######## design 1 ########
<file path="config.mk">
export PLATFORM = sky130hd
export DESIGN_NAME = rv32_scoreboard_hazard_unit_flat
export DESIGN_NICKNAME = d
export VERILOG_FILES = /design/src/rtl/rv32_scoreboard_hazard_unit_if.sv /design/src/rtl/rv32_scoreboard_hazard_unit.sv /design/src/flat_wrapper.sv
export SDC_FILE = /design/constraint.sdc
export NUM_CORES = 1
export LEC_CHECK = 0
export ABC_AREA = 1
export CAP_MARGIN = 20
export CORE_MARGIN = 5
export CORE_UTILIZATION = 55
export DETAILED_ROUTE_END_ITERATION = 10
export PLACE_DENSITY = 0.73
export SLEW_MARGIN = 25
export SYNTH_ARGS = -nofsm -noshare
export SYNTH_HDL_FRONTEND = slang
export SYNTH_SLANG_ARGS = --single-unit
</file>
<file path="constraint.sdc">
create_clock -name clk -period 6.35 [get_ports clk]
set_input_delay 1.5875 -clock clk [delete_from_list [all_inputs] [get_ports clk]]
set_output_delay 1.5875 -clock clk [all_outputs]
set_load 0.005 [all_outputs]
</file>
<file path="src/rtl/rv32_scoreboard_hazard_unit_if.sv">
// Decode-to-hazard-unit bundle: instruction operand/destination info in,
// issue stall and per-operand bypass selects out.
interface rv32_scoreboard_hazard_unit_if #(
  parameter int unsigned NUM_READ    = 3,
  parameter int unsigned MAX_LATENCY = 8,
  parameter int unsigned BYP_STAGES  = 2
);
  localparam int unsigned LAT_W  = $clog2(MAX_LATENCY + 1);
  localparam int unsigned BSEL_W = $clog2(BYP_STAGES + 1);

  logic                       issue_valid;
  logic [NUM_READ-1:0]        use_rs;
  logic [NUM_READ*5-1:0]      rs_id;
  logic [4:0]                 rd_id;
  logic                       rd_wb;
  logic [LAT_W-1:0]           rd_latency;
  logic                       is_csr;
  logic                       flush;
  logic                       stall;
  logic [NUM_READ*BSEL_W-1:0] bypass_rs;

  // Decode stage side
  modport master (
    output issue_valid, use_rs, rs_id, rd_id, rd_wb, rd_latency, is_csr, flush,
    input  stall, bypass_rs
  );

  // Hazard unit side
  modport slave (
    input  issue_valid, use_rs, rs_id, rd_id, rd_wb, rd_latency, is_csr, flush,
    output stall, bypass_rs
  );
endinterface

</file>
<file path="src/rtl/rv32_scoreboard_hazard_unit.sv">
// Scoreboard data-hazard unit for the decode stage. Each architectural
// register holds a countdown of cycles until its pending result has drained
// out of the bypass network; a result-slot occupancy vector guards the single
// result port; a small counter serialises CSR accesses.
module rv32_scoreboard_hazard_unit #(
  parameter int unsigned NUM_READ    = 3,
  parameter int unsigned MAX_LATENCY = 8,
  parameter int unsigned BYP_STAGES  = 2,
  parameter int unsigned CSR_DEPTH   = 2
) (
  input logic                       clk,
  input logic                       rst,
  rv32_scoreboard_hazard_unit_if.slave bus
);
  localparam int unsigned CNT_W  = $clog2(MAX_LATENCY + BYP_STAGES + 1);
  localparam int unsigned LAT_W  = $clog2(MAX_LATENCY + 1);
  localparam int unsigned BSEL_W = $clog2(BYP_STAGES + 1);
  localparam int unsigned CSR_W  = (CSR_DEPTH < 1) ? 1 : $clog2(CSR_DEPTH + 1);

  logic [CNT_W-1:0]         cnt_q [32];
  logic [MAX_LATENCY:1]     occ_q;
  logic [CSR_W-1:0]         csr_q;

  logic [LAT_W-1:0]         lat_eff;
  logic [CNT_W-1:0]         rd_target;
  logic                     rd_act;
  logic                     raw_hz;
  logic                     waw_hz;
  logic                     slot_hz;
  logic                     csr_hz;
  logic                     fire;
  logic [NUM_READ*BSEL_W-1:0] bypass_d;

  // Latency 0 behaves as 1; values above MAX_LATENCY are clamped so the
  // occupancy index stays in range.
  always_comb begin
    lat_eff = bus.rd_latency;
    if (bus.rd_latency == '0) begin
      lat_eff = LAT_W'(1);
    end else if (bus.rd_latency > LAT_W'(MAX_LATENCY)) begin
      lat_eff = LAT_W'(MAX_LATENCY);
    end
  end

  assign rd_target = CNT_W'(lat_eff) + CNT_W'(BYP_STAGES - 1);
  assign rd_act    = bus.rd_wb && (bus.rd_id != 5'd0);

  // Destination-side hazards: an older write outliving the new one, or the
  // new producer's result-port cycle already being claimed.
  always_comb begin
    waw_hz  = rd_act && (cnt_q[bus.rd_id] > rd_target);
    slot_hz = rd_act && (lat_eff >= LAT_W'(2)) && occ_q[lat_eff];
    csr_hz  = bus.is_csr && (csr_q != '0);
  end

  // Source-side: RAW stall while the producer has not reached stage 1,
  // otherwise pick the bypass stage that currently holds the value.
  always_comb begin
    logic [4:0]       rs;
    logic [CNT_W-1:0] c;
    raw_hz   = 1'b0;
    bypass_d = '0;
    rs       = '0;
    c        = '0;
    for (int unsigned i = 0; i < NUM_READ; i++) begin
      rs = bus.rs_id[i*5 +: 5];
      c  = cnt_q[rs];
      if (bus.use_rs[i] && (rs != 5'd0)) begin
        if (c > CNT_W'(BYP_STAGES)) begin
          raw_hz = 1'b1;
        end else if (c != '0) begin
          bypass_d[i*BSEL_W +: BSEL_W] =
            BSEL_W'(CNT_W'(BYP_STAGES) - c + CNT_W'(1));
        end
      end
    end
  end

  assign bus.stall     = bus.issue_valid && (raw_hz || waw_hz || slot_hz || csr_hz);
  assign bus.bypass_rs = bypass_d;
  assign fire          = bus.issue_valid && !bus.stall && !bus.flush;

  // Scoreboard state: age every entry, then record the issuing instruction.
  // Flush and reset both wipe everything and suppress the same-cycle issue.
  always_ff @(posedge clk) begin
    if (rst || bus.flush) begin
      for (int unsigned r = 0; r < 32; r++) begin
        cnt_q[r] <= '0;
      end
      occ_q <= '0;
      csr_q <= '0;
    end else begin
      for (int unsigned r = 1; r < 32; r++) begin
        if (cnt_q[r] != '0) begin
          cnt_q[r] <= cnt_q[r] - CNT_W'(1);
        end
      end
      occ_q <= {1'b0, occ_q[MAX_LATENCY:2]};
      if (csr_q != '0) begin
        csr_q <= csr_q - CSR_W'(1);
      end
      if (fire && rd_act) begin
        cnt_q[bus.rd_id] <= rd_target;
        if (lat_eff >= LAT_W'(2)) begin
          occ_q[lat_eff - LAT_W'(1)] <= 1'b1;
        end
      end
      if (fire && bus.is_csr) begin
        csr_q <= CSR_W'(CSR_DEPTH);
      end
    end
  end
endmodule

</file>
<file path="src/flat_wrapper.sv">
// flat-port wrapper written by rule: the top's interface ports become plain ports
module rv32_scoreboard_hazard_unit_flat 
#(
  parameter int unsigned NUM_READ    = 3,
  parameter int unsigned MAX_LATENCY = 8,
  parameter int unsigned BYP_STAGES  = 2,
  parameter int unsigned CSR_DEPTH   = 2
)
  (clk, rst, bus_issue_valid, bus_use_rs, bus_rs_id, bus_rd_id, bus_rd_wb, bus_rd_latency, bus_is_csr, bus_flush, bus_stall, bus_bypass_rs);
  rv32_scoreboard_hazard_unit_if #(.NUM_READ(NUM_READ), .MAX_LATENCY(MAX_LATENCY), .BYP_STAGES(BYP_STAGES)) bus_i ();
  input logic clk;
  input logic rst;
  input wire logic [$bits(bus_i.issue_valid)-1:0] bus_issue_valid;
  input wire logic [$bits(bus_i.use_rs)-1:0] bus_use_rs;
  input wire logic [$bits(bus_i.rs_id)-1:0] bus_rs_id;
  input wire logic [$bits(bus_i.rd_id)-1:0] bus_rd_id;
  input wire logic [$bits(bus_i.rd_wb)-1:0] bus_rd_wb;
  input wire logic [$bits(bus_i.rd_latency)-1:0] bus_rd_latency;
  input wire logic [$bits(bus_i.is_csr)-1:0] bus_is_csr;
  input wire logic [$bits(bus_i.flush)-1:0] bus_flush;
  output wire logic [$bits(bus_i.stall)-1:0] bus_stall;
  output wire logic [$bits(bus_i.bypass_rs)-1:0] bus_bypass_rs;
  assign bus_i.issue_valid = bus_issue_valid;
  assign bus_i.use_rs = bus_use_rs;
  assign bus_i.rs_id = bus_rs_id;
  assign bus_i.rd_id = bus_rd_id;
  assign bus_i.rd_wb = bus_rd_wb;
  assign bus_i.rd_latency = bus_rd_latency;
  assign bus_i.is_csr = bus_is_csr;
  assign bus_i.flush = bus_flush;
  assign bus_stall = bus_i.stall;
  assign bus_bypass_rs = bus_i.bypass_rs;
  rv32_scoreboard_hazard_unit #(.NUM_READ(NUM_READ), .MAX_LATENCY(MAX_LATENCY), .BYP_STAGES(BYP_STAGES), .CSR_DEPTH(CSR_DEPTH)) u_core (.clk(clk), .rst(rst), .bus(bus_i));
endmodule
</file>
Figure 1. Routed metal, one color a layer (design 1).
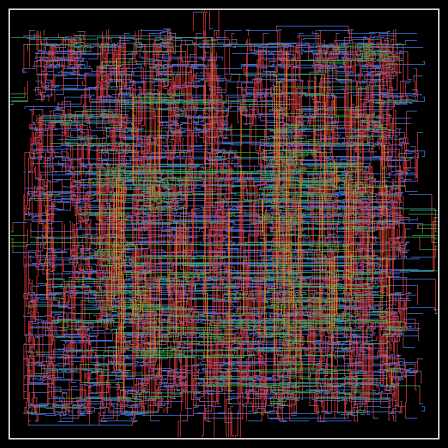
Key: red = metal 2 [wire length 23.0 mm]; orange = metal 4 [wire length 2720 um]; green = metal 3 [wire length 6870 um]; blue = metal 1 [wire length 20.3 mm]

==> impl_metrics.toml <==
# yosys + openroad results
[sta]
worstMarginPinSlew_ns = 0.8758
skew_ns = 0.01461
rsz0062_at_grt = "false"
post-route-period-util_pct = 100.8
setup_slack_ns = -0.05270
setup_viol = 1

[floorplanning]
num_rows = 56

[detailed_routing]
dr.first_iter.drc_count = 2335
route.detailed.drc = 0
drt_first_pass_iters = 8
totalWireLength_mm = 52.90
ant_nets = 0
dr.max_layer_used = "met4"

[cells_and_area]
stdcell_count = 2441
top_regs = "u_core.cnt_q x128, u_core.occ_q x7, u_core.csr_q x2"
comb_area_um2 = 8113
layout_top_cell = "nand2_1"
logic_gates = 1631
top_register = "u_core.cnt_q"
buffers = 137
largest_register_ffs = 128

[clock_network]
clock-sinks = 137
cts_hold_buf = 0
cts_tree = "built"

[logic_synthesis]
compound_area_share_pct = 12.47
ys_seq_share_pct = 30.64
ys_cells = 2039
avgSynthCellArea_um2 = 6.440
mux_share_pct = 0

[pwr]
p_clk_mw = 1.03
comb_power_share_pct = 43.5

[status]
violations = "setup timing"
status = "finished with violations"

[worst_setup_path]
cp.arrival_ns = 4.82

[grt]
overflow = 0
Figure 2. Cells colored by class (design 1).
The bar under the picture is 50 um long.
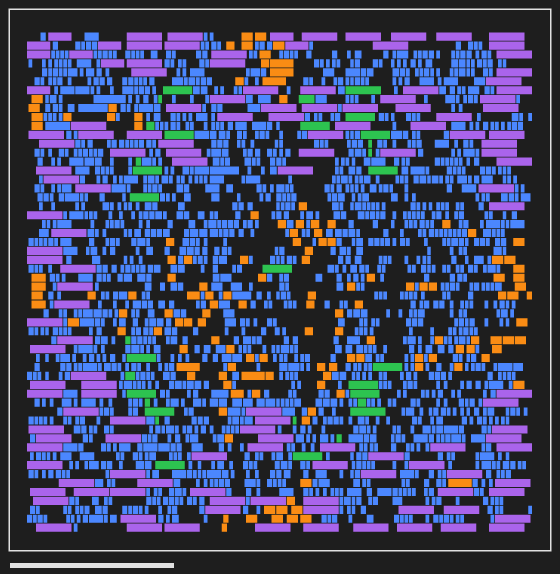
Key: orange = remaining buffers and delay cells [cells 137, share of their area 8.2%]; purple = sequential cells [cells 137, share of their area 28%]; green = clock drivers and dummy loads [cells 32, share of their area 3.8%]; blue = combinational and other logic [cells 1816, share of their area 60%]

[cells by family (layout without fill, tap and decap cells)]
| family | after synthesis | count (layout) |
|---|---|---|
| xor gates and xnor gates | 16 | 16 |
| other | 1 | 5 |
| buffers and inverters | 275 | 354 |
| adders and majority gates | 54 | 54 |
| AOI/OAI and AO/OA | 284 | 284 |
| and+or+nand+nor | 1272 | 1272 |
| DFF | 137 | 137 |
[synthesized netlist by cell type, types with 7 or more instances]
master,count,area (um2)
nand2_1,593,2226
nor2_1,282,1059
nand3_1,243,1216
inv_1,175,656.9
edfxtp_1,128,3844
o21ai_0,87,435.4
a21oi_1,76,380.4
nor3_1,58,290.3
o22ai_1,58,362.9
ha_1,54,675.7
clkbuf_1,41,153.9
buf_2,27,135.1
nor4_1,27,168.9
o211ai_1,27,202.7
nand3_2,20,200.2
or2_2,17,106.4
a31oi_1,16,100.1
nand4_1,15,93.84
xnor2_1,15,131.4
buf_6,10,112.6
dfxtp_1,9,180.2
nor2_2,8,50.05
buf_4,7,52.55
inv_2,7,26.28
[timing repair]
action | 4_1_cts | 5_1_grt
gates cloned | 0 | 0
pin swaps | 1 | 3
buffers inserted | 0 | 1
resized | 11 | 32
endpoints found under the setup margin | 2 | 1

######## design 2 ########
[src/rtl/keypad_entry.sv]
// Keypad entry block: scans a 4x4 active-low keypad, debounces complete scans,
// and drives a small editor FSM that commits a BCD time (HHMM) or a plant type.
module keypad_entry #(
    parameter int DEBOUNCE_SCANS = 20,
    parameter int PLANT_MAX      = 9
) (
    input  logic        clk1kHz,
    input  logic        rst,
    input  logic [3:0]  filas,
    output logic [3:0]  columnas,
    output logic [15:0] hora,
    output logic [3:0]  tipoPlanta,
    output logic [1:0]  editando,
    output logic [3:0]  tecla,
    output logic        tecla_valida,
    output logic        error
);

    // Debounce counter only has to reach DEBOUNCE_SCANS-1.
    localparam int CW = (DEBOUNCE_SCANS > 1) ? $clog2(DEBOUNCE_SCANS) : 1;
    localparam logic [CW-1:0] DB_MAX = CW'(DEBOUNCE_SCANS - 1);
    localparam logic [3:0] PLANT_MAX_L = 4'(PLANT_MAX);

    typedef enum logic [1:0] {
        ST_IDLE   = 2'b00,
        ST_HORA   = 2'b01,
        ST_PLANTA = 2'b10
    } state_e;

    // Key code for a (row, column) position on the keypad.
    function automatic logic [3:0] key_code(input logic [1:0] r, input logic [1:0] c);
        logic [3:0] k;
        case ({r, c})
            4'h0: k = 4'd1;
            4'h1: k = 4'd2;
            4'h2: k = 4'd3;
            4'h3: k = 4'd10;
            4'h4: k = 4'd4;
            4'h5: k = 4'd5;
            4'h6: k = 4'd6;
            4'h7: k = 4'd11;
            4'h8: k = 4'd7;
            4'h9: k = 4'd8;
            4'hA: k = 4'd9;
            4'hB: k = 4'd12;
            4'hC: k = 4'd14;
            4'hD: k = 4'd0;
            4'hE: k = 4'd15;
            default: k = 4'd13;
        endcase
        return k;
    endfunction

    // ------------------------------------------------------------------
    // Row synchronizer and column scan
    // ------------------------------------------------------------------
    logic [3:0] filas_m_q, filas_s_q;
    logic [3:0] scan_cyc_q;

    // Two-flop synchronizer; idle value is "all rows released".
    always_ff @(posedge clk1kHz) begin
        if (rst) begin
            filas_m_q <= 4'hF;
            filas_s_q <= 4'hF;
        end else begin
            filas_m_q <= filas;
            filas_s_q <= filas_m_q;
        end
    end

    // Free-running 16-cycle scan: bits [3:2] select the column, [1:0] the slot cycle.
    always_ff @(posedge clk1kHz) begin
        if (rst) scan_cyc_q <= 4'd0;
        else     scan_cyc_q <= scan_cyc_q + 4'd1;
    end

    generate
        for (genvar gi = 0; gi < 4; gi++) begin : g_col
            assign columnas[gi] = (scan_cyc_q[3:2] != 2'(gi));
        end
    endgenerate

    logic sample_en, scan_end;
    assign sample_en = (scan_cyc_q[1:0] == 2'b11);
    assign scan_end  = (scan_cyc_q == 4'hF);

    // ------------------------------------------------------------------
    // Per-scan key accumulation
    // ------------------------------------------------------------------
    logic [3:0] row_low;
    logic [2:0] row_cnt;
    logic [1:0] row_idx;
    logic [1:0] hits_q, hits_new;
    logic [3:0] code_q, code_new;
    logic [2:0] hit_sum;
    logic [4:0] scan_res;   // {valid, code}; 0 means no key (none or multi)

    assign row_low = ~filas_s_q;

    // Count low rows in the current column and remember which one was low.
    always_comb begin
        row_cnt = 3'd0;
        row_idx = 2'd0;
        for (int r = 0; r < 4; r++) begin
            if (row_low[r]) begin
                row_cnt = row_cnt + 3'd1;
                row_idx = 2'(r);
            end
        end
    end

    // Fold this column's sample into the running scan result (hits saturate at 2 = multi).
    always_comb begin
        hit_sum  = {1'b0, hits_q} + row_cnt;
        hits_new = (hit_sum >= 3'd2) ? 2'd2 : hit_sum[1:0];
        code_new = (row_cnt == 3'd1) ? key_code(row_idx, scan_cyc_q[3:2]) : code_q;
        scan_res = (hits_new == 2'd1) ? {1'b1, code_new} : 5'b0;
    end

    // Accumulators restart at the end of every complete scan.
    always_ff @(posedge clk1kHz) begin
        if (rst) begin
            hits_q <= 2'd0;
            code_q <= 4'd0;
        end else if (sample_en) begin
            if (scan_end) begin
                hits_q <= 2'd0;
                code_q <= 4'd0;
            end else begin
                hits_q <= hits_new;
                code_q <= code_new;
            end
        end
    end

    // ------------------------------------------------------------------
    // Scan-level debounce and press detection
    // ------------------------------------------------------------------
    logic [4:0]    prev_q, prev_d, stable_q, stable_d;
    logic [CW-1:0] db_cnt_q, db_cnt_d;
    logic          press_d;
    logic [3:0]    tecla_q;
    logic          tecla_valida_q;

    // Compare each finished scan with the previous one; accept after enough repeats.
    always_comb begin
        prev_d   = prev_q;
        db_cnt_d = db_cnt_q;
        stable_d = stable_q;
        press_d  = 1'b0;
        if (scan_end) begin
            if (scan_res == prev_q)
                db_cnt_d = (db_cnt_q == DB_MAX) ? db_cnt_q : db_cnt_q + CW'(1);
            else
                db_cnt_d = '0;
            prev_d = scan_res;
            if (db_cnt_d == DB_MAX) begin
                stable_d = scan_res;
                press_d  = scan_res[4] && (scan_res != stable_q);
            end
        end
    end

    // Debounce state plus the registered key report.
    always_ff @(posedge clk1kHz) begin
        if (rst) begin
            prev_q         <= 5'b0;
            db_cnt_q       <= '0;
            stable_q       <= 5'b0;
            tecla_q        <= 4'd0;
            tecla_valida_q <= 1'b0;
        end else begin
            prev_q         <= prev_d;
            db_cnt_q       <= db_cnt_d;
            stable_q       <= stable_d;
            tecla_valida_q <= press_d;
            if (press_d) tecla_q <= scan_res[3:0];
        end
    end

    assign tecla        = tecla_q;
    assign tecla_valida = tecla_valida_q;

    // ------------------------------------------------------------------
    // Editor FSM
    // ------------------------------------------------------------------
    state_e      state_q, state_d;
    logic [15:0] buf_q, buf_d;
    logic [2:0]  ndig_q, ndig_d;
    logic [15:0] hora_q, hora_d;
    logic [3:0]  planta_q, planta_d;
    logic        error_q, error_d;
    logic        hora_ok, planta_ok;

    // Digits are always 0..9, so only HH<=23 and the minutes tens digit need checking.
    assign hora_ok = (ndig_q == 3'd4) && (buf_q[7:4] <= 4'd5) &&
                     ((buf_q[15:12] < 4'd2) || ((buf_q[15:12] == 4'd2) && (buf_q[11:8] <= 4'd3)));
    assign planta_ok = (ndig_q == 3'd1) && (buf_q[3:0] <= PLANT_MAX_L);

    // Next state, edit buffer and commit decisions, driven by accepted key presses.
    always_comb begin
        state_d  = state_q;
        buf_d    = buf_q;
        ndig_d   = ndig_q;
        hora_d   = hora_q;
        planta_d = planta_q;
        error_d  = 1'b0;
        if (tecla_valida_q) begin
            case (tecla_q)
                4'd10: begin
                    state_d = ST_HORA;
                    buf_d   = 16'h0000;
                    ndig_d  = 3'd0;
                end
                4'd11: begin
                    state_d = ST_PLANTA;
                    buf_d   = 16'h0000;
                    ndig_d  = 3'd0;
                end
                4'd12: state_d = ST_IDLE;
                4'd13: begin
                    case (state_q)
                        ST_HORA: begin
                            if (hora_ok) hora_d = buf_q;
                            else         error_d = 1'b1;
                            state_d = ST_IDLE;
                        end
                        ST_PLANTA: begin
                            if (planta_ok) planta_d = buf_q[3:0];
                            else           error_d = 1'b1;
                            state_d = ST_IDLE;
                        end
                        default: state_d = ST_IDLE;
                    endcase
                end
                default: begin
                    if (tecla_q <= 4'd9) begin
                        if (state_q == ST_HORA && ndig_q < 3'd4) begin
                            case (ndig_q[1:0])
                                2'd0:    buf_d[15:12] = tecla_q;
                                2'd1:    buf_d[11:8]  = tecla_q;
                                2'd2:    buf_d[7:4]   = tecla_q;
                                default: buf_d[3:0]   = tecla_q;
                            endcase
                            ndig_d = ndig_q + 3'd1;
                        end else if (state_q == ST_PLANTA && ndig_q == 3'd0) begin
                            buf_d[3:0] = tecla_q;
                            ndig_d     = 3'd1;
                        end
                    end
                end
            endcase
        end
    end

    // FSM state, buffer and committed outputs.
    always_ff @(posedge clk1kHz) begin
        if (rst) begin
            state_q  <= ST_IDLE;
            buf_q    <= 16'h0000;
            ndig_q   <= 3'd0;
            hora_q   <= 16'h0000;
            planta_q <= 4'd0;
            error_q  <= 1'b0;
        end else begin
            state_q  <= state_d;
            buf_q    <= buf_d;
            ndig_q   <= ndig_d;
            hora_q   <= hora_d;
            planta_q <= planta_d;
            error_q  <= error_d;
        end
    end

    assign hora       = hora_q;
    assign tipoPlanta = planta_q;
    assign editando   = state_q;
    assign error      = error_q;

endmodule

[config.mk]
export PLATFORM = sky130hd
export DESIGN_NAME = keypad_entry
export DESIGN_NICKNAME = d
export VERILOG_FILES = /design/src/rtl/keypad_entry.sv
export SDC_FILE = /design/constraint.sdc
export NUM_CORES = 1
export LEC_CHECK = 0
export CAP_MARGIN = 20
export CORE_ASPECT_RATIO = 0.75
export CORE_MARGIN = 8
export CORE_UTILIZATION = 60
export DETAILED_ROUTE_END_ITERATION = 6
export HOLD_SLACK_MARGIN = 0.15
export PLACE_DENSITY = 0.83
export SYNTH_ARGS = -nofsm -noshare
export SYNTH_HDL_FRONTEND = slang
export SYNTH_SLANG_ARGS = --single-unit
export TNS_END_PERCENT = 100
[constraint.sdc]
create_clock -name clk1kHz -period 8.3 [get_ports clk1kHz]
set_input_delay 0.83 -clock clk1kHz [delete_from_list [all_inputs] [get_ports clk1kHz]]
set_output_delay 0.83 -clock clk1kHz [all_outputs]
set_load 0.03 [all_outputs]
Figure 3. Supply network (design 2).
The bar under the picture is 20 um long. Pins as bars on the die edge.
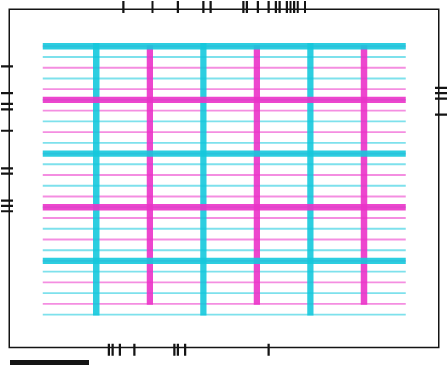
Key: cyan = VSS; magenta = VDD
6 straps on met4. 5 straps on met5.

Figure 4. Cells colored by class (design 2).
The bar under the picture is 20 um long.
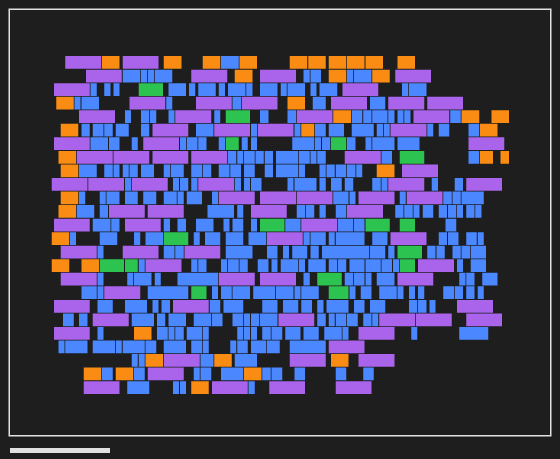
Key: blue = combinational and other logic [cells 336, share of their area 50%]; green = clock drivers and dummy loads [cells 16, share of their area 4.3%]; purple = sequential cells [cells 80, share of their area 37%]; orange = remaining buffers and delay cells [cells 39, share of their area 8.8%]

==> impl_metrics.toml <==
# yosys + openroad results
[status]
status = "completed"

[pwr]
swShare_pct = 27.12

[sta]
final_hold_viol_count = 0
skew_ns = 0.01294
post-route-period-util_pct = 48.61

[logic_synthesis]
avgSynthCellArea_um2 = 8.862
ys.flops = 80
ys_cells = 434
synth.largest_area_cell = "dfxtp_1"
async_reset_ff_share_pct = 0

[clock_network]
cts_hold_buf = 0
cts_made_buffers = 9
cts_resized = 0

[worst_setup_path]
crit_buf_inv = 1
critical_path_class = "register to register"
rr_endpoint = "tecla[3]$_SDFFE_PP0P_"
path_cells = "inv_1 > ha_1 > xnor2_1 > ha_1 > nor2_1 > a31oi_1 > fa_1 > xnor2_1 > xnor2_1 > nand3_1 > nor3_1 > and4b_1 > a311oi_4 > mux2_4 > nor2_1"
crit_family = "adder cells"

[cells_and_area]
comb_area_um2 = 2079
clkCellAreaFrac_pct = 4.183

[placed_design]
dp.cells = 536

[worst_hold_path]
hold_start = "filas_m_q[0]$_SDFF_PP1_"

[floorplanning]
io_pins = 38

[detailed_routing]
vias_per_cell = 5.692
ant_nets = 0
m1WireLength_mm = 4.013

[grt]
grt.met3_usage_pct = 4.921
Figure 5. Clock distribution (design 2).
The bar under the picture is 20 um long.
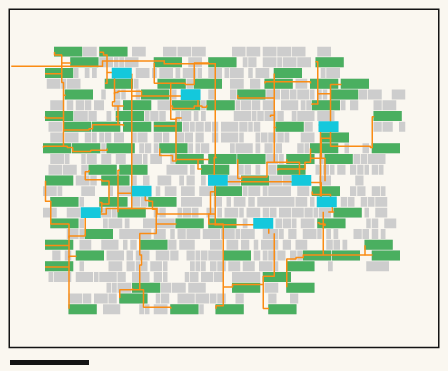
Key: cyan = clock drivers [count 9]; orange = clock wires [length 909 um]; green = flip-flops [count 80]
There are 10 routed clock nets.

[logic make-up (layout without fill, tap and decap cells)]
| logic type | Yosys count | count (layout) | synth area share (%) |
|---|---|---|---|
| and+or+nand+nor | 178 | 178 | 22.12 |
| DFF | 80 | 80 | 41.64 |
| AOI/OAI and AO/OA | 64 | 64 | 10.83 |
| buffers and inverters | 39 | 76 | 4.294 |
| muxes | 37 | 37 | 10.57 |
| adders and majority gates | 20 | 20 | 6.701 |
| xor gates and xnor gates | 16 | 16 | 3.839 |
[stage by stage]
stage | worst slack, ns | utilization [%]
2_1_floorplan | 4.687 | -
3_3_place_gp | 4.495 | 67.80
3_5_place_dp | 4.319 | 67.80
4_1_cts | 4.288 | 70.76
5_1_grt | 3.959 | 70.76
6_report | 4.266 | 70.76
[state kept, by name (all words and copies together), names as in the netlist]
name          flops
buf_q            16
code_q            4
db_cnt_q          5
editando          2
error             1
filas_m_q         4
filas_s_q         4
hits_q            2
hora             16
ndig_q            3
prev_q            5
scan_cyc_q        4
stable_q          5
tecla             4
tecla_valida      1
tipoPlanta        4

######## design 3 ########
Figure 6. Supply network (design 3).
The bar under the picture is 100 um long. Pins as bars on the die edge.
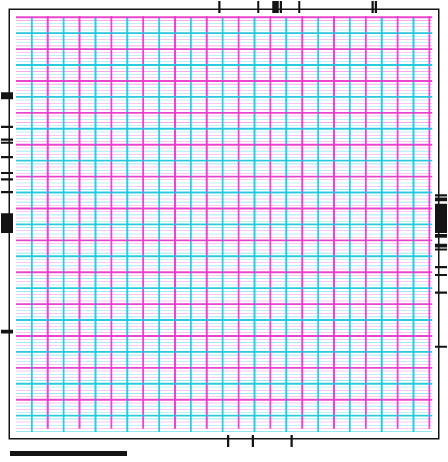
Figure 7. Cells colored by class (design 3).
The bar under the picture is 100 um long.
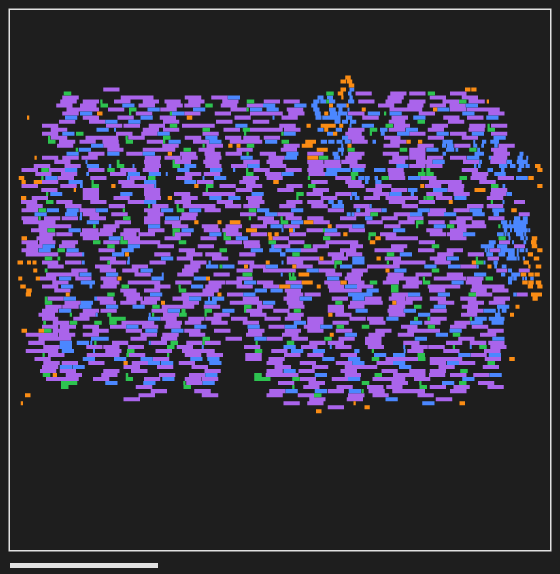
**config.mk**
```make
export PLATFORM = sky130hd
export DESIGN_NAME = microsequencer_flat
export DESIGN_NICKNAME = d
export VERILOG_FILES = /design/src/rtl/microsequencer_if.sv /design/src/rtl/microsequencer.sv /design/src/flat_wrapper.sv
export SDC_FILE = /design/constraint.sdc
export NUM_CORES = 1
export LEC_CHECK = 0
export CAP_MARGIN = 20
export CORE_MARGIN = 5
export CORE_UTILIZATION = 25
export CTS_BUF_LIST = sky130_fd_sc_hd__clkbuf_8
export CTS_CLUSTER_DIAMETER = 200
export DETAILED_ROUTE_END_ITERATION = 6
export PLACE_DENSITY = 0.49
export RECOVER_POWER = 50
export SLEW_MARGIN = 20
export SYNTH_ARGS = -nofsm -noshare
export SYNTH_HDL_FRONTEND = slang
export SYNTH_SLANG_ARGS = --single-unit
```
**constraint.sdc**
```tcl
create_clock -name clk -period 5.3 [get_ports clk]
set_clock_uncertainty 0.1 [all_clocks]
set_input_delay 1.06 -clock clk [delete_from_list [all_inputs] [get_ports clk]]
set_output_delay 1.06 -clock clk [all_outputs]
set_load 0.05 [all_outputs]
```
**src/rtl/microsequencer_if.sv**
```systemverilog
// Signal bundle between the microsequencer, its host and the 8-register ALU
// datapath. The master side is the microsequencer.
//
// Handshake rules:
//   host   : start is a request that is taken only while busy = 0, together
//            with entry_addr. busy is high from the next cycle until the
//            DONE cycle ends. done pulses for exactly one cycle.
//   x_in   : x_valid/x_ready. A transfer happens on a cycle where both are
//            high. x_valid must not wait for x_ready. x_ready is high only
//            when x_valid is already high and the current word loads R_in.
//   z_out  : z_valid is a pure qualifier with no back-pressure. z_out holds
//            a new result on every cycle z_valid is high.
interface microsequencer_if #(
   parameter int AW = 5
);
   localparam int UW = 20 + AW;

   // host control and control-store write port
   logic          start;
   logic [AW-1:0] entry_addr;
   logic          busy;
   logic          done;
   logic          uc_we;
   logic [AW-1:0] uc_addr;
   logic [UW-1:0] uc_wdata;

   // datapath operand / result handshakes
   logic          x_valid;
   logic          x_ready;
   logic          z_valid;

   // datapath controls
   logic [2:0]    fld_A;
   logic [2:0]    fld_B;
   logic [2:0]    fld_C;
   logic          ldRF;
   logic          selR_in;
   logic          ldR_in;
   logic          ldR_out;
   logic [1:0]    alu_op;

   // datapath registered flags
   logic          zero;
   logic          neg;
   logic          cy;

   modport master (
      input  start, entry_addr, uc_we, uc_addr, uc_wdata,
      input  x_valid, zero, neg, cy,
      output busy, done, x_ready, z_valid,
      output fld_A, fld_B, fld_C, ldRF, selR_in, ldR_in, ldR_out, alu_op
   );

   modport slave (
      output start, entry_addr, uc_we, uc_addr, uc_wdata,
      output x_valid, zero, neg, cy,
      input  busy, done, x_ready, z_valid,
      input  fld_A, fld_B, fld_C, ldRF, selR_in, ldR_in, ldR_out, alu_op
   );
endinterface

```
**src/rtl/microsequencer.sv**
```systemverilog
// Microprogram controller for the 8-register, 8-bit ALU datapath.
// A writable control store is read combinationally at the micro-PC; the
// current word drives the datapath and selects the next micro-PC. The word
// loading R_in stalls until an operand is offered on x_in.
//
// Microinstruction layout (UW = 20 + AW bits):
//   [2:0] fld_A  [5:3] fld_B  [8:6] fld_C
//   [9] ldRF  [10] selR_in  [11] ldR_in  [12] ldR_out  [14:13] alu_op
//   [16:15] seq  : NEXT / JUMP / BRANCH / HALT
//   [18:17] cond : zero / neg / cy / constant 1
//   [19] pol     : inverts the branch condition
//   [19+AW:20]   : branch / jump target
module microsequencer #(
   parameter int AW = 5
) (
   input  logic             clk,
   input  logic             rst,
   microsequencer_if.master bus,
   output logic [1:0]       dbg_state,
   output logic [AW-1:0]    dbg_upc
);
   localparam int UW    = 20 + AW;
   localparam int DEPTH = 1 << AW;

   typedef enum logic [1:0] {
      S_IDLE = 2'd0,
      S_RUN  = 2'd1,
      S_DONE = 2'd2
   } state_t;

   typedef enum logic [1:0] {
      SEQ_NEXT   = 2'd0,
      SEQ_JUMP   = 2'd1,
      SEQ_BRANCH = 2'd2,
      SEQ_HALT   = 2'd3
   } seq_t;

   typedef enum logic [1:0] {
      COND_ZERO = 2'd0,
      COND_NEG  = 2'd1,
      COND_CY   = 2'd2,
      COND_ONE  = 2'd3
   } cond_t;

   state_t        state;
   state_t        state_nxt;
   logic [AW-1:0] upc;
   logic [AW-1:0] upc_nxt;
   logic [AW-1:0] upc_inc;

   // Control store: deliberately not reset so microcode survives rst.
   logic [UW-1:0] store [DEPTH];
   logic [UW-1:0] uword;

   // Fields of the current microinstruction.
   logic [2:0]    w_fld_a;
   logic [2:0]    w_fld_b;
   logic [2:0]    w_fld_c;
   logic          w_ldrf;
   logic          w_selr_in;
   logic          w_ldr_in;
   logic          w_ldr_out;
   logic [1:0]    w_alu_op;
   seq_t          w_seq;
   cond_t         w_cond;
   logic          w_pol;
   logic [AW-1:0] w_target;

   logic          stall;
   logic          flag;
   logic          take_branch;

   // Values presented on the bus.
   logic [2:0]    fld_a;
   logic [2:0]    fld_b;
   logic [2:0]    fld_c;
   logic          ldrf;
   logic          selr_in;
   logic          ldr_in;
   logic          ldr_out;
   logic [1:0]    alu_op;
   logic          x_ready;
   logic          done_pulse;
   logic          z_valid_q;

   assign uword     = store[upc];
   assign w_fld_a   = uword[2:0];
   assign w_fld_b   = uword[5:3];
   assign w_fld_c   = uword[8:6];
   assign w_ldrf    = uword[9];
   assign w_selr_in = uword[10];
   assign w_ldr_in  = uword[11];
   assign w_ldr_out = uword[12];
   assign w_alu_op  = uword[14:13];
   assign w_seq     = seq_t'(uword[16:15]);
   assign w_cond    = cond_t'(uword[18:17]);
   assign w_pol     = uword[19];
   assign w_target  = uword[19+AW:20];

   assign upc_inc   = upc + AW'(1);

   // A word that loads R_in cannot execute until an operand is offered.
   assign stall     = w_ldr_in & ~bus.x_valid;

   // Branch condition select; flags are the datapath's registered copies.
   always_comb begin
      flag = 1'b0;
      unique case (w_cond)
         COND_ZERO: flag = bus.zero;
         COND_NEG:  flag = bus.neg;
         COND_CY:   flag = bus.cy;
         COND_ONE:  flag = 1'b1;
         default:   flag = 1'b0;
      endcase
   end

   assign take_branch = flag ^ w_pol;

   // Control-store write port, open only while the sequencer is idle.
   always_ff @(posedge clk) begin
      if (state == S_IDLE && bus.uc_we) begin
         store[bus.uc_addr] <= bus.uc_wdata;
      end
   end

   // Next-state, next micro-PC and datapath control decode.
   always_comb begin
      state_nxt  = state;
      upc_nxt    = upc;
      fld_a      = 3'd0;
      fld_b      = 3'd0;
      fld_c      = 3'd0;
      ldrf       = 1'b0;
      selr_in    = 1'b0;
      ldr_in     = 1'b0;
      ldr_out    = 1'b0;
      alu_op     = 2'd0;
      x_ready    = 1'b0;
      done_pulse = 1'b0;

      unique case (state)
         S_IDLE: begin
            if (bus.start) begin
               upc_nxt   = bus.entry_addr;
               state_nxt = S_RUN;
            end
         end

         S_RUN: begin
            // Selects and ALU op follow the word even while stalled, so the
            // datapath flags track the stalled instruction's own result.
            fld_a   = w_fld_a;
            fld_b   = w_fld_b;
            fld_c   = w_fld_c;
            selr_in = w_selr_in;
            alu_op  = w_alu_op;
            if (!stall) begin
               ldrf    = w_ldrf;
               ldr_in  = w_ldr_in;
               ldr_out = w_ldr_out;
               // Not stalled, so a word loading R_in implies x_valid is high.
               x_ready = w_ldr_in;
               unique case (w_seq)
                  SEQ_NEXT:   upc_nxt = upc_inc;
                  SEQ_JUMP:   upc_nxt = w_target;
                  SEQ_BRANCH: upc_nxt = take_branch ? w_target : upc_inc;
                  SEQ_HALT:   state_nxt = S_DONE;
                  default:    upc_nxt = upc_inc;
               endcase
            end
         end

         S_DONE: begin
            done_pulse = 1'b1;
            state_nxt  = S_IDLE;
         end

         default: begin
            state_nxt = S_IDLE;
         end
      endcase
   end

   // State and micro-PC registers.
   always_ff @(posedge clk) begin
      if (rst) begin
         state <= S_IDLE;
         upc   <= '0;
      end else begin
         state <= state_nxt;
         upc   <= upc_nxt;
      end
   end

   // z_valid lines up with the datapath's registered z_out.
   always_ff @(posedge clk) begin
      if (rst) begin
         z_valid_q <= 1'b0;
      end else begin
         z_valid_q <= ldr_out;
      end
   end

   assign bus.fld_A   = fld_a;
   assign bus.fld_B   = fld_b;
   assign bus.fld_C   = fld_c;
   assign bus.ldRF    = ldrf;
   assign bus.selR_in = selr_in;
   assign bus.ldR_in  = ldr_in;
   assign bus.ldR_out = ldr_out;
   assign bus.alu_op  = alu_op;
   assign bus.x_ready = x_ready;
   assign bus.done    = done_pulse;
   assign bus.busy    = (state != S_IDLE);
   assign bus.z_valid = z_valid_q;

   assign dbg_state   = state;
   assign dbg_upc     = upc;
endmodule

```
**src/flat_wrapper.sv**
```systemverilog
// flat-port wrapper written by rule: the top's interface ports become plain ports
module microsequencer_flat 
#(
   parameter int AW = 5
)
  (clk, rst, dbg_state, dbg_upc, bus_start, bus_entry_addr, bus_uc_we, bus_uc_addr, bus_uc_wdata, bus_x_valid, bus_zero, bus_neg, bus_cy, bus_busy, bus_done, bus_x_ready, bus_z_valid, bus_fld_A, bus_fld_B, bus_fld_C, bus_ldRF, bus_selR_in, bus_ldR_in, bus_ldR_out, bus_alu_op);
  microsequencer_if #(.AW(AW)) bus_i ();
  input  logic clk;
  input  logic rst;
  output logic [1:0] dbg_state;
  output logic [AW-1:0] dbg_upc;
  input wire logic [$bits(bus_i.start)-1:0] bus_start;
  input wire logic [$bits(bus_i.entry_addr)-1:0] bus_entry_addr;
  input wire logic [$bits(bus_i.uc_we)-1:0] bus_uc_we;
  input wire logic [$bits(bus_i.uc_addr)-1:0] bus_uc_addr;
  input wire logic [$bits(bus_i.uc_wdata)-1:0] bus_uc_wdata;
  input wire logic [$bits(bus_i.x_valid)-1:0] bus_x_valid;
  input wire logic [$bits(bus_i.zero)-1:0] bus_zero;
  input wire logic [$bits(bus_i.neg)-1:0] bus_neg;
  input wire logic [$bits(bus_i.cy)-1:0] bus_cy;
  output wire logic [$bits(bus_i.busy)-1:0] bus_busy;
  output wire logic [$bits(bus_i.done)-1:0] bus_done;
  output wire logic [$bits(bus_i.x_ready)-1:0] bus_x_ready;
  output wire logic [$bits(bus_i.z_valid)-1:0] bus_z_valid;
  output wire logic [$bits(bus_i.fld_A)-1:0] bus_fld_A;
  output wire logic [$bits(bus_i.fld_B)-1:0] bus_fld_B;
  output wire logic [$bits(bus_i.fld_C)-1:0] bus_fld_C;
  output wire logic [$bits(bus_i.ldRF)-1:0] bus_ldRF;
  output wire logic [$bits(bus_i.selR_in)-1:0] bus_selR_in;
  output wire logic [$bits(bus_i.ldR_in)-1:0] bus_ldR_in;
  output wire logic [$bits(bus_i.ldR_out)-1:0] bus_ldR_out;
  output wire logic [$bits(bus_i.alu_op)-1:0] bus_alu_op;
  assign bus_i.start = bus_start;
  assign bus_i.entry_addr = bus_entry_addr;
  assign bus_i.uc_we = bus_uc_we;
  assign bus_i.uc_addr = bus_uc_addr;
  assign bus_i.uc_wdata = bus_uc_wdata;
  assign bus_i.x_valid = bus_x_valid;
  assign bus_i.zero = bus_zero;
  assign bus_i.neg = bus_neg;
  assign bus_i.cy = bus_cy;
  assign bus_busy = bus_i.busy;
  assign bus_done = bus_i.done;
  assign bus_x_ready = bus_i.x_ready;
  assign bus_z_valid = bus_i.z_valid;
  assign bus_fld_A = bus_i.fld_A;
  assign bus_fld_B = bus_i.fld_B;
  assign bus_fld_C = bus_i.fld_C;
  assign bus_ldRF = bus_i.ldRF;
  assign bus_selR_in = bus_i.selR_in;
  assign bus_ldR_in = bus_i.ldR_in;
  assign bus_ldR_out = bus_i.ldR_out;
  assign bus_alu_op = bus_i.alu_op;
  microsequencer #(.AW(AW)) u_core (.clk(clk), .rst(rst), .bus(bus_i), .dbg_state(dbg_state), .dbg_upc(dbg_upc));
endmodule
```
==> impl_metrics.toml <==
# yosys + openroad results
[cells_and_area]
sh_seq_area_pct = 66.02
syn_to_final_growth_pct = 16.69
top_area_cell_class = "registers"
fillers = 12240
clkCellAreaFrac_pct = 5.796
comb_area_um2 = 7032
ff_latch_area_um2 = 24300
n_all_inverters = 10

[logic_synthesis]
synth_dominant_cell_count = "edfxtp_1"
ys_seq_share_pct = 76.99
avgSynthCellArea_um2 = 22.97
area_leaders = "edfxtp_1 (76%), mux4_2 (17%), dfxtp_1 (0.83%)"
compound_area_share_pct = 1.472
topCombFamilyByArea = "multiplexers"
netlist_area_um2 = 31540
syn_nets = 1421

[run]
timing.max_cap.violations = 0

[clock_network]
root_buffer = "clkbuf_8"
h-tree-depth = 3
cts_made_buffers = 119
postCtsSetupBuffers = 0
path_clk_slew_ns = 0.06

[worst_setup_path]
reg2reg_slack_ns = 0.85
cp.arrival_ns = 3.75

[sta]
fin_setup_tns_ns = 0
setup_slack_ns = 0.3885
post-route-period-util_pct = 92.67
rsz0062_at_grt = "false"

[status]
status = "completed"

[pwr]
power_leakage_nw = 10.96

[floorplanning]
num_rows = 130
die_y_um = 365.2
io_pins = 69

[detailed_routing]
via_count = 15080
Notes on Figure 6 above:
Key: cyan = VSS; magenta = VDD
131 met1 rails follow the rows. 26 straps on met5. 69 signal pins sit on the boundary. The core has 130 rows.

Notes on Figure 7 above:
Key: green = clock drivers and dummy loads [cells 208, share of their area 6.1%]; purple = sequential cells [cells 813, share of their area 70%]; blue = combinational and other logic [cells 490, share of their area 20%]; orange = remaining buffers and delay cells [cells 131, share of their area 3.5%]

power breakdown:
part           internal (mW)  total (mW)  switching (mW)
registers               7.17        7.43           0.260
logic                   1.97        4.44            2.47
clock network           2.29        4.64            2.35
total                   11.4        16.5            5.08
metal layers:
layer	track usage (%)	wire length, um
met1	17.23	36890
met2	20.82	40810
met3	2.852	5422
met4	2.872	1714
met5	0	10
stage by stage:
step | hold WS (ns) | util [%] | std cells
final | 0.4211 | 29.31 | 3296
after global routing | 0.4650 | 29.30 | 3293
after CTS | 0.4169 | 29.36 | 3292
after detailed placement | 0.4088 | 27.66 | 3084
after global placement | 0.3974 | 27.64 | 3083
after floorplan | 0.6325 | - | 1373
flip-flops by register name, summed over array words and instances, names as in the netlist, named ones only:
name                cells
u_core.dbg_state        2
u_core.bus.z_valid      1
u_core.dbg_upc          5
u_core.store          800
critical path, cell delays in order, from the launching register on:
cell and delay [ns]:
dfxtp_4 0.45, buf_12 0.46, mux4_2 0.59, mux4_2 0.47, nand2_1 0.09, a21oi_1 0.09, clkdlybuf4s50_1 0.76

######## design 4 ########
Figure 8. Routing congestion map (design 4).
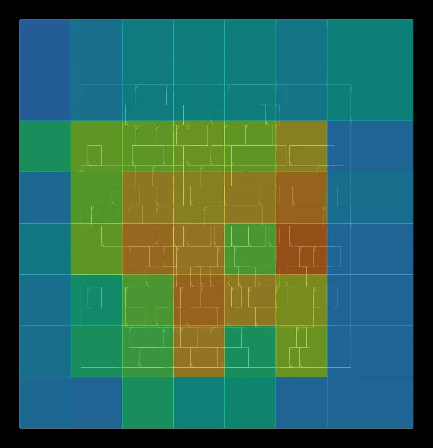
Figure 9. Cells colored by class (design 4).
The bar under the picture is 20 um long.
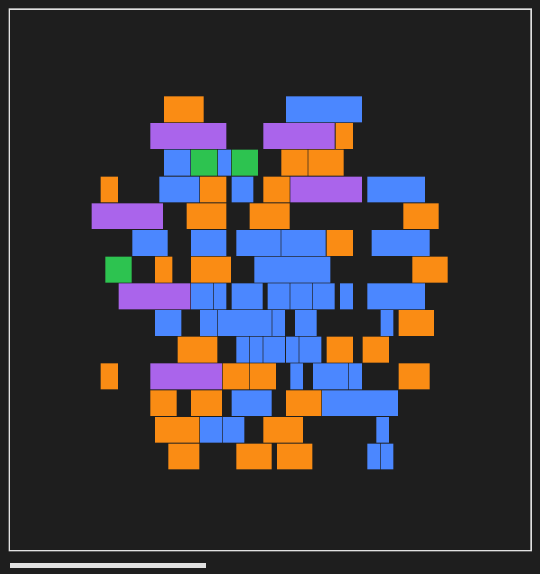
[config.mk]
export PLATFORM = sky130hd
export DESIGN_NAME = lane_share_arbiter
export DESIGN_NICKNAME = d
export VERILOG_FILES = /design/src/rtl/lane_share_pkg.sv /design/src/rtl/lane_share_rr_pick.sv /design/src/rtl/lane_share_arbiter.sv
export SDC_FILE = /design/constraint.sdc
export NUM_CORES = 1
export LEC_CHECK = 0
export CAP_MARGIN = 20
export CORE_AREA = 8 8 45 47
export CTS_CLUSTER_SIZE = 14
export DETAILED_ROUTE_END_ITERATION = 10
export DIE_AREA = 0 0 53 55
export PLACE_DENSITY_LB_ADDON = 0.1
export SYNTH_ARGS = -nofsm -noshare
export SYNTH_HDL_FRONTEND = slang
export SYNTH_HIERARCHICAL = 1
export SYNTH_SLANG_ARGS = --single-unit
[constraint.sdc]
create_clock -name clk -period 1.15 [get_ports clk]
set_input_delay 0.23 -clock clk [delete_from_list [all_inputs] [get_ports clk]]
set_output_delay 0.23 -clock clk [all_outputs]
set_load 0.02 [all_outputs]
[src/rtl/lane_share_pkg.sv]
// Shared types and constants for the lane_share_arbiter slice.
// Optional burst lock is enabled with the ARB_BURST_LOCK_EN macro.
package lane_share_pkg;

    localparam int unsigned DEFAULT_WIDTH = 3;

    localparam logic SRC_A = 1'b0;
    localparam logic SRC_C = 1'b1;

    typedef enum logic [1:0] {
        ST_ARB    = 2'd0,
        ST_LOCK_A = 2'd1,
        ST_LOCK_C = 2'd2
    } state_t;

endpackage

[src/rtl/lane_share_rr_pick.sv]
// Combinational 2-way round-robin picker; bit 0 = A side, bit 1 = C side.
module lane_share_rr_pick
    import lane_share_pkg::*;
(
    input  logic [1:0] req,
    input  logic       prio,
    input  logic       lock_en,
    input  logic       lock_src,
    output logic [1:0] gnt
);

    // A held lock only ever grants the locked side, even if it is idle.
    always_comb begin
        gnt = 2'b00;
        if (lock_en) begin
            if (lock_src == SRC_C) begin
                gnt[1] = req[1];
            end else begin
                gnt[0] = req[0];
            end
        end else begin
            case (req)
                2'b01:   gnt = 2'b01;
                2'b10:   gnt = 2'b10;
                2'b11:   gnt = (prio == SRC_C) ? 2'b10 : 2'b01;
                default: gnt = 2'b00;
            endcase
        end
    end

endmodule

[src/rtl/lane_share_arbiter.sv]
// Round-robin share of one registered lane between A and C requesters.
// Define ARB_BURST_LOCK_EN to add a_last/c_last and burst locking.
module lane_share_arbiter
    import lane_share_pkg::*;
#(
    parameter int unsigned WIDTH = DEFAULT_WIDTH
) (
    input  logic             clk,
    input  logic             rst_n,
    input  logic             a_valid,
    input  logic [WIDTH-1:0] a_data,
    output logic             a_ready,
    input  logic             c_valid,
    input  logic [WIDTH-1:0] c_data,
    output logic             c_ready,
`ifdef ARB_BURST_LOCK_EN
    input  logic             a_last,
    input  logic             c_last,
`endif
    output logic             s_valid,
    output logic [WIDTH-1:0] s_data,
    output logic             s_src,
    input  logic             s_ready
);

    state_t           r_state;
    state_t           w_state_nxt;
    logic             r_prio;
    logic             w_prio_nxt;
    logic             r_s_valid;
    logic [WIDTH-1:0] r_s_data;
    logic             r_s_src;
    logic             w_load;
    logic [1:0]       w_gnt;
    logic             w_lock_en;
    logic             w_lock_src;
    logic             w_acc_a;
    logic             w_acc_c;
    logic             w_a_last;
    logic             w_c_last;

`ifdef ARB_BURST_LOCK_EN
    assign w_a_last = a_last;
    assign w_c_last = c_last;
`else
    assign w_a_last = 1'b1;
    assign w_c_last = 1'b1;
`endif

    assign w_load     = ~r_s_valid | s_ready;
    assign w_lock_en  = (r_state != ST_ARB);
    assign w_lock_src = (r_state == ST_LOCK_C) ? SRC_C : SRC_A;

    lane_share_rr_pick u_pick (
        .req      ({c_valid, a_valid}),
        .prio     (r_prio),
        .lock_en  (w_lock_en),
        .lock_src (w_lock_src),
        .gnt      (w_gnt)
    );

    // Readies are forced low while reset is asserted.
    assign a_ready = rst_n & w_load & w_gnt[0];
    assign c_ready = rst_n & w_load & w_gnt[1];
    assign w_acc_a = a_valid & a_ready;
    assign w_acc_c = c_valid & c_ready;

    // Next state and priority; priority only flips at the end of a burst.
    always_comb begin
        w_state_nxt = r_state;
        w_prio_nxt  = r_prio;
        if (w_acc_a && w_a_last) begin
            w_prio_nxt = SRC_C;
        end else if (w_acc_c && w_c_last) begin
            w_prio_nxt = SRC_A;
        end
`ifdef ARB_BURST_LOCK_EN
        case (r_state)
            ST_ARB: begin
                if (w_acc_a && !w_a_last) begin
                    w_state_nxt = ST_LOCK_A;
                end else if (w_acc_c && !w_c_last) begin
                    w_state_nxt = ST_LOCK_C;
                end
            end
            ST_LOCK_A: if (w_acc_a && w_a_last) w_state_nxt = ST_ARB;
            ST_LOCK_C: if (w_acc_c && w_c_last) w_state_nxt = ST_ARB;
            default:   w_state_nxt = ST_ARB;
        endcase
`else
        w_state_nxt = ST_ARB;
`endif
    end

    always_ff @(posedge clk) begin
        if (!rst_n) begin
            r_state <= ST_ARB;
            r_prio  <= SRC_A;
        end else begin
            r_state <= w_state_nxt;
            r_prio  <= w_prio_nxt;
        end
    end

    // Output slot: replaced on accept, emptied when drained without a refill.
    always_ff @(posedge clk) begin
        if (!rst_n) begin
            r_s_valid <= 1'b0;
            r_s_data  <= '0;
            r_s_src   <= SRC_A;
        end else if (w_acc_a) begin
            r_s_valid <= 1'b1;
            r_s_data  <= a_data;
            r_s_src   <= SRC_A;
        end else if (w_acc_c) begin
            r_s_valid <= 1'b1;
            r_s_data  <= c_data;
            r_s_src   <= SRC_C;
        end else if (s_ready) begin
            r_s_valid <= 1'b0;
        end
    end

    assign s_valid = r_s_valid;
    assign s_data  = r_s_data;
    assign s_src   = r_s_src;

endmodule
==> impl_metrics.toml <==
# yosys + openroad results
[cells_and_area]
largest_register_ffs = 3
layout-drive-gt1-share_pct = 47.50
ff_latch_area_um2 = 121.4
clkCellAreaFrac_pct = 2.913
n_all_inverters = 5
fillers = 137
top_area_cell_class = "combinational gates"
syn_to_final_growth_pct = 110.2
buffers = 30

[grt]
grt_max_degree = 9

[logic_synthesis]
yosys_warnings = 6
synth-edff-count = 0
synth_dominant_cell_count = "dfxtp_1"
netlist_area_um2 = 367.9
topCombFamilyByArea = "AND-OR/OR-AND gates"
synth.largest_area_cell = "dfxtp_1"
yosys.area_share.adder_pct = 0
ys.flops = 6

[clock_network]
h-tree-depth = 1
cts.path.max_buffers = 2
root_buffer = "clkbuf_4"
cts_hold_buf = 0
clock-sinks = 6
cts_tree = "built"

[worst_setup_path]
reg2reg_slack_ns = -0.20

[pwr]
vdd_drop_max_mv = 0.5689

[detailed_routing]
dr.first_iter.drc_count = 0
route.detailed.drc = 0
dr.max_layer_used = "met3"
totalWireLength_mm = 1.314

[sta]
setup_viol = 7
setup_slack_ns = -0.3099
rsz0062_at_grt = "true"

[worst_hold_path]
worstHoldPathCells = 4

[floorplanning]
num_rows = 14
coreArea_um2 = 1384
tap_cells = 16

[status]
violations = "setup timing"
status = "finished with violations"

[run]
tool_warnings = 28
timing.max_cap.violations = 0
Notes on Figure 8 above:
met3 usage: 4.813%
GR peak layer: met2
met2 Track Usage GR: 16.60%
GR met1 Demand/Resource: 9.741%
wire per inst: 13.69 um

Notes on Figure 9 above:
Key: green = clock drivers [cells 3, share of their area 3.0%]; purple = sequential cells [cells 6, share of their area 16%]; blue = combinational and other logic [cells 41, share of their area 46%]; orange = remaining buffers and delay cells [cells 30, share of their area 35%]

-- worst max-delay path by stage --
stage                         end                  from
6_report                  a_ready   r_prio$_SDFFE_PN0P_
2_1_floorplan  s_src$_SDFFE_PP0P_  s_valid$_SDFFE_PN0P_
3_5_place_dp              a_ready               c_valid
3_3_place_gp              a_ready               c_valid
4_1_cts                   a_ready   r_prio$_SDFFE_PN0P_
5_1_grt                   c_ready   r_prio$_SDFFE_PN0P_
-- metrics by stage --
stage | utilization (%) | cell area, um2 | setup TNS [ns]
after floorplan | - | 406.6 | 0
after global placement | 48.28 | 668.1 | -5.413
after detailed placement | 48.28 | 668.1 | -5.469
after CTS | 54.88 | 759.5 | -1.369
after global routing | 55.88 | 773.2 | -1.813
final | 55.88 | 773.2 | -1.410
-- power by group through the flow --
stage	combinational (mW)	sequential [mW]	clock, mW
after floorplan	0.0699	0.242	0
after global placement	0.184	0.230	0
after detailed placement	0.183	0.230	0
after CTS	0.199	0.226	0.198
after global routing	0.224	0.228	0.216
final	0.209	0.227	0.188
-- critical path, delay by kind of cell, from the launching register on --
kind | cells | cell delay [ns]
compound gates | 1 | 0.22
buf+inv | 2 | 0.23
flops | 1 | 0.33
simple gates | 2 | 0.22

######## design 5 ########
$ cat src/rtl/data_mem_ctrl.sv
// data_mem_ctrl: serialises 1/2/4-byte loads and stores from the load-store buffer
// onto an 8-bit synchronous RAM bus, assembling and extending load data little-endian.
module data_mem_ctrl #(
  parameter int              DAT_W  = 32,
  parameter int              OP_W   = 6,
  parameter logic [OP_W-1:0] OP_LB  = OP_W'(1),
  parameter logic [OP_W-1:0] OP_LH  = OP_W'(2),
  parameter logic [OP_W-1:0] OP_LW  = OP_W'(3),
  parameter logic [OP_W-1:0] OP_LBU = OP_W'(4),
  parameter logic [OP_W-1:0] OP_LHU = OP_W'(5)
) (
  input  logic             clk,
  input  logic             rst,
  input  logic             en,
  input  logic             lsb_en_i,
  input  logic             lsb_rwen_i,
  input  logic [OP_W-1:0]  lsb_op_i,
  input  logic [2:0]       lsb_len_i,
  input  logic [DAT_W-1:0] lsb_adr_i,
  input  logic [DAT_W-1:0] lsb_dat_i,
  output logic             lsb_en_o,
  output logic [DAT_W-1:0] lsb_dat_o,
  input  logic             br_flag,
  input  logic [7:0]       mem_din,
  output logic [7:0]       mem_dout,
  output logic [DAT_W-1:0] mem_a,
  output logic             mem_wr
);

  localparam int LANE_W = $clog2(DAT_W / 8);

  typedef enum logic [1:0] {
    S_IDLE,
    S_RD,
    S_WR
  } state_t;

  state_t             r_state;
  logic [2:0]         r_cnt;
  logic [2:0]         r_len;
  logic [OP_W-1:0]    r_op;
  logic [DAT_W-1:0]   r_base;
  logic [DAT_W-1:0]   r_sdat;
  logic [DAT_W-1:0]   r_buf;
  logic               r_lsbEn;
  logic [DAT_W-1:0]   r_lsbDat;
  logic [DAT_W-1:0]   r_memA;
  logic [7:0]         r_memDout;
  logic               r_memWr;

  logic [2:0]         w_cntNext;
  logic [LANE_W-1:0]  w_capIdx;
  logic [LANE_W-1:0]  w_nxtIdx;
  logic [DAT_W-1:0]   w_asm;
  logic [DAT_W-1:0]   w_ext;
  logic [7:0]         w_stByte;
  logic [DAT_W-1:0]   w_nxtAdr;

  // In RD, r_cnt counts edges since the request; the byte arriving now was addressed two edges ago.
  assign w_cntNext = r_cnt + 3'd1;
  assign w_capIdx  = LANE_W'(r_cnt - 3'd1);
  assign w_nxtIdx  = LANE_W'(w_cntNext);
  assign w_stByte  = r_sdat[{w_nxtIdx, 3'b000} +: 8];
  assign w_nxtAdr  = r_base + DAT_W'(w_cntNext);

  always_comb begin
    w_asm = r_buf;
    w_asm[{w_capIdx, 3'b000} +: 8] = mem_din;
  end

  always_comb begin
    w_ext = w_asm;
    case (r_op)
      OP_LB:   w_ext = {{(DAT_W-8){w_asm[7]}}, w_asm[7:0]};
      OP_LH:   w_ext = {{(DAT_W-16){w_asm[15]}}, w_asm[15:0]};
      OP_LBU:  w_ext = {{(DAT_W-8){1'b0}}, w_asm[7:0]};
      OP_LHU:  w_ext = {{(DAT_W-16){1'b0}}, w_asm[15:0]};
      OP_LW:   w_ext = w_asm;
      default: w_ext = w_asm;
    endcase
  end

  always_ff @(posedge clk or negedge rst) begin
    if (!rst) begin
      r_state   <= S_IDLE;
      r_cnt     <= '0;
      r_len     <= '0;
      r_op      <= '0;
      r_base    <= '0;
      r_sdat    <= '0;
      r_buf     <= '0;
      r_lsbEn   <= 1'b0;
      r_lsbDat  <= '0;
      r_memA    <= '0;
      r_memDout <= '0;
      r_memWr   <= 1'b0;
    end else if (en) begin
      r_lsbEn <= 1'b0;
      case (r_state)
        S_IDLE: begin
          r_memWr <= 1'b0;
          // A load arriving together with a flush belongs to the squashed path; stores survive.
          if (lsb_en_i && (lsb_rwen_i || !br_flag)) begin
            r_len  <= lsb_len_i;
            r_op   <= lsb_op_i;
            r_base <= lsb_adr_i;
            r_sdat <= lsb_dat_i;
            r_buf  <= '0;
            r_memA <= lsb_adr_i;
            r_cnt  <= '0;
            if (lsb_rwen_i) begin
              r_state   <= S_WR;
              r_memWr   <= 1'b1;
              r_memDout <= lsb_dat_i[7:0];
            end else begin
              r_state <= S_RD;
            end
          end
        end
        S_RD: begin
          if (br_flag) begin
            r_state <= S_IDLE;
          end else begin
            if (w_cntNext < r_len) begin
              r_memA <= w_nxtAdr;
            end
            if (r_cnt != 3'd0) begin
              r_buf <= w_asm;
            end
            if (r_cnt == r_len) begin
              r_lsbDat <= w_ext;
              r_lsbEn  <= 1'b1;
              r_state  <= S_IDLE;
            end
            r_cnt <= w_cntNext;
          end
        end
        S_WR: begin
          if (w_cntNext < r_len) begin
            r_memA    <= w_nxtAdr;
            r_memDout <= w_stByte;
            r_cnt     <= w_cntNext;
          end else begin
            r_memWr <= 1'b0;
            r_lsbEn <= 1'b1;
            r_state <= S_IDLE;
          end
        end
        default: begin
          r_memWr <= 1'b0;
          r_state <= S_IDLE;
        end
      endcase
    end
  end

  assign lsb_en_o  = r_lsbEn;
  assign lsb_dat_o = r_lsbDat;
  assign mem_dout  = r_memDout;
  assign mem_a     = r_memA;
  assign mem_wr    = r_memWr;

endmodule

$ cat config.mk
export PLATFORM = sky130hd
export DESIGN_NAME = data_mem_ctrl
export DESIGN_NICKNAME = d
export VERILOG_FILES = /design/src/rtl/data_mem_ctrl.sv
export SDC_FILE = /design/constraint.sdc
export NUM_CORES = 1
export LEC_CHECK = 0
export CORE_ASPECT_RATIO = 0.7
export CORE_MARGIN = 1
export CORE_UTILIZATION = 30
export DETAILED_ROUTE_END_ITERATION = 10
export GPL_TIMING_DRIVEN = 0
export PLACE_DENSITY_LB_ADDON = 0.15
export SLEW_MARGIN = 15
export SYNTH_ARGS = -nofsm -noshare
export SYNTH_HDL_FRONTEND = slang
export SYNTH_SLANG_ARGS = --single-unit
$ cat constraint.sdc
create_clock -name clk -period 3.5 [get_ports clk]
set_clock_uncertainty 0.05 [all_clocks]
set_input_delay 0.7 -clock clk [delete_from_list [all_inputs] [get_ports clk]]
set_output_delay 0.7 -clock clk [all_outputs]
set_load 0.01 [all_outputs]
Figure 10. Supply network (design 5).
The bar under the picture is 50 um long. Pins as bars on the die edge.
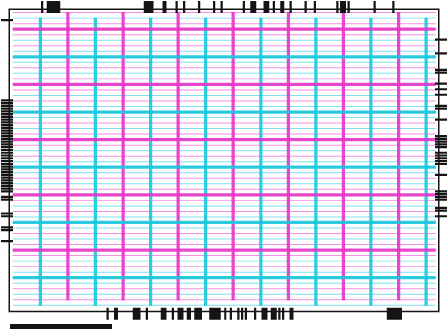
Key: magenta = VDD; cyan = VSS
The core has 53 rows. 54 met1 rails follow the rows. 10 straps on met5.

Figure 11. Cells colored by class (design 5).
The bar under the picture is 50 um long.
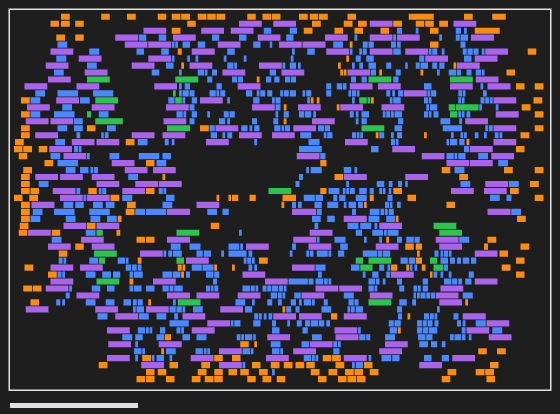
Key: orange = remaining buffers and delay cells [cells 221, share of their area 17%]; green = clock drivers and dummy loads [cells 32, share of their area 4.9%]; purple = sequential cells [cells 184, share of their area 40%]; blue = combinational and other logic [cells 636, share of their area 38%]

Figure 12. Clock distribution (design 5).
The bar under the picture is 50 um long.
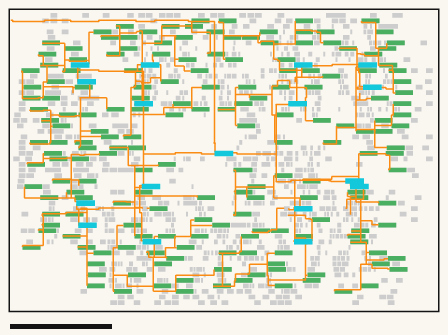
Key: cyan = clock drivers [count 17]; orange = clock wires [length 2780 um]; green = flip-flops [count 184]
Position of the flops: all over the die. There are 18 routed clock nets.

==> impl_metrics.toml <==
# yosys + openroad results
[clock_network]
clk_latency_ns = 0.44

[sta]
whs_ns = 0.03798
fin_setup_tns_ns = 0

[detailed_routing]
via_count = 7421
ant_nets = 0

[placed_design]
dp_hpwl_mm = 20.46
dp_slack_ns = -0.8871

[logic_synthesis]
syn_nets = 975
synth_chip_area_um2 = 9156

[cells_and_area]
layout.nets = 1163
num_antenna_cells = 0
ff_count = 184

[floorplanning]
die-area_um2 = 31230
coreArea_um2 = 30040
die_w_um = 210.8

[worst_setup_path]
path_cells = "buf_8 > clkinvlp_4 > ha_4 > inv_1 > fa_1 > nor2b_2 > o211a_2 > and2_2 > clkbuf_1 > xnor2_1 > o221ai_1"
startpoint_type = "register"

[status]
status = "completed"

[grt]
overflow = 0
cell usage in the layout (no fill, tap or decap), types with 19 or more instances in the layout:
cell,netlist,layout
a31oi_1,27,27
mux2_2,66,66
o31ai_1,20,20
nor2b_1,39,38
clkbuf_1,37,38
clkdlybuf4s50_1,0,159
a21oi_1,34,34
inv_1,20,19
nand2_1,106,106
o21ai_0,43,43
nor2_1,53,52
dfrtp_1,184,183
sequential cells by signal (all words and copies together) (netlist names):
signal     flops
lsb_dat_o     32
mem_a         32
r_base        32
r_buf         32
r_sdat        32
mem_dout       8
r_op           6
r_cnt          3
r_len          3
r_state        2
lsb_en_o       1
mem_wr         1
where the power goes:
part / internal [mW] / switching (mW)
logic: 2.42 / 2.70
registers: 3.04 / 0.659
clock network: 1.01 / 0.914
total: 6.47 / 4.27
routing by layer:
layer  global-route usage (%)  up-vias  part of all wire, %
li1                         -     3527                    -
met1                    28.99     3697                   52
met2                    25.25      178                   41
met3                    4.540       19                  5.8
met4                    4.819        0                 0.97
met5                        0        -                    0
what timing repair did:
action                                  CTS  global route
endpoints found under the setup margin   56            32
buffers inserted                          3             4
resized                                  13             5
pin swaps                                 1             0
endpoints found under the hold margin     0             0
cloned                                    0             0
hold buffers                              0             0

######## design 6 ########
Figure 13. Supply network (design 6).
The bar under the picture is 50 um long. Pins as bars on the die edge.
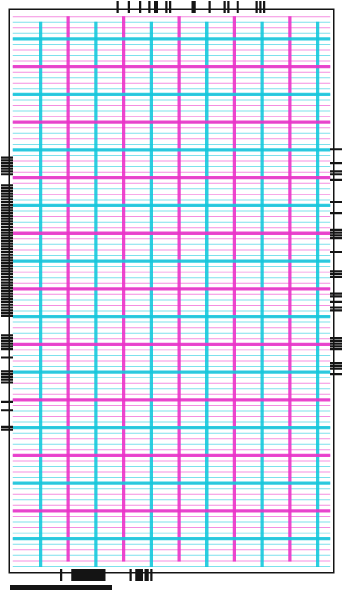
Figure 14. Cells colored by class (design 6).
The bar under the picture is 50 um long.
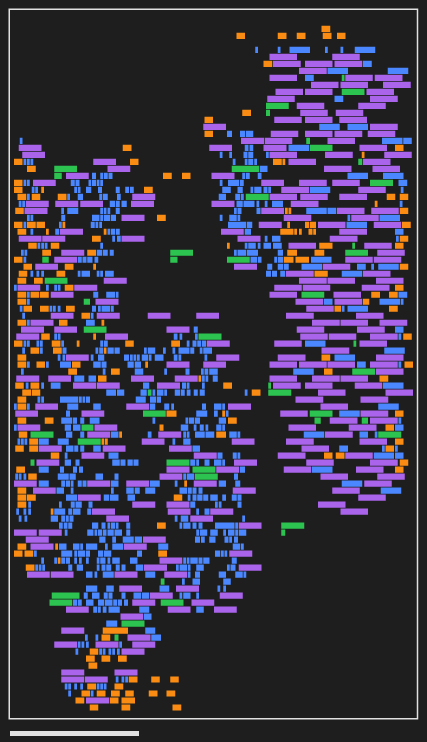
$ cat src/rtl/risc_boot_ctrl.sv
// risc_boot_ctrl: program loader and run controller for the 16-bit RISC core.
// A session streams (addr,data) beats into CPU RAM while summing the data words.
// It then checks that sum against the host's expected checksum. On a match the
// CPU runs until it reports done or the watchdog expires. Independently of the
// session, every rising edge of the CPU output strobe is captured into a small FIFO.
module risc_boot_ctrl #(
    parameter int DATA_W      = 16,
    parameter int ADDR_W      = 16,
    parameter int CNT_W       = 16,
    parameter int TO_W        = 32,
    parameter int TIMEOUT_CYC = 1000000,
    parameter int OUT_DEPTH   = 8
) (
    input  logic              CLK,
    input  logic              rst_n,
    input  logic              start,
    input  logic              s_valid,
    output logic              s_ready,
    input  logic [ADDR_W-1:0] s_addr,
    input  logic [DATA_W-1:0] s_data,
    input  logic              s_last,
    input  logic [DATA_W-1:0] s_csum,
    output logic [ADDR_W-1:0] Ram_addr,
    output logic [DATA_W-1:0] Ram_data,
    output logic              WR_RAM_E,
    output logic              E,
    input  logic              done,
    input  logic              out_flag,
    input  logic [DATA_W-1:0] out_data,
    output logic              o_valid,
    output logic [DATA_W-1:0] o_data,
    input  logic              o_ready,
    output logic [CNT_W-1:0]  inst_count,
    output logic              busy,
    output logic [1:0]        status,
    output logic              ovf
);

    localparam int PTR_W = $clog2(OUT_DEPTH);
    localparam logic [TO_W-1:0]  TO_LAST   = TO_W'(TIMEOUT_CYC - 1);
    localparam logic [PTR_W:0]   FIFO_FULL = (PTR_W + 1)'(OUT_DEPTH);

    localparam logic [1:0] STAT_NONE = 2'd0;
    localparam logic [1:0] STAT_PASS = 2'd1;
    localparam logic [1:0] STAT_CSUM = 2'd2;
    localparam logic [1:0] STAT_TOUT = 2'd3;

    typedef enum logic [2:0] {
        ST_IDLE,
        ST_LOAD,
        ST_CHECK,
        ST_RUN,
        ST_FIN
    } state_t;

    state_t             r_state;
    state_t             w_state_next;
    logic [1:0]         r_status;
    logic [1:0]         w_status_next;

    logic [ADDR_W-1:0]  r_ram_addr;
    logic [DATA_W-1:0]  r_ram_data;
    logic               r_wr_e;
    logic [CNT_W-1:0]   r_inst_count;
    logic [DATA_W-1:0]  r_csum;
    logic [DATA_W-1:0]  r_csum_exp;
    logic [TO_W-1:0]    r_wd;

    logic               r_flag_q;
    logic [DATA_W-1:0]  r_mem [OUT_DEPTH];
    logic [PTR_W-1:0]   r_wr_ptr;
    logic [PTR_W-1:0]   r_rd_ptr;
    logic [PTR_W:0]     r_count;
    logic               r_ovf;

    logic               w_accept;
    logic               w_start_ok;
    logic               w_timeout;
    logic               w_rise;
    logic               w_empty;
    logic               w_full;
    logic               w_pop;
    logic               w_push;

    // A new session may only be opened from a quiescent state.
    assign w_start_ok = start & ((r_state == ST_IDLE) | (r_state == ST_FIN));
    assign w_accept   = s_valid & s_ready;
    assign w_timeout  = (r_state == ST_RUN) & (r_wd == TO_LAST);

    assign s_ready    = (r_state == ST_LOAD);
    assign E          = (r_state == ST_RUN);
    assign busy       = (r_state == ST_LOAD) | (r_state == ST_CHECK) | (r_state == ST_RUN);
    assign status     = r_status;
    assign ovf        = r_ovf;
    assign Ram_addr   = r_ram_addr;
    assign Ram_data   = r_ram_data;
    assign WR_RAM_E   = r_wr_e;
    assign inst_count = r_inst_count;

    // FIFO occupancy; a pop on an empty FIFO is simply not possible.
    assign w_rise  = out_flag & ~r_flag_q;
    assign w_empty = (r_count == '0);
    assign w_full  = (r_count == FIFO_FULL);
    assign w_pop   = o_ready & ~w_empty;
    assign w_push  = w_rise & (~w_full | w_pop);
    assign o_valid = ~w_empty;
    assign o_data  = w_empty ? '0 : r_mem[r_rd_ptr];

    // State and session status register.
    always_ff @(posedge CLK or negedge rst_n) begin
        if (!rst_n) begin
            r_state  <= ST_IDLE;
            r_status <= STAT_NONE;
        end else begin
            r_state  <= w_state_next;
            r_status <= w_status_next;
        end
    end

    // Next-state and status decisions; done has priority over the watchdog.
    always_comb begin
        w_state_next  = r_state;
        w_status_next = r_status;
        case (r_state)
            ST_IDLE, ST_FIN: begin
                if (start) begin
                    w_state_next  = ST_LOAD;
                    w_status_next = STAT_NONE;
                end
            end
            ST_LOAD: begin
                if (w_accept && s_last) begin
                    w_state_next = ST_CHECK;
                end
            end
            ST_CHECK: begin
                if (r_csum == r_csum_exp) begin
                    w_state_next = ST_RUN;
                end else begin
                    w_state_next  = ST_FIN;
                    w_status_next = STAT_CSUM;
                end
            end
            ST_RUN: begin
                if (done) begin
                    w_state_next  = ST_FIN;
                    w_status_next = STAT_PASS;
                end else if (w_timeout) begin
                    w_state_next  = ST_FIN;
                    w_status_next = STAT_TOUT;
                end
            end
            default: begin
                w_state_next = ST_IDLE;
            end
        endcase
    end

    // Load path: register each accepted beat toward RAM and accumulate the count and checksum.
    always_ff @(posedge CLK or negedge rst_n) begin
        if (!rst_n) begin
            r_ram_addr   <= '0;
            r_ram_data   <= '0;
            r_wr_e       <= 1'b0;
            r_inst_count <= '0;
            r_csum       <= '0;
            r_csum_exp   <= '0;
        end else begin
            r_wr_e <= w_accept;
            if (w_accept) begin
                r_ram_addr   <= s_addr;
                r_ram_data   <= s_data;
                r_inst_count <= r_inst_count + CNT_W'(1);
                r_csum       <= r_csum + s_data;
                if (s_last) begin
                    r_csum_exp <= s_csum;
                end
            end else if (w_start_ok) begin
                r_inst_count <= '0;
                r_csum       <= '0;
            end
        end
    end

    // Watchdog: zeroed during the check cycle so the first RUN cycle reads 0.
    always_ff @(posedge CLK or negedge rst_n) begin
        if (!rst_n) begin
            r_wd <= '0;
        end else if (r_state == ST_CHECK) begin
            r_wd <= '0;
        end else if (r_state == ST_RUN) begin
            r_wd <= r_wd + TO_W'(1);
        end
    end

    // Capture control: edge detector, pointers, occupancy and the sticky overflow flag.
    always_ff @(posedge CLK or negedge rst_n) begin
        if (!rst_n) begin
            r_flag_q <= 1'b0;
            r_wr_ptr <= '0;
            r_rd_ptr <= '0;
            r_count  <= '0;
            r_ovf    <= 1'b0;
        end else begin
            r_flag_q <= out_flag;
            if (w_start_ok) begin
                r_wr_ptr <= '0;
                r_rd_ptr <= '0;
                r_count  <= '0;
                r_ovf    <= 1'b0;
            end else begin
                if (w_push) begin
                    r_wr_ptr <= r_wr_ptr + PTR_W'(1);
                end
                if (w_pop) begin
                    r_rd_ptr <= r_rd_ptr + PTR_W'(1);
                end
                if (w_push && !w_pop) begin
                    r_count <= r_count + (PTR_W + 1)'(1);
                end else if (w_pop && !w_push) begin
                    r_count <= r_count - (PTR_W + 1)'(1);
                end
                if (w_rise && w_full && !w_pop) begin
                    r_ovf <= 1'b1;
                end
            end
        end
    end

    // FIFO storage; contents need no reset because occupancy gates visibility.
    always_ff @(posedge CLK) begin
        if (w_push && !w_start_ok) begin
            r_mem[r_wr_ptr] <= out_data;
        end
    end

endmodule

$ cat config.mk
export PLATFORM = sky130hd
export DESIGN_NAME = risc_boot_ctrl
export DESIGN_NICKNAME = d
export VERILOG_FILES = /design/src/rtl/risc_boot_ctrl.sv
export SDC_FILE = /design/constraint.sdc
export NUM_CORES = 1
export LEC_CHECK = 0
export CORE_ASPECT_RATIO = 1.75
export CORE_UTILIZATION = 27
export DETAILED_ROUTE_END_ITERATION = 12
export GPL_TIMING_DRIVEN = 0
export PLACE_DENSITY = 0.56
export SLEW_MARGIN = 15
export SYNTH_ARGS = -nofsm -noshare
export SYNTH_HDL_FRONTEND = slang
export SYNTH_SLANG_ARGS = --single-unit
$ cat constraint.sdc
create_clock -name CLK -period 6.4 [get_ports CLK]
set_input_delay 1.28 -clock CLK [delete_from_list [all_inputs] [get_ports CLK]]
set_output_delay 1.28 -clock CLK [all_outputs]
set_load 0.01 [all_outputs]
==> impl_metrics.toml <==
# yosys + openroad results
[grt]
grt.met3_usage_pct = 2.277
grt_max_degree = 91
grt_pass1_wl_mm = 45.35

[cells_and_area]
logic_gates = 625
buffers = 188
top_area_cell_class = "registers"
n_all_inverters = 12

[placed_design]
gp_congestion = 0.8071
place_area_um2 = 13820

[clock_network]
cts.path.max_buffers = 3
cts_resized = 0
clk_latency_ns = 0.55
h-tree-depth = 1

[sta]
final_hold_viol_count = 0
fin_crit_ns = 4.628
post-route-period-util_pct = 72.32
worstMarginPinSlew_ns = 1.037

[logic_synthesis]
top_cell_area_share_pct = 33.36
yosys_warnings = 0

[pwr]
pg_seq_mw = 2.26
p_per_area_nw_per_um2 = 405.9
p_int_mw = 3.972

[status]
status = "completed"

[detailed_routing]
route.detailed.drc = 0
dr.max_layer_used = "met4"

[worst_setup_path]
startpoint_type = "register"
## Picture notes: Figure 13
Key: magenta = VDD; cyan = VSS
144 signal pins sit on the boundary. 100 met1 rails follow the rows. 11 straps on met4. 19 straps on met5.

## Picture notes: Figure 14
Key: purple = sequential cells [cells 258, share of their area 51%]; blue = combinational and other logic [cells 637, share of their area 31%]; green = clock drivers and dummy loads [cells 48, share of their area 6.1%]; orange = remaining buffers and delay cells [cells 188, share of their area 12%]

-- final timing paths --
| kind | to | slack, ns | cells past startpoint |
|---|---|---|---|
| setup / recovery | o_data[14] | 1.77 | 6 |
| hold / removal | Ram_addr[1]$_DFFE_PN0P_ | 0.48 | 2 |
| setup reg to reg | r_count[3]$_DFFE_PN0P_ | 2.74 | 12 |
| hold reg to reg | Ram_addr[1]$_DFFE_PN0P_ | 0.48 | 2 |
| max in group asynchronous | r_flag_q$_DFF_PN0_ | 4.98 | 2 |
| min in group asynchronous | WR_RAM_E$_DFF_PN0_ | 0.62 | 1 |
-- cell families (layout without fill, tap and decap cells) --
kind of cell,Yosys count,count (layout),share of synthesized area [%]
compound gates,104,104,5.354
fa+ha+maj,23,23,2.628
xor+xnor,57,57,4.333
simple gates,365,365,14.16
mux,76,76,10.26
flops,258,258,61.60
buf+inv,46,248,1.662
-- sequential cells by signal, summed over array words and instances, names as in the netlist --
name and cells:
r_csum 16, status 2, r_wd 32, inst_count 16
WR_RAM_E 1, r_state 3, r_rd_ptr 3, r_mem 128
ovf 1, r_wr_ptr 3, r_count 4, r_flag_q 1
Ram_addr 16, r_csum_exp 16, Ram_data 16

######## design 7 ########
Figure 15. Supply network (design 7).
The bar under the picture is 50 um long. Pins as bars on the die edge.
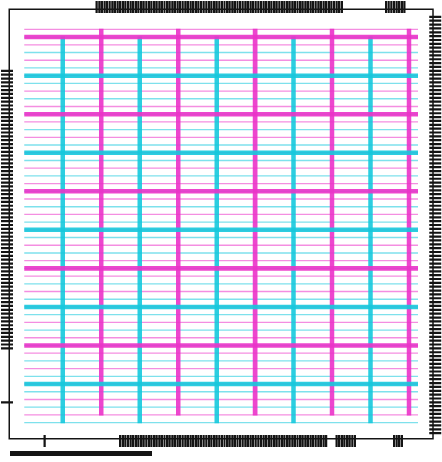
Figure 16. Cells colored by class (design 7).
The bar under the picture is 50 um long.
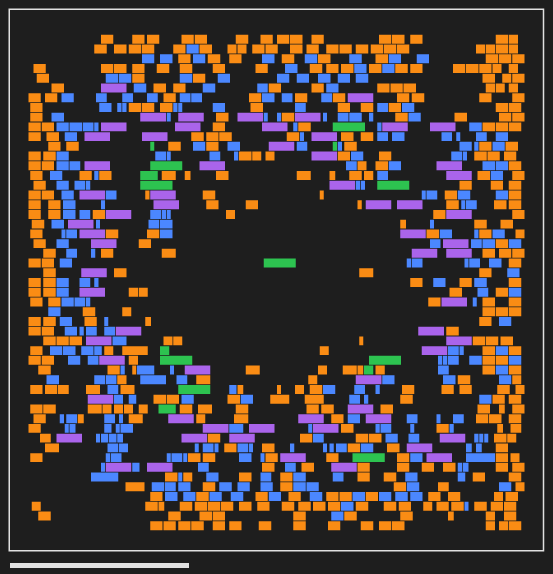
Figure 17. Clock distribution (design 7).
The bar under the picture is 50 um long.
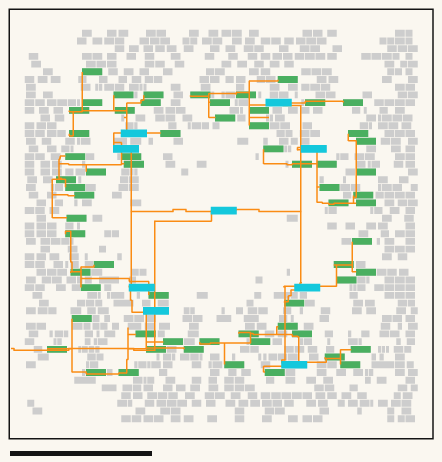
`config.mk`:
```
export PLATFORM = sky130hd
export DESIGN_NAME = memory_arbiter
export DESIGN_NICKNAME = d
export VERILOG_FILES = /design/src/rtl/memory_arbiter.sv
export SDC_FILE = /design/constraint.sdc
export NUM_CORES = 1
export LEC_CHECK = 0
export CAP_MARGIN = 20
export CORE_AREA = 5 5 144 146
export CTS_CLUSTER_DIAMETER = 100
export DETAILED_ROUTE_END_ITERATION = 12
export DIE_AREA = 0 0 149 151
export GPL_TIMING_DRIVEN = 0
export PLACE_DENSITY = 0.55
export SYNTH_ARGS = -nofsm -noshare
export SYNTH_HDL_FRONTEND = slang
export SYNTH_SLANG_ARGS = --single-unit
```
`constraint.sdc`:
```
create_clock -name clock -period 2.61 [get_ports clock]
set_input_delay 0.6525 -clock clock [delete_from_list [all_inputs] [get_ports clock]]
set_output_delay 0.6525 -clock clock [all_outputs]
set_load 0.03 [all_outputs]
```
`src/rtl/memory_arbiter.sv`:
```
// memory_arbiter: round-robin merge of NUM_MASTERS masters onto one slave through a 1-entry request register (1 cycle, no bubble);
// responses routed by smID, combinational unless MEMORY_ARBITER_RESP_REG_EN adds a 1-entry response register; stalls hold all state.
module memory_arbiter #(
  parameter int NUM_MASTERS   = 4,
  parameter int DATA_WIDTH    = 24,
  parameter int ADDRESS_WIDTH = 32,
  parameter int ID_WIDTH      = 4
) (
  input  logic                                        clock,
  input  logic                                        reset,
  input  logic [NUM_MASTERS-1:0]                      in_msValid,
  output logic [NUM_MASTERS-1:0]                      in_msReady,
  input  logic [NUM_MASTERS-1:0]                      in_msWrite,
  input  logic [NUM_MASTERS-1:0][ADDRESS_WIDTH-1:0]   in_msAddress,
  input  logic [NUM_MASTERS-1:0][DATA_WIDTH-1:0]      in_msData,
  input  logic [NUM_MASTERS-1:0][ID_WIDTH-1:0]        in_msID,
  output logic [NUM_MASTERS-1:0]                      in_smValid,
  input  logic [NUM_MASTERS-1:0]                      in_smReady,
  output logic [DATA_WIDTH-1:0]                       in_smData,
  output logic                                        out_msValid,
  output logic                                        out_msWrite,
  output logic [ADDRESS_WIDTH-1:0]                    out_msAddress,
  output logic [DATA_WIDTH-1:0]                       out_msData,
  output logic [ID_WIDTH-1:0]                         out_msID,
  input  logic                                        out_msReady,
  input  logic                                        out_smValid,
  input  logic [DATA_WIDTH-1:0]                       out_smData,
  input  logic [ID_WIDTH-1:0]                         out_smID,
  output logic                                        out_smReady
);

  localparam int PTR_W = (NUM_MASTERS > 1) ? $clog2(NUM_MASTERS) : 1;

  typedef struct packed {
    logic                     write;
    logic [ADDRESS_WIDTH-1:0] address;
    logic [DATA_WIDTH-1:0]    data;
    logic [ID_WIDTH-1:0]      id;
  } req_t;

  req_t             req_q;
  req_t             req_d;
  logic             full;
  logic [PTR_W-1:0] ptr;
  logic [PTR_W-1:0] grant;
  logic [PTR_W-1:0] ptr_next;
  logic             grant_vld;
  logic             load_ok;
  logic             req_load;
  logic             req_drain;

  // First valid master at or above ptr, wrapping past NUM_MASTERS-1.
  always_comb begin
    int idx;
    logic [PTR_W-1:0] cand;
    grant_vld = 1'b0;
    grant     = '0;
    idx       = 0;
    cand      = '0;
    for (int k = 0; k < NUM_MASTERS; k++) begin
      idx  = (int'(ptr) + k) % NUM_MASTERS;
      cand = PTR_W'(idx);
      if (!grant_vld && in_msValid[cand]) begin
        grant_vld = 1'b1;
        grant     = cand;
      end
    end
  end

  assign ptr_next  = PTR_W'((int'(grant) + 1) % NUM_MASTERS);
  assign load_ok   = !full || out_msReady;
  assign req_load  = !reset && load_ok && grant_vld;
  assign req_drain = full && out_msReady;

  always_comb begin
    in_msReady = '0;
    for (int k = 0; k < NUM_MASTERS; k++) begin
      in_msReady[k] = req_load && (grant == PTR_W'(k));
    end
  end

  always_comb begin
    req_d         = '0;
    req_d.write   = in_msWrite[grant];
    req_d.address = in_msAddress[grant];
    req_d.data    = in_msData[grant];
    req_d.id      = in_msID[grant];
  end

  // A drain and a load in the same cycle simply overwrite, keeping full set.
  always_ff @(posedge clock) begin
    if (reset) begin
      full  <= 1'b0;
      ptr   <= '0;
      req_q <= '0;
    end else if (req_load) begin
      full  <= 1'b1;
      ptr   <= ptr_next;
      req_q <= req_d;
    end else if (req_drain) begin
      full  <= 1'b0;
    end
  end

  assign out_msValid   = full;
  assign out_msWrite   = req_q.write;
  assign out_msAddress = req_q.address;
  assign out_msData    = req_q.data;
  assign out_msID      = req_q.id;

  logic sm_mapped;
  assign sm_mapped = int'(out_smID) < NUM_MASTERS;

`ifdef MEMORY_ARBITER_RESP_REG_EN

  logic                  rfull;
  logic [DATA_WIDTH-1:0] rdata;
  logic [ID_WIDTH-1:0]   rid;
  logic                  held_rdy;
  logic                  resp_drain;
  logic                  resp_load;

  always_comb begin
    held_rdy = 1'b0;
    for (int k = 0; k < NUM_MASTERS; k++) begin
      if (rid == ID_WIDTH'(k) && in_smReady[k]) held_rdy = 1'b1;
    end
  end

  assign resp_drain  = rfull && held_rdy;
  assign out_smReady = !rfull || held_rdy;
  // Unmapped IDs are accepted but never occupy the register.
  assign resp_load   = out_smValid && out_smReady && sm_mapped;

  always_ff @(posedge clock) begin
    if (reset) begin
      rfull <= 1'b0;
      rdata <= '0;
      rid   <= '0;
    end else if (resp_load) begin
      rfull <= 1'b1;
      rdata <= out_smData;
      rid   <= out_smID;
    end else if (resp_drain) begin
      rfull <= 1'b0;
    end
  end

  always_comb begin
    in_smValid = '0;
    for (int k = 0; k < NUM_MASTERS; k++) begin
      in_smValid[k] = rfull && (rid == ID_WIDTH'(k));
    end
  end

  assign in_smData = rdata;

`else

  logic routed_rdy;

  always_comb begin
    routed_rdy = 1'b0;
    in_smValid = '0;
    for (int k = 0; k < NUM_MASTERS; k++) begin
      in_smValid[k] = out_smValid && (out_smID == ID_WIDTH'(k));
      if (out_smID == ID_WIDTH'(k) && in_smReady[k]) routed_rdy = 1'b1;
    end
  end

  // Responses for IDs with no master are swallowed.
  assign out_smReady = routed_rdy || !sm_mapped;
  assign in_smData   = out_smData;

`endif

endmodule

```
==> impl_metrics.toml <==
# yosys + openroad results
[worst_setup_path]
reg2reg_slack_ns = 0.57
cp.arrival_ns = 1.94
crit_start = "in_msValid[0]"

[grt]
antenna_found_initial = 0
grtUsageTotal_pct = 16.29
first_global_vias = 5100

[cells_and_area]
comb_area_um2 = 2280
syn_to_final_growth_pct = 109.1
layout.nets = 1071

[pwr]
p_seq_share_pct = 27.4
p_int_mw = 2.944

[sta]
post-route-period-util_pct = 99.52

[logic_synthesis]
ys_cells = 408
netlist_area_um2 = 3955
simple_gate_share_pct = 9.491
ff_type = "dfxtp_1"

[detailed_routing]
met3_length_mm = 1.735

[status]
status = "completed"

[clock_network]
clock-sinks = 64
## Picture notes: Figure 15
Key: cyan = VSS; magenta = VDD
The core has 51 rows. 10 straps on met4. 52 met1 rails follow the rows.

## Picture notes: Figure 16
Key: blue = combinational and other logic [cells 286, share of their area 29%]; orange = remaining buffers and delay cells [cells 426, share of their area 51%]; green = clock drivers and dummy loads [cells 15, share of their area 3.5%]; purple = sequential cells [cells 64, share of their area 16%]

## Picture notes: Figure 17
Key: orange = clock wires [length 1060 um]; cyan = clock drivers [count 9]; green = flip-flops [count 64]
There are 10 routed clock nets.

==> per-stage QoR <==
stage	util, %	hold WS, ns	worst slack, ns	TNS, ns
6_report	42.92	0.4601	0.01250	0
3_5_place_dp	40.63	0.4487	-1.346	-28.97
2_1_floorplan	-	0.4972	0.007913	0
3_3_place_gp	40.63	0.4427	-1.287	-27.08
5_1_grt	42.92	0.4862	-0.06145	-0.1479
4_1_cts	42.55	0.4659	-0.01017	-0.01017
==> registers in the layout, indices dropped and copies added (netlist names) <==
name	flops
ptr	2
out_msAddress	32
out_msID	4
out_msData	24
out_msWrite	1
out_msValid	1
==> synthesized netlist by cell type (2+ instances only) <==
cell / n
mux2i_1: 123
nor2b_1: 2
buf_6: 9
nor2_1: 9
buf_4: 34
dfxtp_1: 64
inv_1: 4
a21oi_1: 3
buf_2: 9
nand2b_1: 4
nor3_1: 2
nand2_1: 64
o221ai_1: 61
clkbuf_1: 6
==> layer usage <==
layer,vias up,global-route usage (%)
met2,221,29.44
met4,0,6.087
li1,2262,-
met1,2151,17.84
met3,31,5.177
met5,-,0

######## design 8 ########
Figure 18. Supply network (design 8).
The bar under the picture is 20 um long. Pins as bars on the die edge.
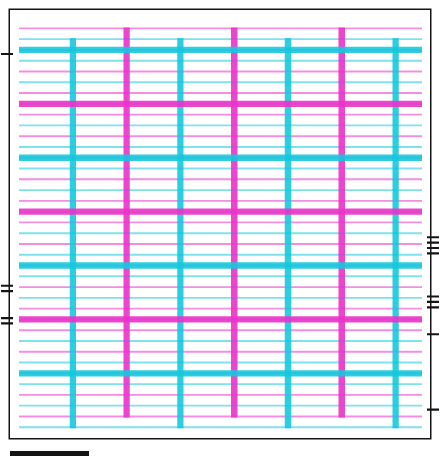
Figure 19. Cells colored by class (design 8).
The bar under the picture is 20 um long.
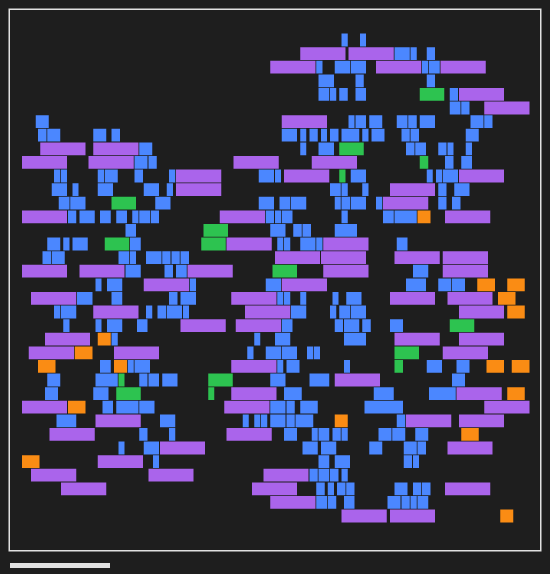
$ cat config.mk
export PLATFORM = sky130hd
export DESIGN_NAME = sw_debounce
export DESIGN_NICKNAME = d
export VERILOG_FILES = /design/src/rtl/sw_pkg.sv /design/src/rtl/sw_debounce_ch.sv /design/src/rtl/sw_debounce.sv
export SDC_FILE = /design/constraint.sdc
export NUM_CORES = 1
export LEC_CHECK = 0
export ABC_CLOCK_PERIOD_IN_PS = 3050
export CORE_AREA = 2 2 104 106
export DETAILED_ROUTE_END_ITERATION = 10
export DIE_AREA = 0 0 106 108
export PLACE_DENSITY = 0.47
export SETUP_SLACK_MARGIN = 0.05
export SLEW_MARGIN = 20
export SYNTH_ARGS = -nofsm -noshare
export SYNTH_HDL_FRONTEND = slang
export SYNTH_SLANG_ARGS = --single-unit
$ cat constraint.sdc
create_clock -name clk -period 3.05 [get_ports clk]
set_input_delay 0.61 -clock clk [delete_from_list [all_inputs] [get_ports clk]]
set_output_delay 0.61 -clock clk [all_outputs]
set_load 0.01 [all_outputs]
$ cat src/rtl/sw_pkg.sv
// sw_pkg: shared defaults and counter-width helper for the switch debouncer
package sw_pkg;

    localparam int SW_N_DEFAULT        = 3;
    localparam int SW_DEBOUNCE_DEFAULT = 1_000_000;

    function automatic int cnt_w(input int cycles);
        return $clog2(cycles + 1);
    endfunction

endpackage

$ cat src/rtl/sw_debounce_ch.sv
// sw_debounce_ch: one switch channel - synchronizer, stability counter, accepted level, edge pulses
module sw_debounce_ch
    import sw_pkg::*;
#(
    parameter int DEBOUNCE_CYCLES = SW_DEBOUNCE_DEFAULT
) (
    input  logic clk,
    input  logic rst_n,
    input  logic sw_raw,
    output logic sw_db,
    output logic sw_rise,
    output logic sw_fall
);

    localparam int                CNT_W    = cnt_w(DEBOUNCE_CYCLES);
    localparam logic [CNT_W-1:0]  CNT_LAST = CNT_W'(DEBOUNCE_CYCLES - 1);

    logic             s1_q, s1_d, s2_q, s2_d;
    logic             stable_q, stable_d;
    logic [CNT_W-1:0] cnt_q, cnt_d;
    logic             rise_q, rise_d, fall_q, fall_d;
    logic             differ, accept;

    // A differing synchronized level must persist for DEBOUNCE_CYCLES edges; any agreeing cycle restarts the count
    always_comb begin
        s1_d     = sw_raw;
        s2_d     = s1_q;
        differ   = s2_q != stable_q;
        accept   = differ && cnt_q == CNT_LAST;
        cnt_d    = (differ && !accept) ? cnt_q + CNT_W'(1) : '0;
        stable_d = accept ? s2_q : stable_q;
        rise_d   = accept && s2_q;
        fall_d   = accept && !s2_q;
    end

    // All channel state clears on reset, so a held-high switch is re-debounced after release
    always_ff @(posedge clk or negedge rst_n) begin
        if (!rst_n) begin
            s1_q     <= 1'b0;
            s2_q     <= 1'b0;
            stable_q <= 1'b0;
            cnt_q    <= '0;
            rise_q   <= 1'b0;
            fall_q   <= 1'b0;
        end else begin
            s1_q     <= s1_d;
            s2_q     <= s2_d;
            stable_q <= stable_d;
            cnt_q    <= cnt_d;
            rise_q   <= rise_d;
            fall_q   <= fall_d;
        end
    end

    assign sw_db   = stable_q;
    assign sw_rise = rise_q;
    assign sw_fall = fall_q;

endmodule

$ cat src/rtl/sw_debounce.sv
// sw_debounce: N_SW independent debounced switch channels with rise/fall pulses
module sw_debounce
    import sw_pkg::*;
#(
    parameter int N_SW            = SW_N_DEFAULT,
    parameter int DEBOUNCE_CYCLES = SW_DEBOUNCE_DEFAULT
) (
    input  logic            clk,
    input  logic            rst_n,
    input  logic [N_SW-1:0] sw_raw,
    output logic [N_SW-1:0] sw_db,
    output logic [N_SW-1:0] sw_rise,
    output logic [N_SW-1:0] sw_fall
);

    for (genvar g = 0; g < N_SW; g++) begin : g_ch
        sw_debounce_ch #(
            .DEBOUNCE_CYCLES(DEBOUNCE_CYCLES)
        ) u_ch (
            .clk    (clk),
            .rst_n  (rst_n),
            .sw_raw (sw_raw[g]),
            .sw_db  (sw_db[g]),
            .sw_rise(sw_rise[g]),
            .sw_fall(sw_fall[g])
        );
    end

endmodule
==> impl_metrics.toml <==
# yosys + openroad results
[cells_and_area]
layout-drive-gt1-share_pct = 8.939
layout_top_cell = "dfrtp_1"

[worst_setup_path]
crit_path_end_kind = "register"
cp_max_fo = 11
critical_path_class = "register to register"

[sta]
worstMarginPinSlew_ns = 0.9401

[floorplanning]
coreArea_um2 = 10230
num_rows = 37

[logic_synthesis]
ys.flops = 75

[status]
status = "completed"

[grt]
grt_use_met2_pct = 21.34

[placed_design]
place_area_um2 = 3794

[detailed_routing]
dr.first_iter.drc_count = 52

[run]
tool_warnings = 26

[pwr]
vdd_drop_max_mv = 0.1791
## Picture notes: Figure 18
Key: magenta = VDD; cyan = VSS
7 straps on met5. The core has 37 rows. 38 met1 rails follow the rows. 7 straps on met4. 14 signal pins sit on the boundary.

## Picture notes: Figure 19
Key: blue = combinational and other logic [cells 250, share of their area 42%]; orange = remaining buffers and delay cells [cells 17, share of their area 4.2%]; purple = sequential cells [cells 75, share of their area 49%]; green = clock drivers and dummy loads [cells 16, share of their area 4.5%]

## worst reg2reg max path: stages (launching register included)
cell and delay, ns:
dfrtp_1 0.43, or4b_1 0.51, or4_4 0.51, o31ai_4 0.44
buf_4 0.25, nor2_1 0.06
## logic make-up (layout without fill, tap and decap cells)
| kind of cell | after synthesis | count (layout) | synth area share, % |
|---|---|---|---|
| compound gates | 39 | 39 | 6.877 |
| mux | 3 | 3 | 1.052 |
| flops | 75 | 75 | 52.63 |
| xor+xnor | 39 | 39 | 9.579 |
| simple gates | 163 | 163 | 25.54 |
| buf+inv | 21 | 36 | 3.263 |
| fa+ha+maj | 3 | 3 | 1.053 |
## metal layers
metal	up-vias	wire [um]
li1	1250	-
met1	1190	3303
met2	26	2987
met3	9	239
met4	0	112
met5	-	0
## cell type report
type	count	share of cell area, %
multi-input cells	247	39.78
clock inverters	2	0.2524
repair buffers	17	3.975
inverters	3	0.2839
flip-flops and latches	75	47.32
clock buffers	14	4.101
well taps	136	4.290
## power by group
group	leakage, nW	switching (mW)	total [mW]	internal [mW]
sequential	1.03	0.0138	1.02	1.01
combinational	0.468	0.0401	0.0601	0.0200
clock	0.0905	0.343	0.681	0.339
total	1.59	0.397	1.76	1.37

######## design 9 ########
Figure 20. Supply network (design 9).
The bar under the picture is 20 um long. Pins as bars on the die edge.
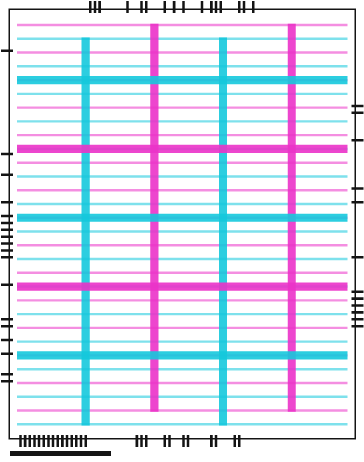
Figure 21. Cells colored by class (design 9).
The bar under the picture is 20 um long.
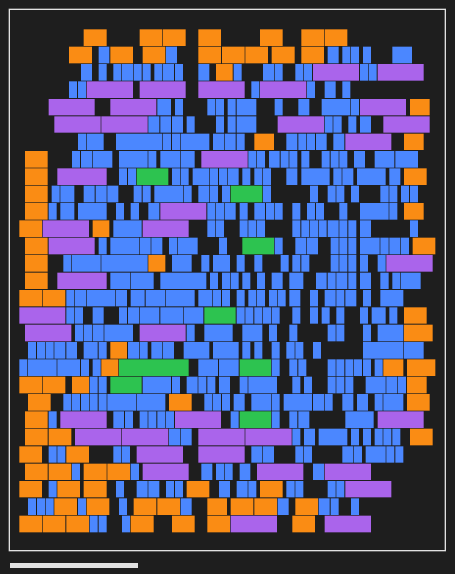
`src/rtl/if_fetch_unit.sv`:
```
// ---------------------------------------------------------------------------
// if_fetch_unit
//
// Purpose
//   Responder side of the input-feature read handshake. A tile of
//   TILE_H x TILE_W words is read from the feature SRAM in row-major order.
//   Each row starts at a row base that advances by a programmable stride.
//   Read data returns MEM_LAT cycles after each strobe and is streamed out in
//   issue order. if_done tells the input-feature controller that the whole
//   tile has been delivered.
//
// Ports
//   clk        in   1       clock
//   rst        in   1       synchronous, active-high reset (highest priority)
//   if_read    in   1       fetch enable; reads are issued only while high
//   clr_if     in   1       tile start/restart, only meaningful with if_read
//   if_base    in   ADDR_W  tile base address, captured on an accepted start
//   if_stride  in   ADDR_W  row-to-row address delta, captured on a start
//   if_done    out  1       tile complete, held high while in DONE
//   mem_rd_en  out  1       SRAM read strobe
//   mem_addr   out  ADDR_W  SRAM read address
//   mem_rdata  in   DATA_W  SRAM read data, valid MEM_LAT cycles after strobe
//   if_valid   out  1       if_data carries a feature word this cycle
//   if_data    out  DATA_W  feature word, forced to zero when not valid
//   if_last    out  1       marks the final word of the tile
// ---------------------------------------------------------------------------
module if_fetch_unit #(
    parameter int DATA_W  = 8,
    parameter int ADDR_W  = 16,
    parameter int TILE_H  = 4,
    parameter int TILE_W  = 4,
    parameter int MEM_LAT = 1
) (
    input  logic              clk,
    input  logic              rst,
    input  logic              if_read,
    input  logic              clr_if,
    input  logic [ADDR_W-1:0] if_base,
    input  logic [ADDR_W-1:0] if_stride,
    output logic              if_done,
    output logic              mem_rd_en,
    output logic [ADDR_W-1:0] mem_addr,
    input  logic [DATA_W-1:0] mem_rdata,
    output logic              if_valid,
    output logic [DATA_W-1:0] if_data,
    output logic              if_last
);

    // Counter widths never drop below one bit so a 1-row or 1-column tile
    // still has a legal (constant zero) counter.
    localparam int ROW_W = (TILE_H > 1) ? $clog2(TILE_H) : 1;
    localparam int COL_W = (TILE_W > 1) ? $clog2(TILE_W) : 1;

    localparam logic [ROW_W-1:0] ROW_LAST = ROW_W'(TILE_H - 1);
    localparam logic [COL_W-1:0] COL_LAST = COL_W'(TILE_W - 1);

    localparam logic [1:0] S_IDLE  = 2'd0;
    localparam logic [1:0] S_FETCH = 2'd1;
    localparam logic [1:0] S_DRAIN = 2'd2;
    localparam logic [1:0] S_DONE  = 2'd3;

    logic [1:0]         r_state;
    logic [ROW_W-1:0]   r_row;
    logic [COL_W-1:0]   r_col;
    logic [ADDR_W-1:0]  r_row_base;
    logic [ADDR_W-1:0]  r_stride;
    logic [MEM_LAT-1:0] r_vpipe;
    logic [MEM_LAT-1:0] r_lpipe;

    logic [1:0] w_next_state;
    logic       w_start;
    logic       w_issue;
    logic       w_row_end;
    logic       w_tile_end;
    logic       w_issue_last;
    logic       w_pipe_valid;
    logic       w_pipe_last;

    // A start request is honoured in every state, so it doubles as the
    // restart condition while a tile is in progress.
    assign w_start = if_read & clr_if;

    // While fetching, the strobe simply follows if_read. In a restart cycle
    // the strobe still fires at the old address; its word is discarded by
    // the pipe flush that accompanies the restart.
    assign w_issue      = (r_state == S_FETCH) & if_read;
    assign w_row_end    = (r_col == COL_LAST);
    assign w_tile_end   = w_row_end & (r_row == ROW_LAST);
    assign w_issue_last = w_issue & w_tile_end;

    assign w_pipe_valid = r_vpipe[MEM_LAT-1];
    assign w_pipe_last  = r_lpipe[MEM_LAT-1];

    // Next-state selection. A start always lands in FETCH regardless of the
    // current state; otherwise FETCH ends on the final issue, DRAIN ends
    // once the final word has left the valid pipe, and DONE is held until
    // the controller drops if_read.
    always_comb begin
        w_next_state = r_state;
        if (w_start) begin
            w_next_state = S_FETCH;
        end else begin
            case (r_state)
                S_IDLE:  w_next_state = S_IDLE;
                S_FETCH: if (w_issue_last) w_next_state = S_DRAIN;
                S_DRAIN: if (w_pipe_valid && w_pipe_last) w_next_state = S_DONE;
                S_DONE:  if (!if_read) w_next_state = S_IDLE;
                default: w_next_state = S_IDLE;
            endcase
        end
    end

    // State register.
    always_ff @(posedge clk) begin
        if (rst) begin
            r_state <= S_IDLE;
        end else begin
            r_state <= w_next_state;
        end
    end

    // Address generation. The row base is kept as a running sum so the
    // address is just row base plus column, with no multiplier. A start
    // reloads everything from the ports; each issue advances the column and,
    // at the end of a row, steps the row base by the stride. Address
    // arithmetic wraps naturally at ADDR_W bits.
    always_ff @(posedge clk) begin
        if (rst) begin
            r_row      <= '0;
            r_col      <= '0;
            r_row_base <= '0;
            r_stride   <= '0;
        end else if (w_start) begin
            r_row      <= '0;
            r_col      <= '0;
            r_row_base <= if_base;
            r_stride   <= if_stride;
        end else if (w_issue) begin
            if (w_row_end) begin
                r_col      <= '0;
                r_row_base <= r_row_base + r_stride;
                if (w_tile_end) begin
                    r_row <= '0;
                end else begin
                    r_row <= r_row + ROW_W'(1);
                end
            end else begin
                r_col <= r_col + COL_W'(1);
            end
        end
    end

    // Valid pipe: a MEM_LAT-deep shift register of the read strobe, with a
    // matching shift register carrying the end-of-tile marker. A start
    // empties both, which suppresses every word still in flight for an
    // aborted tile.
    always_ff @(posedge clk) begin
        if (rst || w_start) begin
            r_vpipe <= '0;
            r_lpipe <= '0;
        end else begin
            r_vpipe[0] <= w_issue;
            r_lpipe[0] <= w_issue_last;
            for (int i = 1; i < MEM_LAT; i++) begin
                r_vpipe[i] <= r_vpipe[i-1];
                r_lpipe[i] <= r_lpipe[i-1];
            end
        end
    end

    // Output mapping. Data is zeroed outside valid cycles so downstream
    // logic never sees stale SRAM contents.
    assign mem_rd_en = w_issue;
    assign mem_addr  = r_row_base + ADDR_W'(r_col);
    assign if_valid  = w_pipe_valid;
    assign if_last   = w_pipe_valid & w_pipe_last;
    assign if_data   = w_pipe_valid ? mem_rdata : '0;
    assign if_done   = (r_state == S_DONE);

    // Protocol guarantees: if_last only ever accompanies a valid word, and
    // if_done never rises unless the final word was output the cycle before.
    a_last_needs_valid : assert property (
        @(posedge clk) disable iff (rst) if_last |-> if_valid);

    a_done_after_last : assert property (
        @(posedge clk) disable iff (rst) $rose(if_done) |-> $past(if_last));

endmodule

```
`config.mk`:
```
export PLATFORM = sky130hd
export DESIGN_NAME = if_fetch_unit
export DESIGN_NICKNAME = d
export VERILOG_FILES = /design/src/rtl/if_fetch_unit.sv
export SDC_FILE = /design/constraint.sdc
export NUM_CORES = 1
export LEC_CHECK = 0
export ABC_AREA = 1
export CAP_MARGIN = 20
export CORE_ASPECT_RATIO = 1.25
export CORE_UTILIZATION = 54
export DETAILED_ROUTE_END_ITERATION = 16
export PLACE_DENSITY = 0.86
export SLEW_MARGIN = 10
export SYNTH_ARGS = -nofsm -noshare
export SYNTH_HDL_FRONTEND = slang
export SYNTH_SLANG_ARGS = --single-unit
export TNS_END_PERCENT = 30
```
`constraint.sdc`:
```
create_clock -name clk -period 2.6 [get_ports clk]
set_input_delay 0.39 -clock clk [delete_from_list [all_inputs] [get_ports clk]]
set_output_delay 0.39 -clock clk [all_outputs]
set_load 0.01 [all_outputs]
```
==> impl_metrics.toml <==
# yosys + openroad results
[worst_setup_path]
crit_buf_inv = 1
path_cells = "ha_1 > nand3_1 > nand2_2 > nand3_2 > nor2_4 > nand2_2 > nor2_1 > xor2_1 > clkdlybuf4s50_1"

[placed_design]
gp_congestion = 0.9334
io_buffers = 71

[sta]
setup_viol = 2
fin_crit_ns = 2.712
setup_slack_ns = -0.1121
final_hold_viol_count = 0

[pwr]
power_leakage_nw = 2.010

[cells_and_area]
fin_area_um2 = 3844
buffer_area_share_pct = 19.56
layout.nets = 598

[status]
violations = "setup timing"
status = "finished with violations"

[clock_network]
cts_tree = "built"
clock-sinks = 40
postCtsSetupBuffers = 0
h-tree-depth = 2
root_buffer = "clkbuf_8"

[logic_synthesis]
syn_nets = 528
top_cell_area_share_pct = 27.19

[detailed_routing]
drt_first_pass_iters = 4
route.detailed.drc = 0
## Picture notes: Figure 20
Key: cyan = VSS; magenta = VDD
72 signal pins sit on the boundary. 30 met1 rails follow the rows.

## Picture notes: Figure 21
Key: purple = sequential cells [cells 40, share of their area 21%]; orange = remaining buffers and delay cells [cells 77, share of their area 20%]; green = clock drivers and dummy loads [cells 8, share of their area 3.4%]; blue = combinational and other logic [cells 405, share of their area 55%]

==> synth_stat cells <==
| cell | instances |
|---|---|
| xor2_1 | 13 |
| clkbuf_1 | 7 |
| nand3b_4 | 1 |
| nor3_1 | 4 |
| nand3_1 | 20 |
| buf_2 | 5 |
| nor3_2 | 1 |
| fa_1 | 2 |
| nand4_1 | 1 |
| xnor2_1 | 9 |
| buf_4 | 1 |
| o21ai_0 | 29 |
| nor2_1 | 66 |
| nand3b_1 | 2 |
| o211a_1 | 1 |
| or2_1 | 1 |
| a21oi_1 | 29 |
| o21bai_1 | 1 |
| buf_1 | 1 |
| nand3_2 | 3 |
| and2_1 | 1 |
| nor2_4 | 3 |
| inv_1 | 61 |
| nand3_4 | 1 |
| ha_1 | 23 |
| nor2_2 | 1 |
| dfxtp_1 | 40 |
| nand2_2 | 1 |
| or2_2 | 1 |
| a31oi_1 | 2 |
| nand2_1 | 128 |
==> layer usage <==
metal / vias to the layer above / part of all wire [%] / GRT usage [%]
li1: 1572 / - / -
met1: 1367 / 40 / 28.21
met2: 90 / 52 / 48.57
met3: 32 / 4.0 / 4.348
met4: 0 / 4.1 / 17.42
met5: - / 0 / 0

######## design 10 ########
Figure 22. Supply network (design 10).
The bar under the picture is 20 um long. Pins as bars on the die edge.
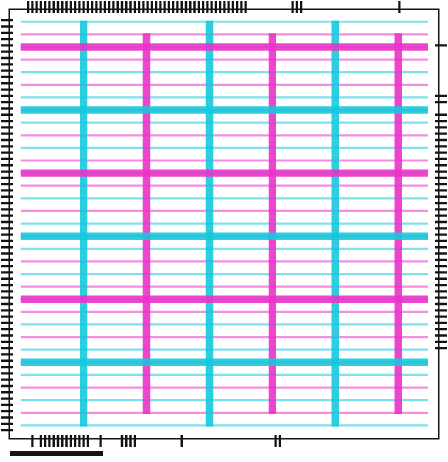
Figure 23. Cells colored by class (design 10).
The bar under the picture is 20 um long.
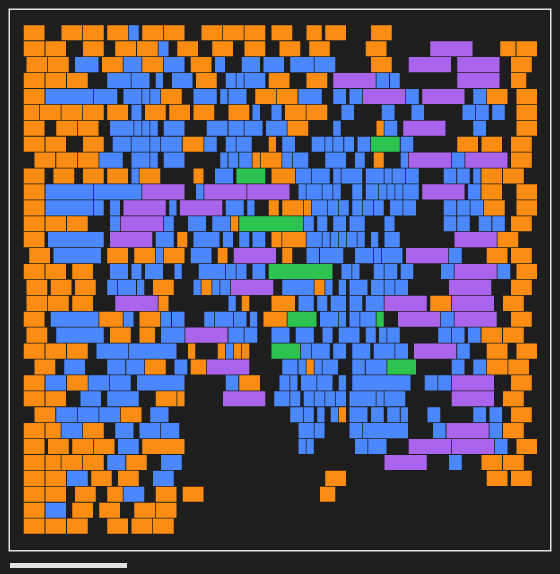
Figure 24. Clock distribution (design 10).
The bar under the picture is 20 um long.
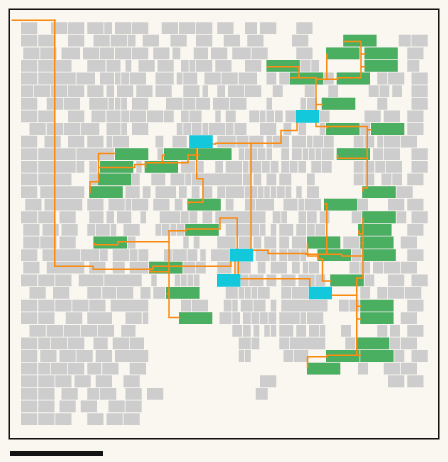
<file path="config.mk">
export PLATFORM = sky130hd
export DESIGN_NAME = sprite_rom_arbiter
export DESIGN_NICKNAME = d
export VERILOG_FILES = /design/src/rtl/sprite_pkg.sv /design/src/rtl/rr_pick.sv /design/src/rtl/sprite_rom_arbiter.sv
export SDC_FILE = /design/constraint.sdc
export NUM_CORES = 1
export LEC_CHECK = 0
export ABC_AREA = 0
export CORE_MARGIN = 2
export CORE_UTILIZATION = 42
export CTS_CLUSTER_SIZE = 12
export DETAILED_ROUTE_END_ITERATION = 10
export GPL_ROUTABILITY_DRIVEN = 0
export GPL_TIMING_DRIVEN = 0
export PLACE_DENSITY = 0.87
export SLEW_MARGIN = 20
export SYNTH_ARGS = -nofsm -noshare
export SYNTH_HDL_FRONTEND = slang
export SYNTH_HIERARCHICAL = 1
export SYNTH_SLANG_ARGS = --single-unit
</file>
<file path="constraint.sdc">
create_clock -name clk -period 8.03 [get_ports clk]
set_clock_uncertainty 0.1 [all_clocks]
set_input_delay 1.606 -clock clk [delete_from_list [all_inputs] [get_ports clk]]
set_output_delay 1.606 -clock clk [all_outputs]
set_load 0.05 [all_outputs]
</file>
<file path="src/rtl/sprite_pkg.sv">
// rtl/sprite_pkg.sv - shared sprite constants and pixel type for the ROM-sharing arbiters
package sprite_pkg;

   localparam int N_MONSTERS    = 12;
   localparam int SPRITE_ADDR_W = 9;
   localparam int PIXEL_W       = 8;
   localparam int HERO_IDX      = 0;

   // RGB 3-3-2 pixel byte as stored in the sprite ROM
   typedef logic [PIXEL_W-1:0] pixel_t;

endpackage

</file>
<file path="src/rtl/rr_pick.sv">
// rtl/rr_pick.sv - combinational rotate-priority encoder (first set bit at or after start, wrapping)
module rr_pick #(
   parameter int N     = 13,
   parameter int IDX_W = (N > 1) ? $clog2(N) : 1
) (
   input  logic [N-1:0]     req,
   input  logic [IDX_W-1:0] start,
   output logic [N-1:0]     onehot,
   output logic [IDX_W-1:0] idx,
   output logic             any
);

   // Two passes with constant indices: first the upper segment [start, N-1], then the wrapped
   // segment [0, start-1]; the first set bit found wins.
   always_comb begin
      onehot = '0;
      idx    = '0;
      any    = 1'b0;
      for (int i = 0; i < N; i++) begin
         if (!any && req[i] && (IDX_W'(i) >= start)) begin
            any       = 1'b1;
            onehot[i] = 1'b1;
            idx       = IDX_W'(i);
         end
      end
      for (int i = 0; i < N; i++) begin
         if (!any && req[i] && (IDX_W'(i) < start)) begin
            any       = 1'b1;
            onehot[i] = 1'b1;
            idx       = IDX_W'(i);
         end
      end
   end

endmodule

</file>
<file path="src/rtl/sprite_rom_arbiter.sv">
// rtl/sprite_rom_arbiter.sv - round-robin sharing of one sprite ROM read port (option: SPRITE_ARB_HERO_PRIO_EN)
module sprite_rom_arbiter
   import sprite_pkg::*;
#(
   parameter int REQUESTERS = N_MONSTERS + 1,
   parameter int ADDR_W     = SPRITE_ADDR_W,
   parameter int DATA_W     = PIXEL_W,
   parameter int ROM_LAT    = 1
) (
   input  logic                         clk,
   input  logic                         rst,
   input  logic [REQUESTERS-1:0]        req,
   input  logic [REQUESTERS*ADDR_W-1:0] req_addr,
   output logic [REQUESTERS-1:0]        gnt,
   output logic [ADDR_W-1:0]            rom_addr,
   input  logic [DATA_W-1:0]            rom_data,
   output logic [REQUESTERS-1:0]        rd_valid,
   output logic [DATA_W-1:0]            rd_data,
   output logic                         busy
);

   localparam int IDX_W = (REQUESTERS > 1) ? $clog2(REQUESTERS) : 1;

   logic [REQUESTERS-1:0]               gnt_q, gnt_d;
   logic [ADDR_W-1:0]                   rom_addr_q, rom_addr_d;
   logic [IDX_W-1:0]                    ptr_q, ptr_d;
   logic [ROM_LAT-1:0][REQUESTERS-1:0]  tag_q, tag_d;

   logic [REQUESTERS-1:0]               eligible;
   logic [REQUESTERS-1:0]               pick_req;
   logic [REQUESTERS-1:0]               pick_oh;
   logic [IDX_W-1:0]                    pick_idx;
   logic                                pick_any;
   logic                                hero_win;

   // The current grantee is masked so a requester still holding req is not granted twice.
   assign eligible = req & ~gnt_q;

`ifdef SPRITE_ARB_HERO_PRIO_EN
   // Hero bypasses the rotation; monsters rotate among themselves.
   assign hero_win = eligible[HERO_IDX];
   assign pick_req = eligible & ~(REQUESTERS'(1) << HERO_IDX);
`else
   assign hero_win = 1'b0;
   assign pick_req = eligible;
`endif

   rr_pick #(
      .N     (REQUESTERS),
      .IDX_W (IDX_W)
   ) u_pick (
      .req    (pick_req),
      .start  (ptr_q),
      .onehot (pick_oh),
      .idx    (pick_idx),
      .any    (pick_any)
   );

   // Next grant, ROM address and rotation pointer; address and pointer hold when idle.
   always_comb begin
      gnt_d      = '0;
      rom_addr_d = rom_addr_q;
      ptr_d      = ptr_q;
      if (hero_win) begin
         gnt_d[HERO_IDX] = 1'b1;
         rom_addr_d      = req_addr[HERO_IDX*ADDR_W +: ADDR_W];
      end else if (pick_any) begin
         gnt_d      = pick_oh;
         rom_addr_d = req_addr[int'(pick_idx)*ADDR_W +: ADDR_W];
         ptr_d      = (pick_idx == IDX_W'(REQUESTERS-1)) ? '0 : pick_idx + IDX_W'(1);
      end
   end

   // Tag shift register: the grant enters stage 0 and emerges as rd_valid ROM_LAT cycles later.
   always_comb begin
      tag_d    = tag_q;
      tag_d[0] = gnt_q;
      for (int s = 1; s < ROM_LAT; s++) begin
         tag_d[s] = tag_q[s-1];
      end
   end

   // State registers; reset drops in-flight tags so returning ROM data is ignored.
   always_ff @(posedge clk) begin
      if (rst) begin
         gnt_q      <= '0;
         rom_addr_q <= '0;
         ptr_q      <= '0;
         tag_q      <= '0;
      end else begin
         gnt_q      <= gnt_d;
         rom_addr_q <= rom_addr_d;
         ptr_q      <= ptr_d;
         tag_q      <= tag_d;
      end
   end

   assign gnt      = gnt_q;
   assign rom_addr = rom_addr_q;
   assign rd_valid = tag_q[ROM_LAT-1];
   assign rd_data  = rom_data;
   assign busy     = (|req) | (|gnt_q) | (|tag_q);

endmodule
</file>
==> impl_metrics.toml <==
# yosys + openroad results
[status]
status = "completed"

[pwr]
pg_comb_uw = 965
clkPwrFrac_pct = 13.8
pg_seq_uw = 253
vdd_drop_max_mv = 0.1732

[cells_and_area]
fillers = 587
buffers = 214
buffer_area_share_pct = 37.87
sh_seq_area_pct = 14.77
syn_to_final_growth_pct = 61.44

[logic_synthesis]
synth_cell_type_count = 68
ys_seq_share_pct = 23.84
compound_area_share_pct = 24.49
netlist_top_cells_count = "dfxtp_1 (39), nor2b_1 (33), nor2_1 (28)"
syn-instance-count = 383
syn_nets = 525

[worst_setup_path]
critical_path_class = "primary input to register"
path_cells = "clkdlybuf4s50_1 > nor2b_1 > and3b_1 > o2bb2ai_2 > nor4_1 > a22o_1 > and3_1 > or2_1 > or4b_1 > buf_2 > and2_1 > buf_1 > a221oi_1 > o21ai_1 > a311oi_1"
crit_end = "rom_addr[4]$_SDFFE_PP0P_"
path_depth = 15

[grt]
first_global_vias = 4006
antenna_found_initial = 0

[floorplanning]
coreArea_um2 = 7647
die-area_um2 = 8518

[worst_hold_path]
worstHoldPathCells = 2
holdPathEnd = "ptr_q[0]$_SDFFE_PP0P_"

[sta]
drv_slew = 0
setup_slack_ns = 2.301

[run]
timing.max_cap.violations = 0

[placed_design]
dp_hpwl_mm = 9.850
Notes on Figure 22 above:
Key: magenta = VDD; cyan = VSS
33 met1 rails follow the rows. 6 straps on met4.

Notes on Figure 23 above:
Key: purple = sequential cells [cells 39, share of their area 15%]; green = clock drivers and dummy loads [cells 8, share of their area 2.6%]; blue = combinational and other logic [cells 305, share of their area 43%]; orange = remaining buffers and delay cells [cells 214, share of their area 39%]

Notes on Figure 24 above:
Key: cyan = clock drivers [count 5]; orange = clock wires [length 528 um]; green = flip-flops [count 39]
There are 6 routed clock nets.

## metrics by stage
step | cell area (um2) | util (%) | cells | power [mW] | hold slack, ns
floorplan | 3274 | - | 383 | 0.9340 | 0.3469
global placement | 5154 | 67.39 | 660 | 1.184 | 0.3557
detailed placement | 5154 | 67.39 | 660 | 1.208 | 0.3604
CTS | 5286 | 69.13 | 668 | 1.406 | 0.3744
global route | 5286 | 69.13 | 668 | 1.491 | 0.4028
finish | 5286 | 69.13 | 668 | 1.413 | 0.3741
## layer usage
layer	share of wire (%)	track usage, %	up-vias
met3	8.6	6.428	51
li1	-	-	1810
met4	4.6	13.31	0
met5	0	0	-
met2	52	54.66	244
met1	35	29.89	1810
## cell usage in the layout, fill, tap and decap left out, types with 10 or more instances in the layout
| cell type | count |
|---|---|
| o21ai_0 | 11 |
| nor2b_1 | 33 |
| nor2_1 | 28 |
| a21oi_1 | 20 |
| o21ai_1 | 10 |
| clkdlybuf4s50_1 | 175 |
| and2_1 | 14 |
| mux2i_1 | 19 |
| dfxtp_1 | 39 |
| clkbuf_1 | 13 |
| nand2_1 | 20 |
| nor4_1 | 11 |
| buf_4 | 10 |
| nand3_1 | 10 |

######## design 11 ########
File: src/rtl/register_file.sv
// 2**ADDR_WIDTH x DATA_WIDTH register file: two combinational read ports, one write port, x0 hardwired to zero.
// Define REGFILE_BYPASS_EN to forward same-cycle write data to the read ports.
module register_file #(
  parameter int DATA_WIDTH = 32,
  parameter int ADDR_WIDTH = 5
) (
  input  logic                  CLK,
  input  logic                  RST,
  input  logic [ADDR_WIDTH-1:0] A1,
  input  logic [ADDR_WIDTH-1:0] A2,
  input  logic [ADDR_WIDTH-1:0] A3,
  input  logic [DATA_WIDTH-1:0] WD3,
  input  logic                  WE3,
  output logic [DATA_WIDTH-1:0] RD1,
  output logic [DATA_WIDTH-1:0] RD2
);

  localparam int DEPTH = 2 ** ADDR_WIDTH;

  logic [DATA_WIDTH-1:0] r_regs [DEPTH];
  logic                  w_wr_en;
  logic [DATA_WIDTH-1:0] w_rd1_arr;
  logic [DATA_WIDTH-1:0] w_rd2_arr;

  assign w_wr_en = WE3 && (A3 != '0);

  always_ff @(posedge CLK or negedge RST) begin
    if (!RST) begin
      for (int i = 0; i < DEPTH; i++) begin
        r_regs[i] <= '0;
      end
    end else if (w_wr_en) begin
      r_regs[A3] <= WD3;
    end
  end

  // Entry 0 is never written, but the read is still masked so x0 is zero by construction.
  assign w_rd1_arr = (A1 == '0) ? '0 : r_regs[A1];
  assign w_rd2_arr = (A2 == '0) ? '0 : r_regs[A2];

`ifdef REGFILE_BYPASS_EN
  logic w_fwd1;
  logic w_fwd2;

  assign w_fwd1 = w_wr_en && (A1 == A3);
  assign w_fwd2 = w_wr_en && (A2 == A3);

  assign RD1 = !RST ? '0 : (w_fwd1 ? WD3 : w_rd1_arr);
  assign RD2 = !RST ? '0 : (w_fwd2 ? WD3 : w_rd2_arr);
`else
  assign RD1 = !RST ? '0 : w_rd1_arr;
  assign RD2 = !RST ? '0 : w_rd2_arr;
`endif

endmodule
File: config.mk
export PLATFORM = sky130hd
export DESIGN_NAME = register_file
export DESIGN_NICKNAME = d
export VERILOG_FILES = /design/src/rtl/register_file.sv
export SDC_FILE = /design/constraint.sdc
export NUM_CORES = 2
export LEC_CHECK = 0
export ABC_CLOCK_PERIOD_IN_PS = 4700
export CORE_ASPECT_RATIO = 0.6
export CORE_UTILIZATION = 30
export DETAILED_ROUTE_END_ITERATION = 12
export PLACE_DENSITY_LB_ADDON = 0.1
export SYNTH_ARGS = -nofsm -noshare
export SYNTH_HDL_FRONTEND = slang
export SYNTH_SLANG_ARGS = --single-unit
File: constraint.sdc
create_clock -name CLK -period 4.7 [get_ports CLK]
set_input_delay 0.47 -clock CLK [delete_from_list [all_inputs] [get_ports CLK]]
set_output_delay 0.47 -clock CLK [all_outputs]
set_load 0.02 [all_outputs]
Figure 25. Supply network (design 11).
The bar under the picture is 200 um long. Pins as bars on the die edge.
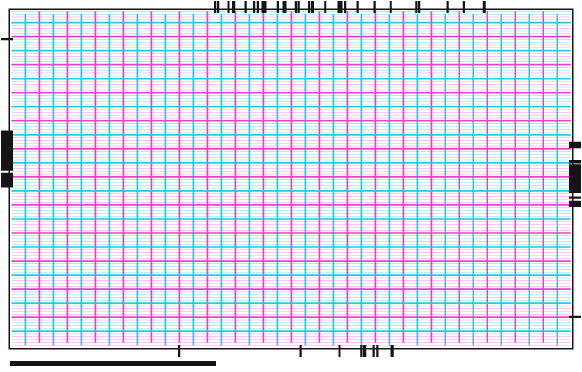
Key: magenta = VDD; cyan = VSS
The core has 119 rows. 23 straps on met5. 39 straps on met4. 114 signal pins sit on the boundary.

==> impl_metrics.toml <==
# yosys + openroad results
[worst_setup_path]
reg2reg_slack_ns = 3.89
crit_buf_inv = 4
required_ns = 4.23
path_depth = 8
reg2regPathDepth = 1

[grt]
first_global_vias = 36150
grtUsageTotal_pct = 23.50
antenna_found_initial = 11

[detailed_routing]
drt_first_pass_iters = 7
totalWireLength_mm = 210.0

[pwr]
p_clk_mw = 9.17
power.group.top = "registers"

[floorplanning]
die_y_um = 327.7

[logic_synthesis]
compound_area_share_pct = 6.689
synth_dominant_cell_count = "dfrtp_1"
topCombFamilyByArea = "multiplexers"
avgSynthCellArea_um2 = 13.33
netlist_top_cells_count = "dfrtp_1 (994), mux2_2 (980), mux2i_1 (574)"
area_leaders = "dfrtp_1 (47%), mux2_2 (21%), mux2i_1 (11%)"

[sta]
final_hold_viol_count = 0
drv_slew = 0
fin_setup_tns_ns = 0

[clock_network]
h-tree-depth = 3

[status]
status = "completed"

[cells_and_area]
fillers = 17130
-- area by class of cell --
type / count / area [um2] / area share [%]
clock buffer: 170 / 3279 / 5.374
clock inverter: 27 / 421.7 / 0.6910
inverter: 4 / 15.01 / 0.02460
multi-input combinational: 2553 / 26470 / 43.38
sequential: 994 / 24870 / 40.76
tap: 2359 / 2952 / 4.837
timing repair buffer: 304 / 3010 / 4.933
-- cell usage in the layout (no fill, tap or decap), drive strengths merged, types with 2 or more instances in the layout --
master         synthesis  layout
a21oi                  4       4
and3                   2       2
bufinv                 0      11
clkdlybuf4s50          0      60
clkinv                 0      15
nand2b                 5       5
a31oi                  2       2
nor2b                 10      10
or3b                   7       7
o21ai                 63      63
and2b                  3       3
and2                   5       5
buf                  210     243
a221oi                62      62
o22ai                191     191
clkbuf               218     170
nor2                  18      18
nand3b                 5       5
nor3                   4       4
o32ai                  2       2
nand3                  7       7
a22oi                189     189
mux2i                574     574
mux2                 992     992
nand4                 64      64
or2                    2       2
mux4                 193     193
dfrtp                994     994
or3                    2       2
inv                    4       5
o221ai                 2       2
nand2                141     141
-- repair_timing --
item,in CTS,in global routing
hold buffers,1,0
endpoints found under the setup margin,0,0
gates resized,0,0
hold endpoints to repair,17,0


==> screenshots <==
Routing congestion map.
Plate I
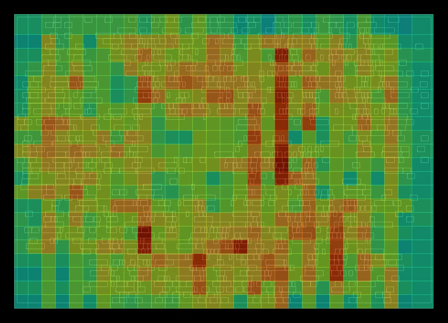
Plate II
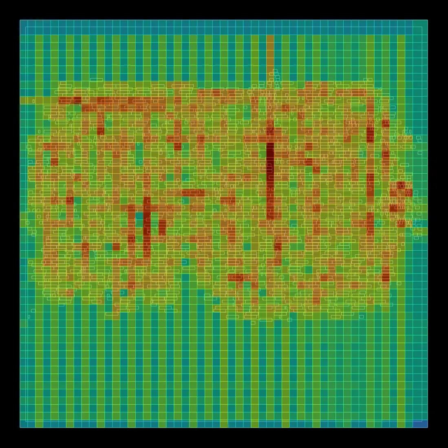
Plate III
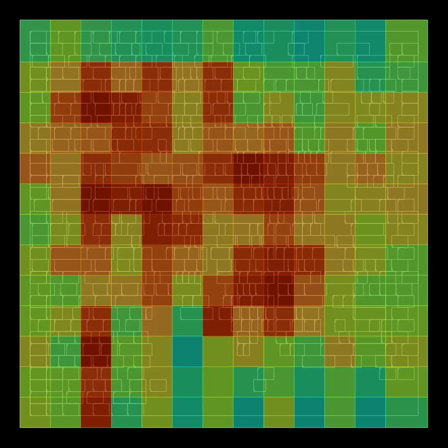
Plate IV
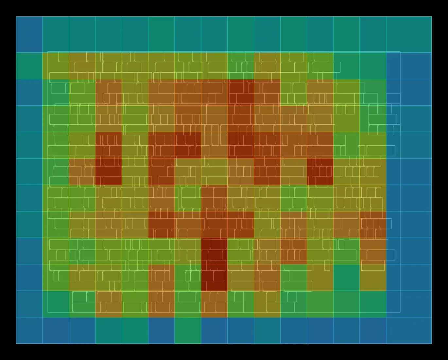
Plate V
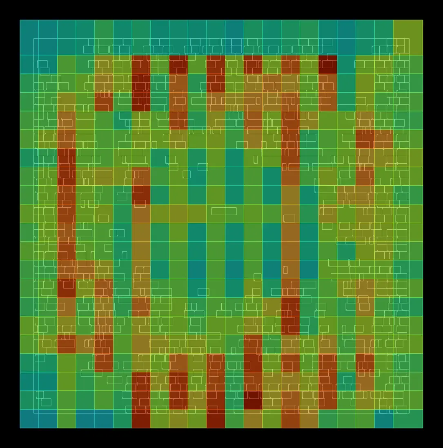
Plate VI
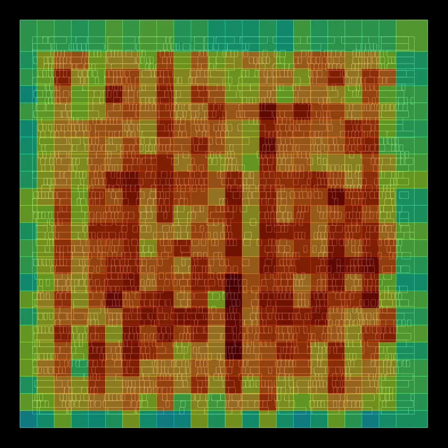
Plate V comes from design 7.
Plate VI comes from design 1.
Plate II comes from design 3.
Plate I comes from design 5.
Plate IV comes from design 2.
Plate III comes from design 10.
- most wire per cell: Plate II
- highest track usage: Plate VI


==> notes/layouts.md <==
Pictures saved along the way, in no particular order.

Routed metal, one color a layer.
shot_01.png
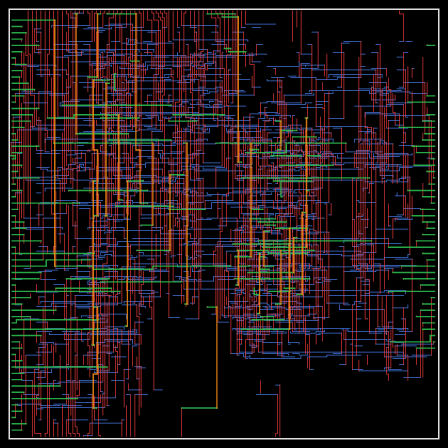
shot_02.png
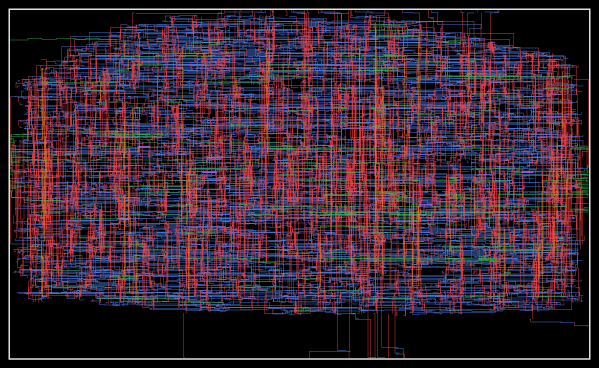
shot_03.png
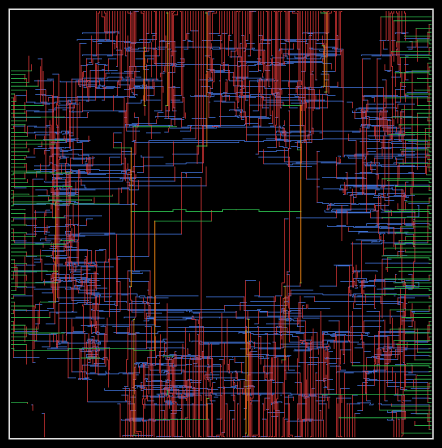
shot_04.png
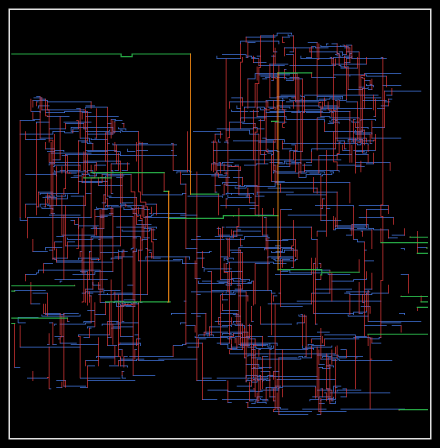
shot_05.png
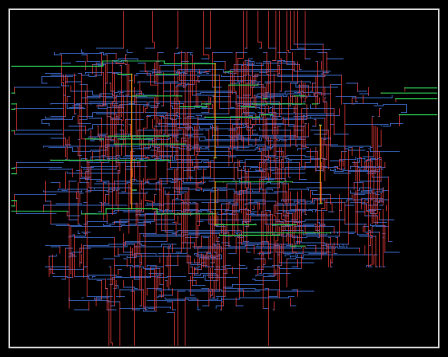
shot_06.png
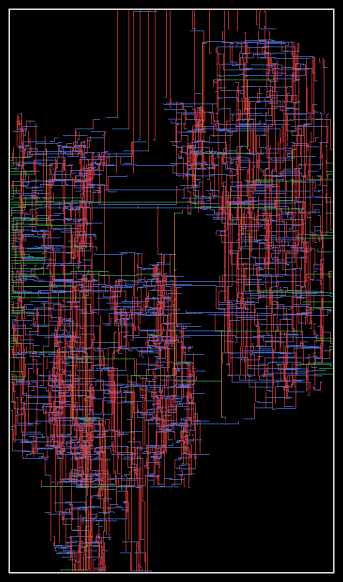
| from | picture |
|---|---|
| design 6 | shot_06.png |
| design 11 | shot_02.png |
| design 2 | shot_05.png |
| design 8 | shot_04.png |
| design 7 | shot_03.png |
| design 10 | shot_01.png |

Key to shot_03.png:
Key: red = metal 2 [wire length 10000 um]; blue = metal 1 [wire length 7250 um]; green = metal 3 [wire length 1740 um]; orange = metal 4 [wire length 486 um]

Power and IR drop assume default switching activity.
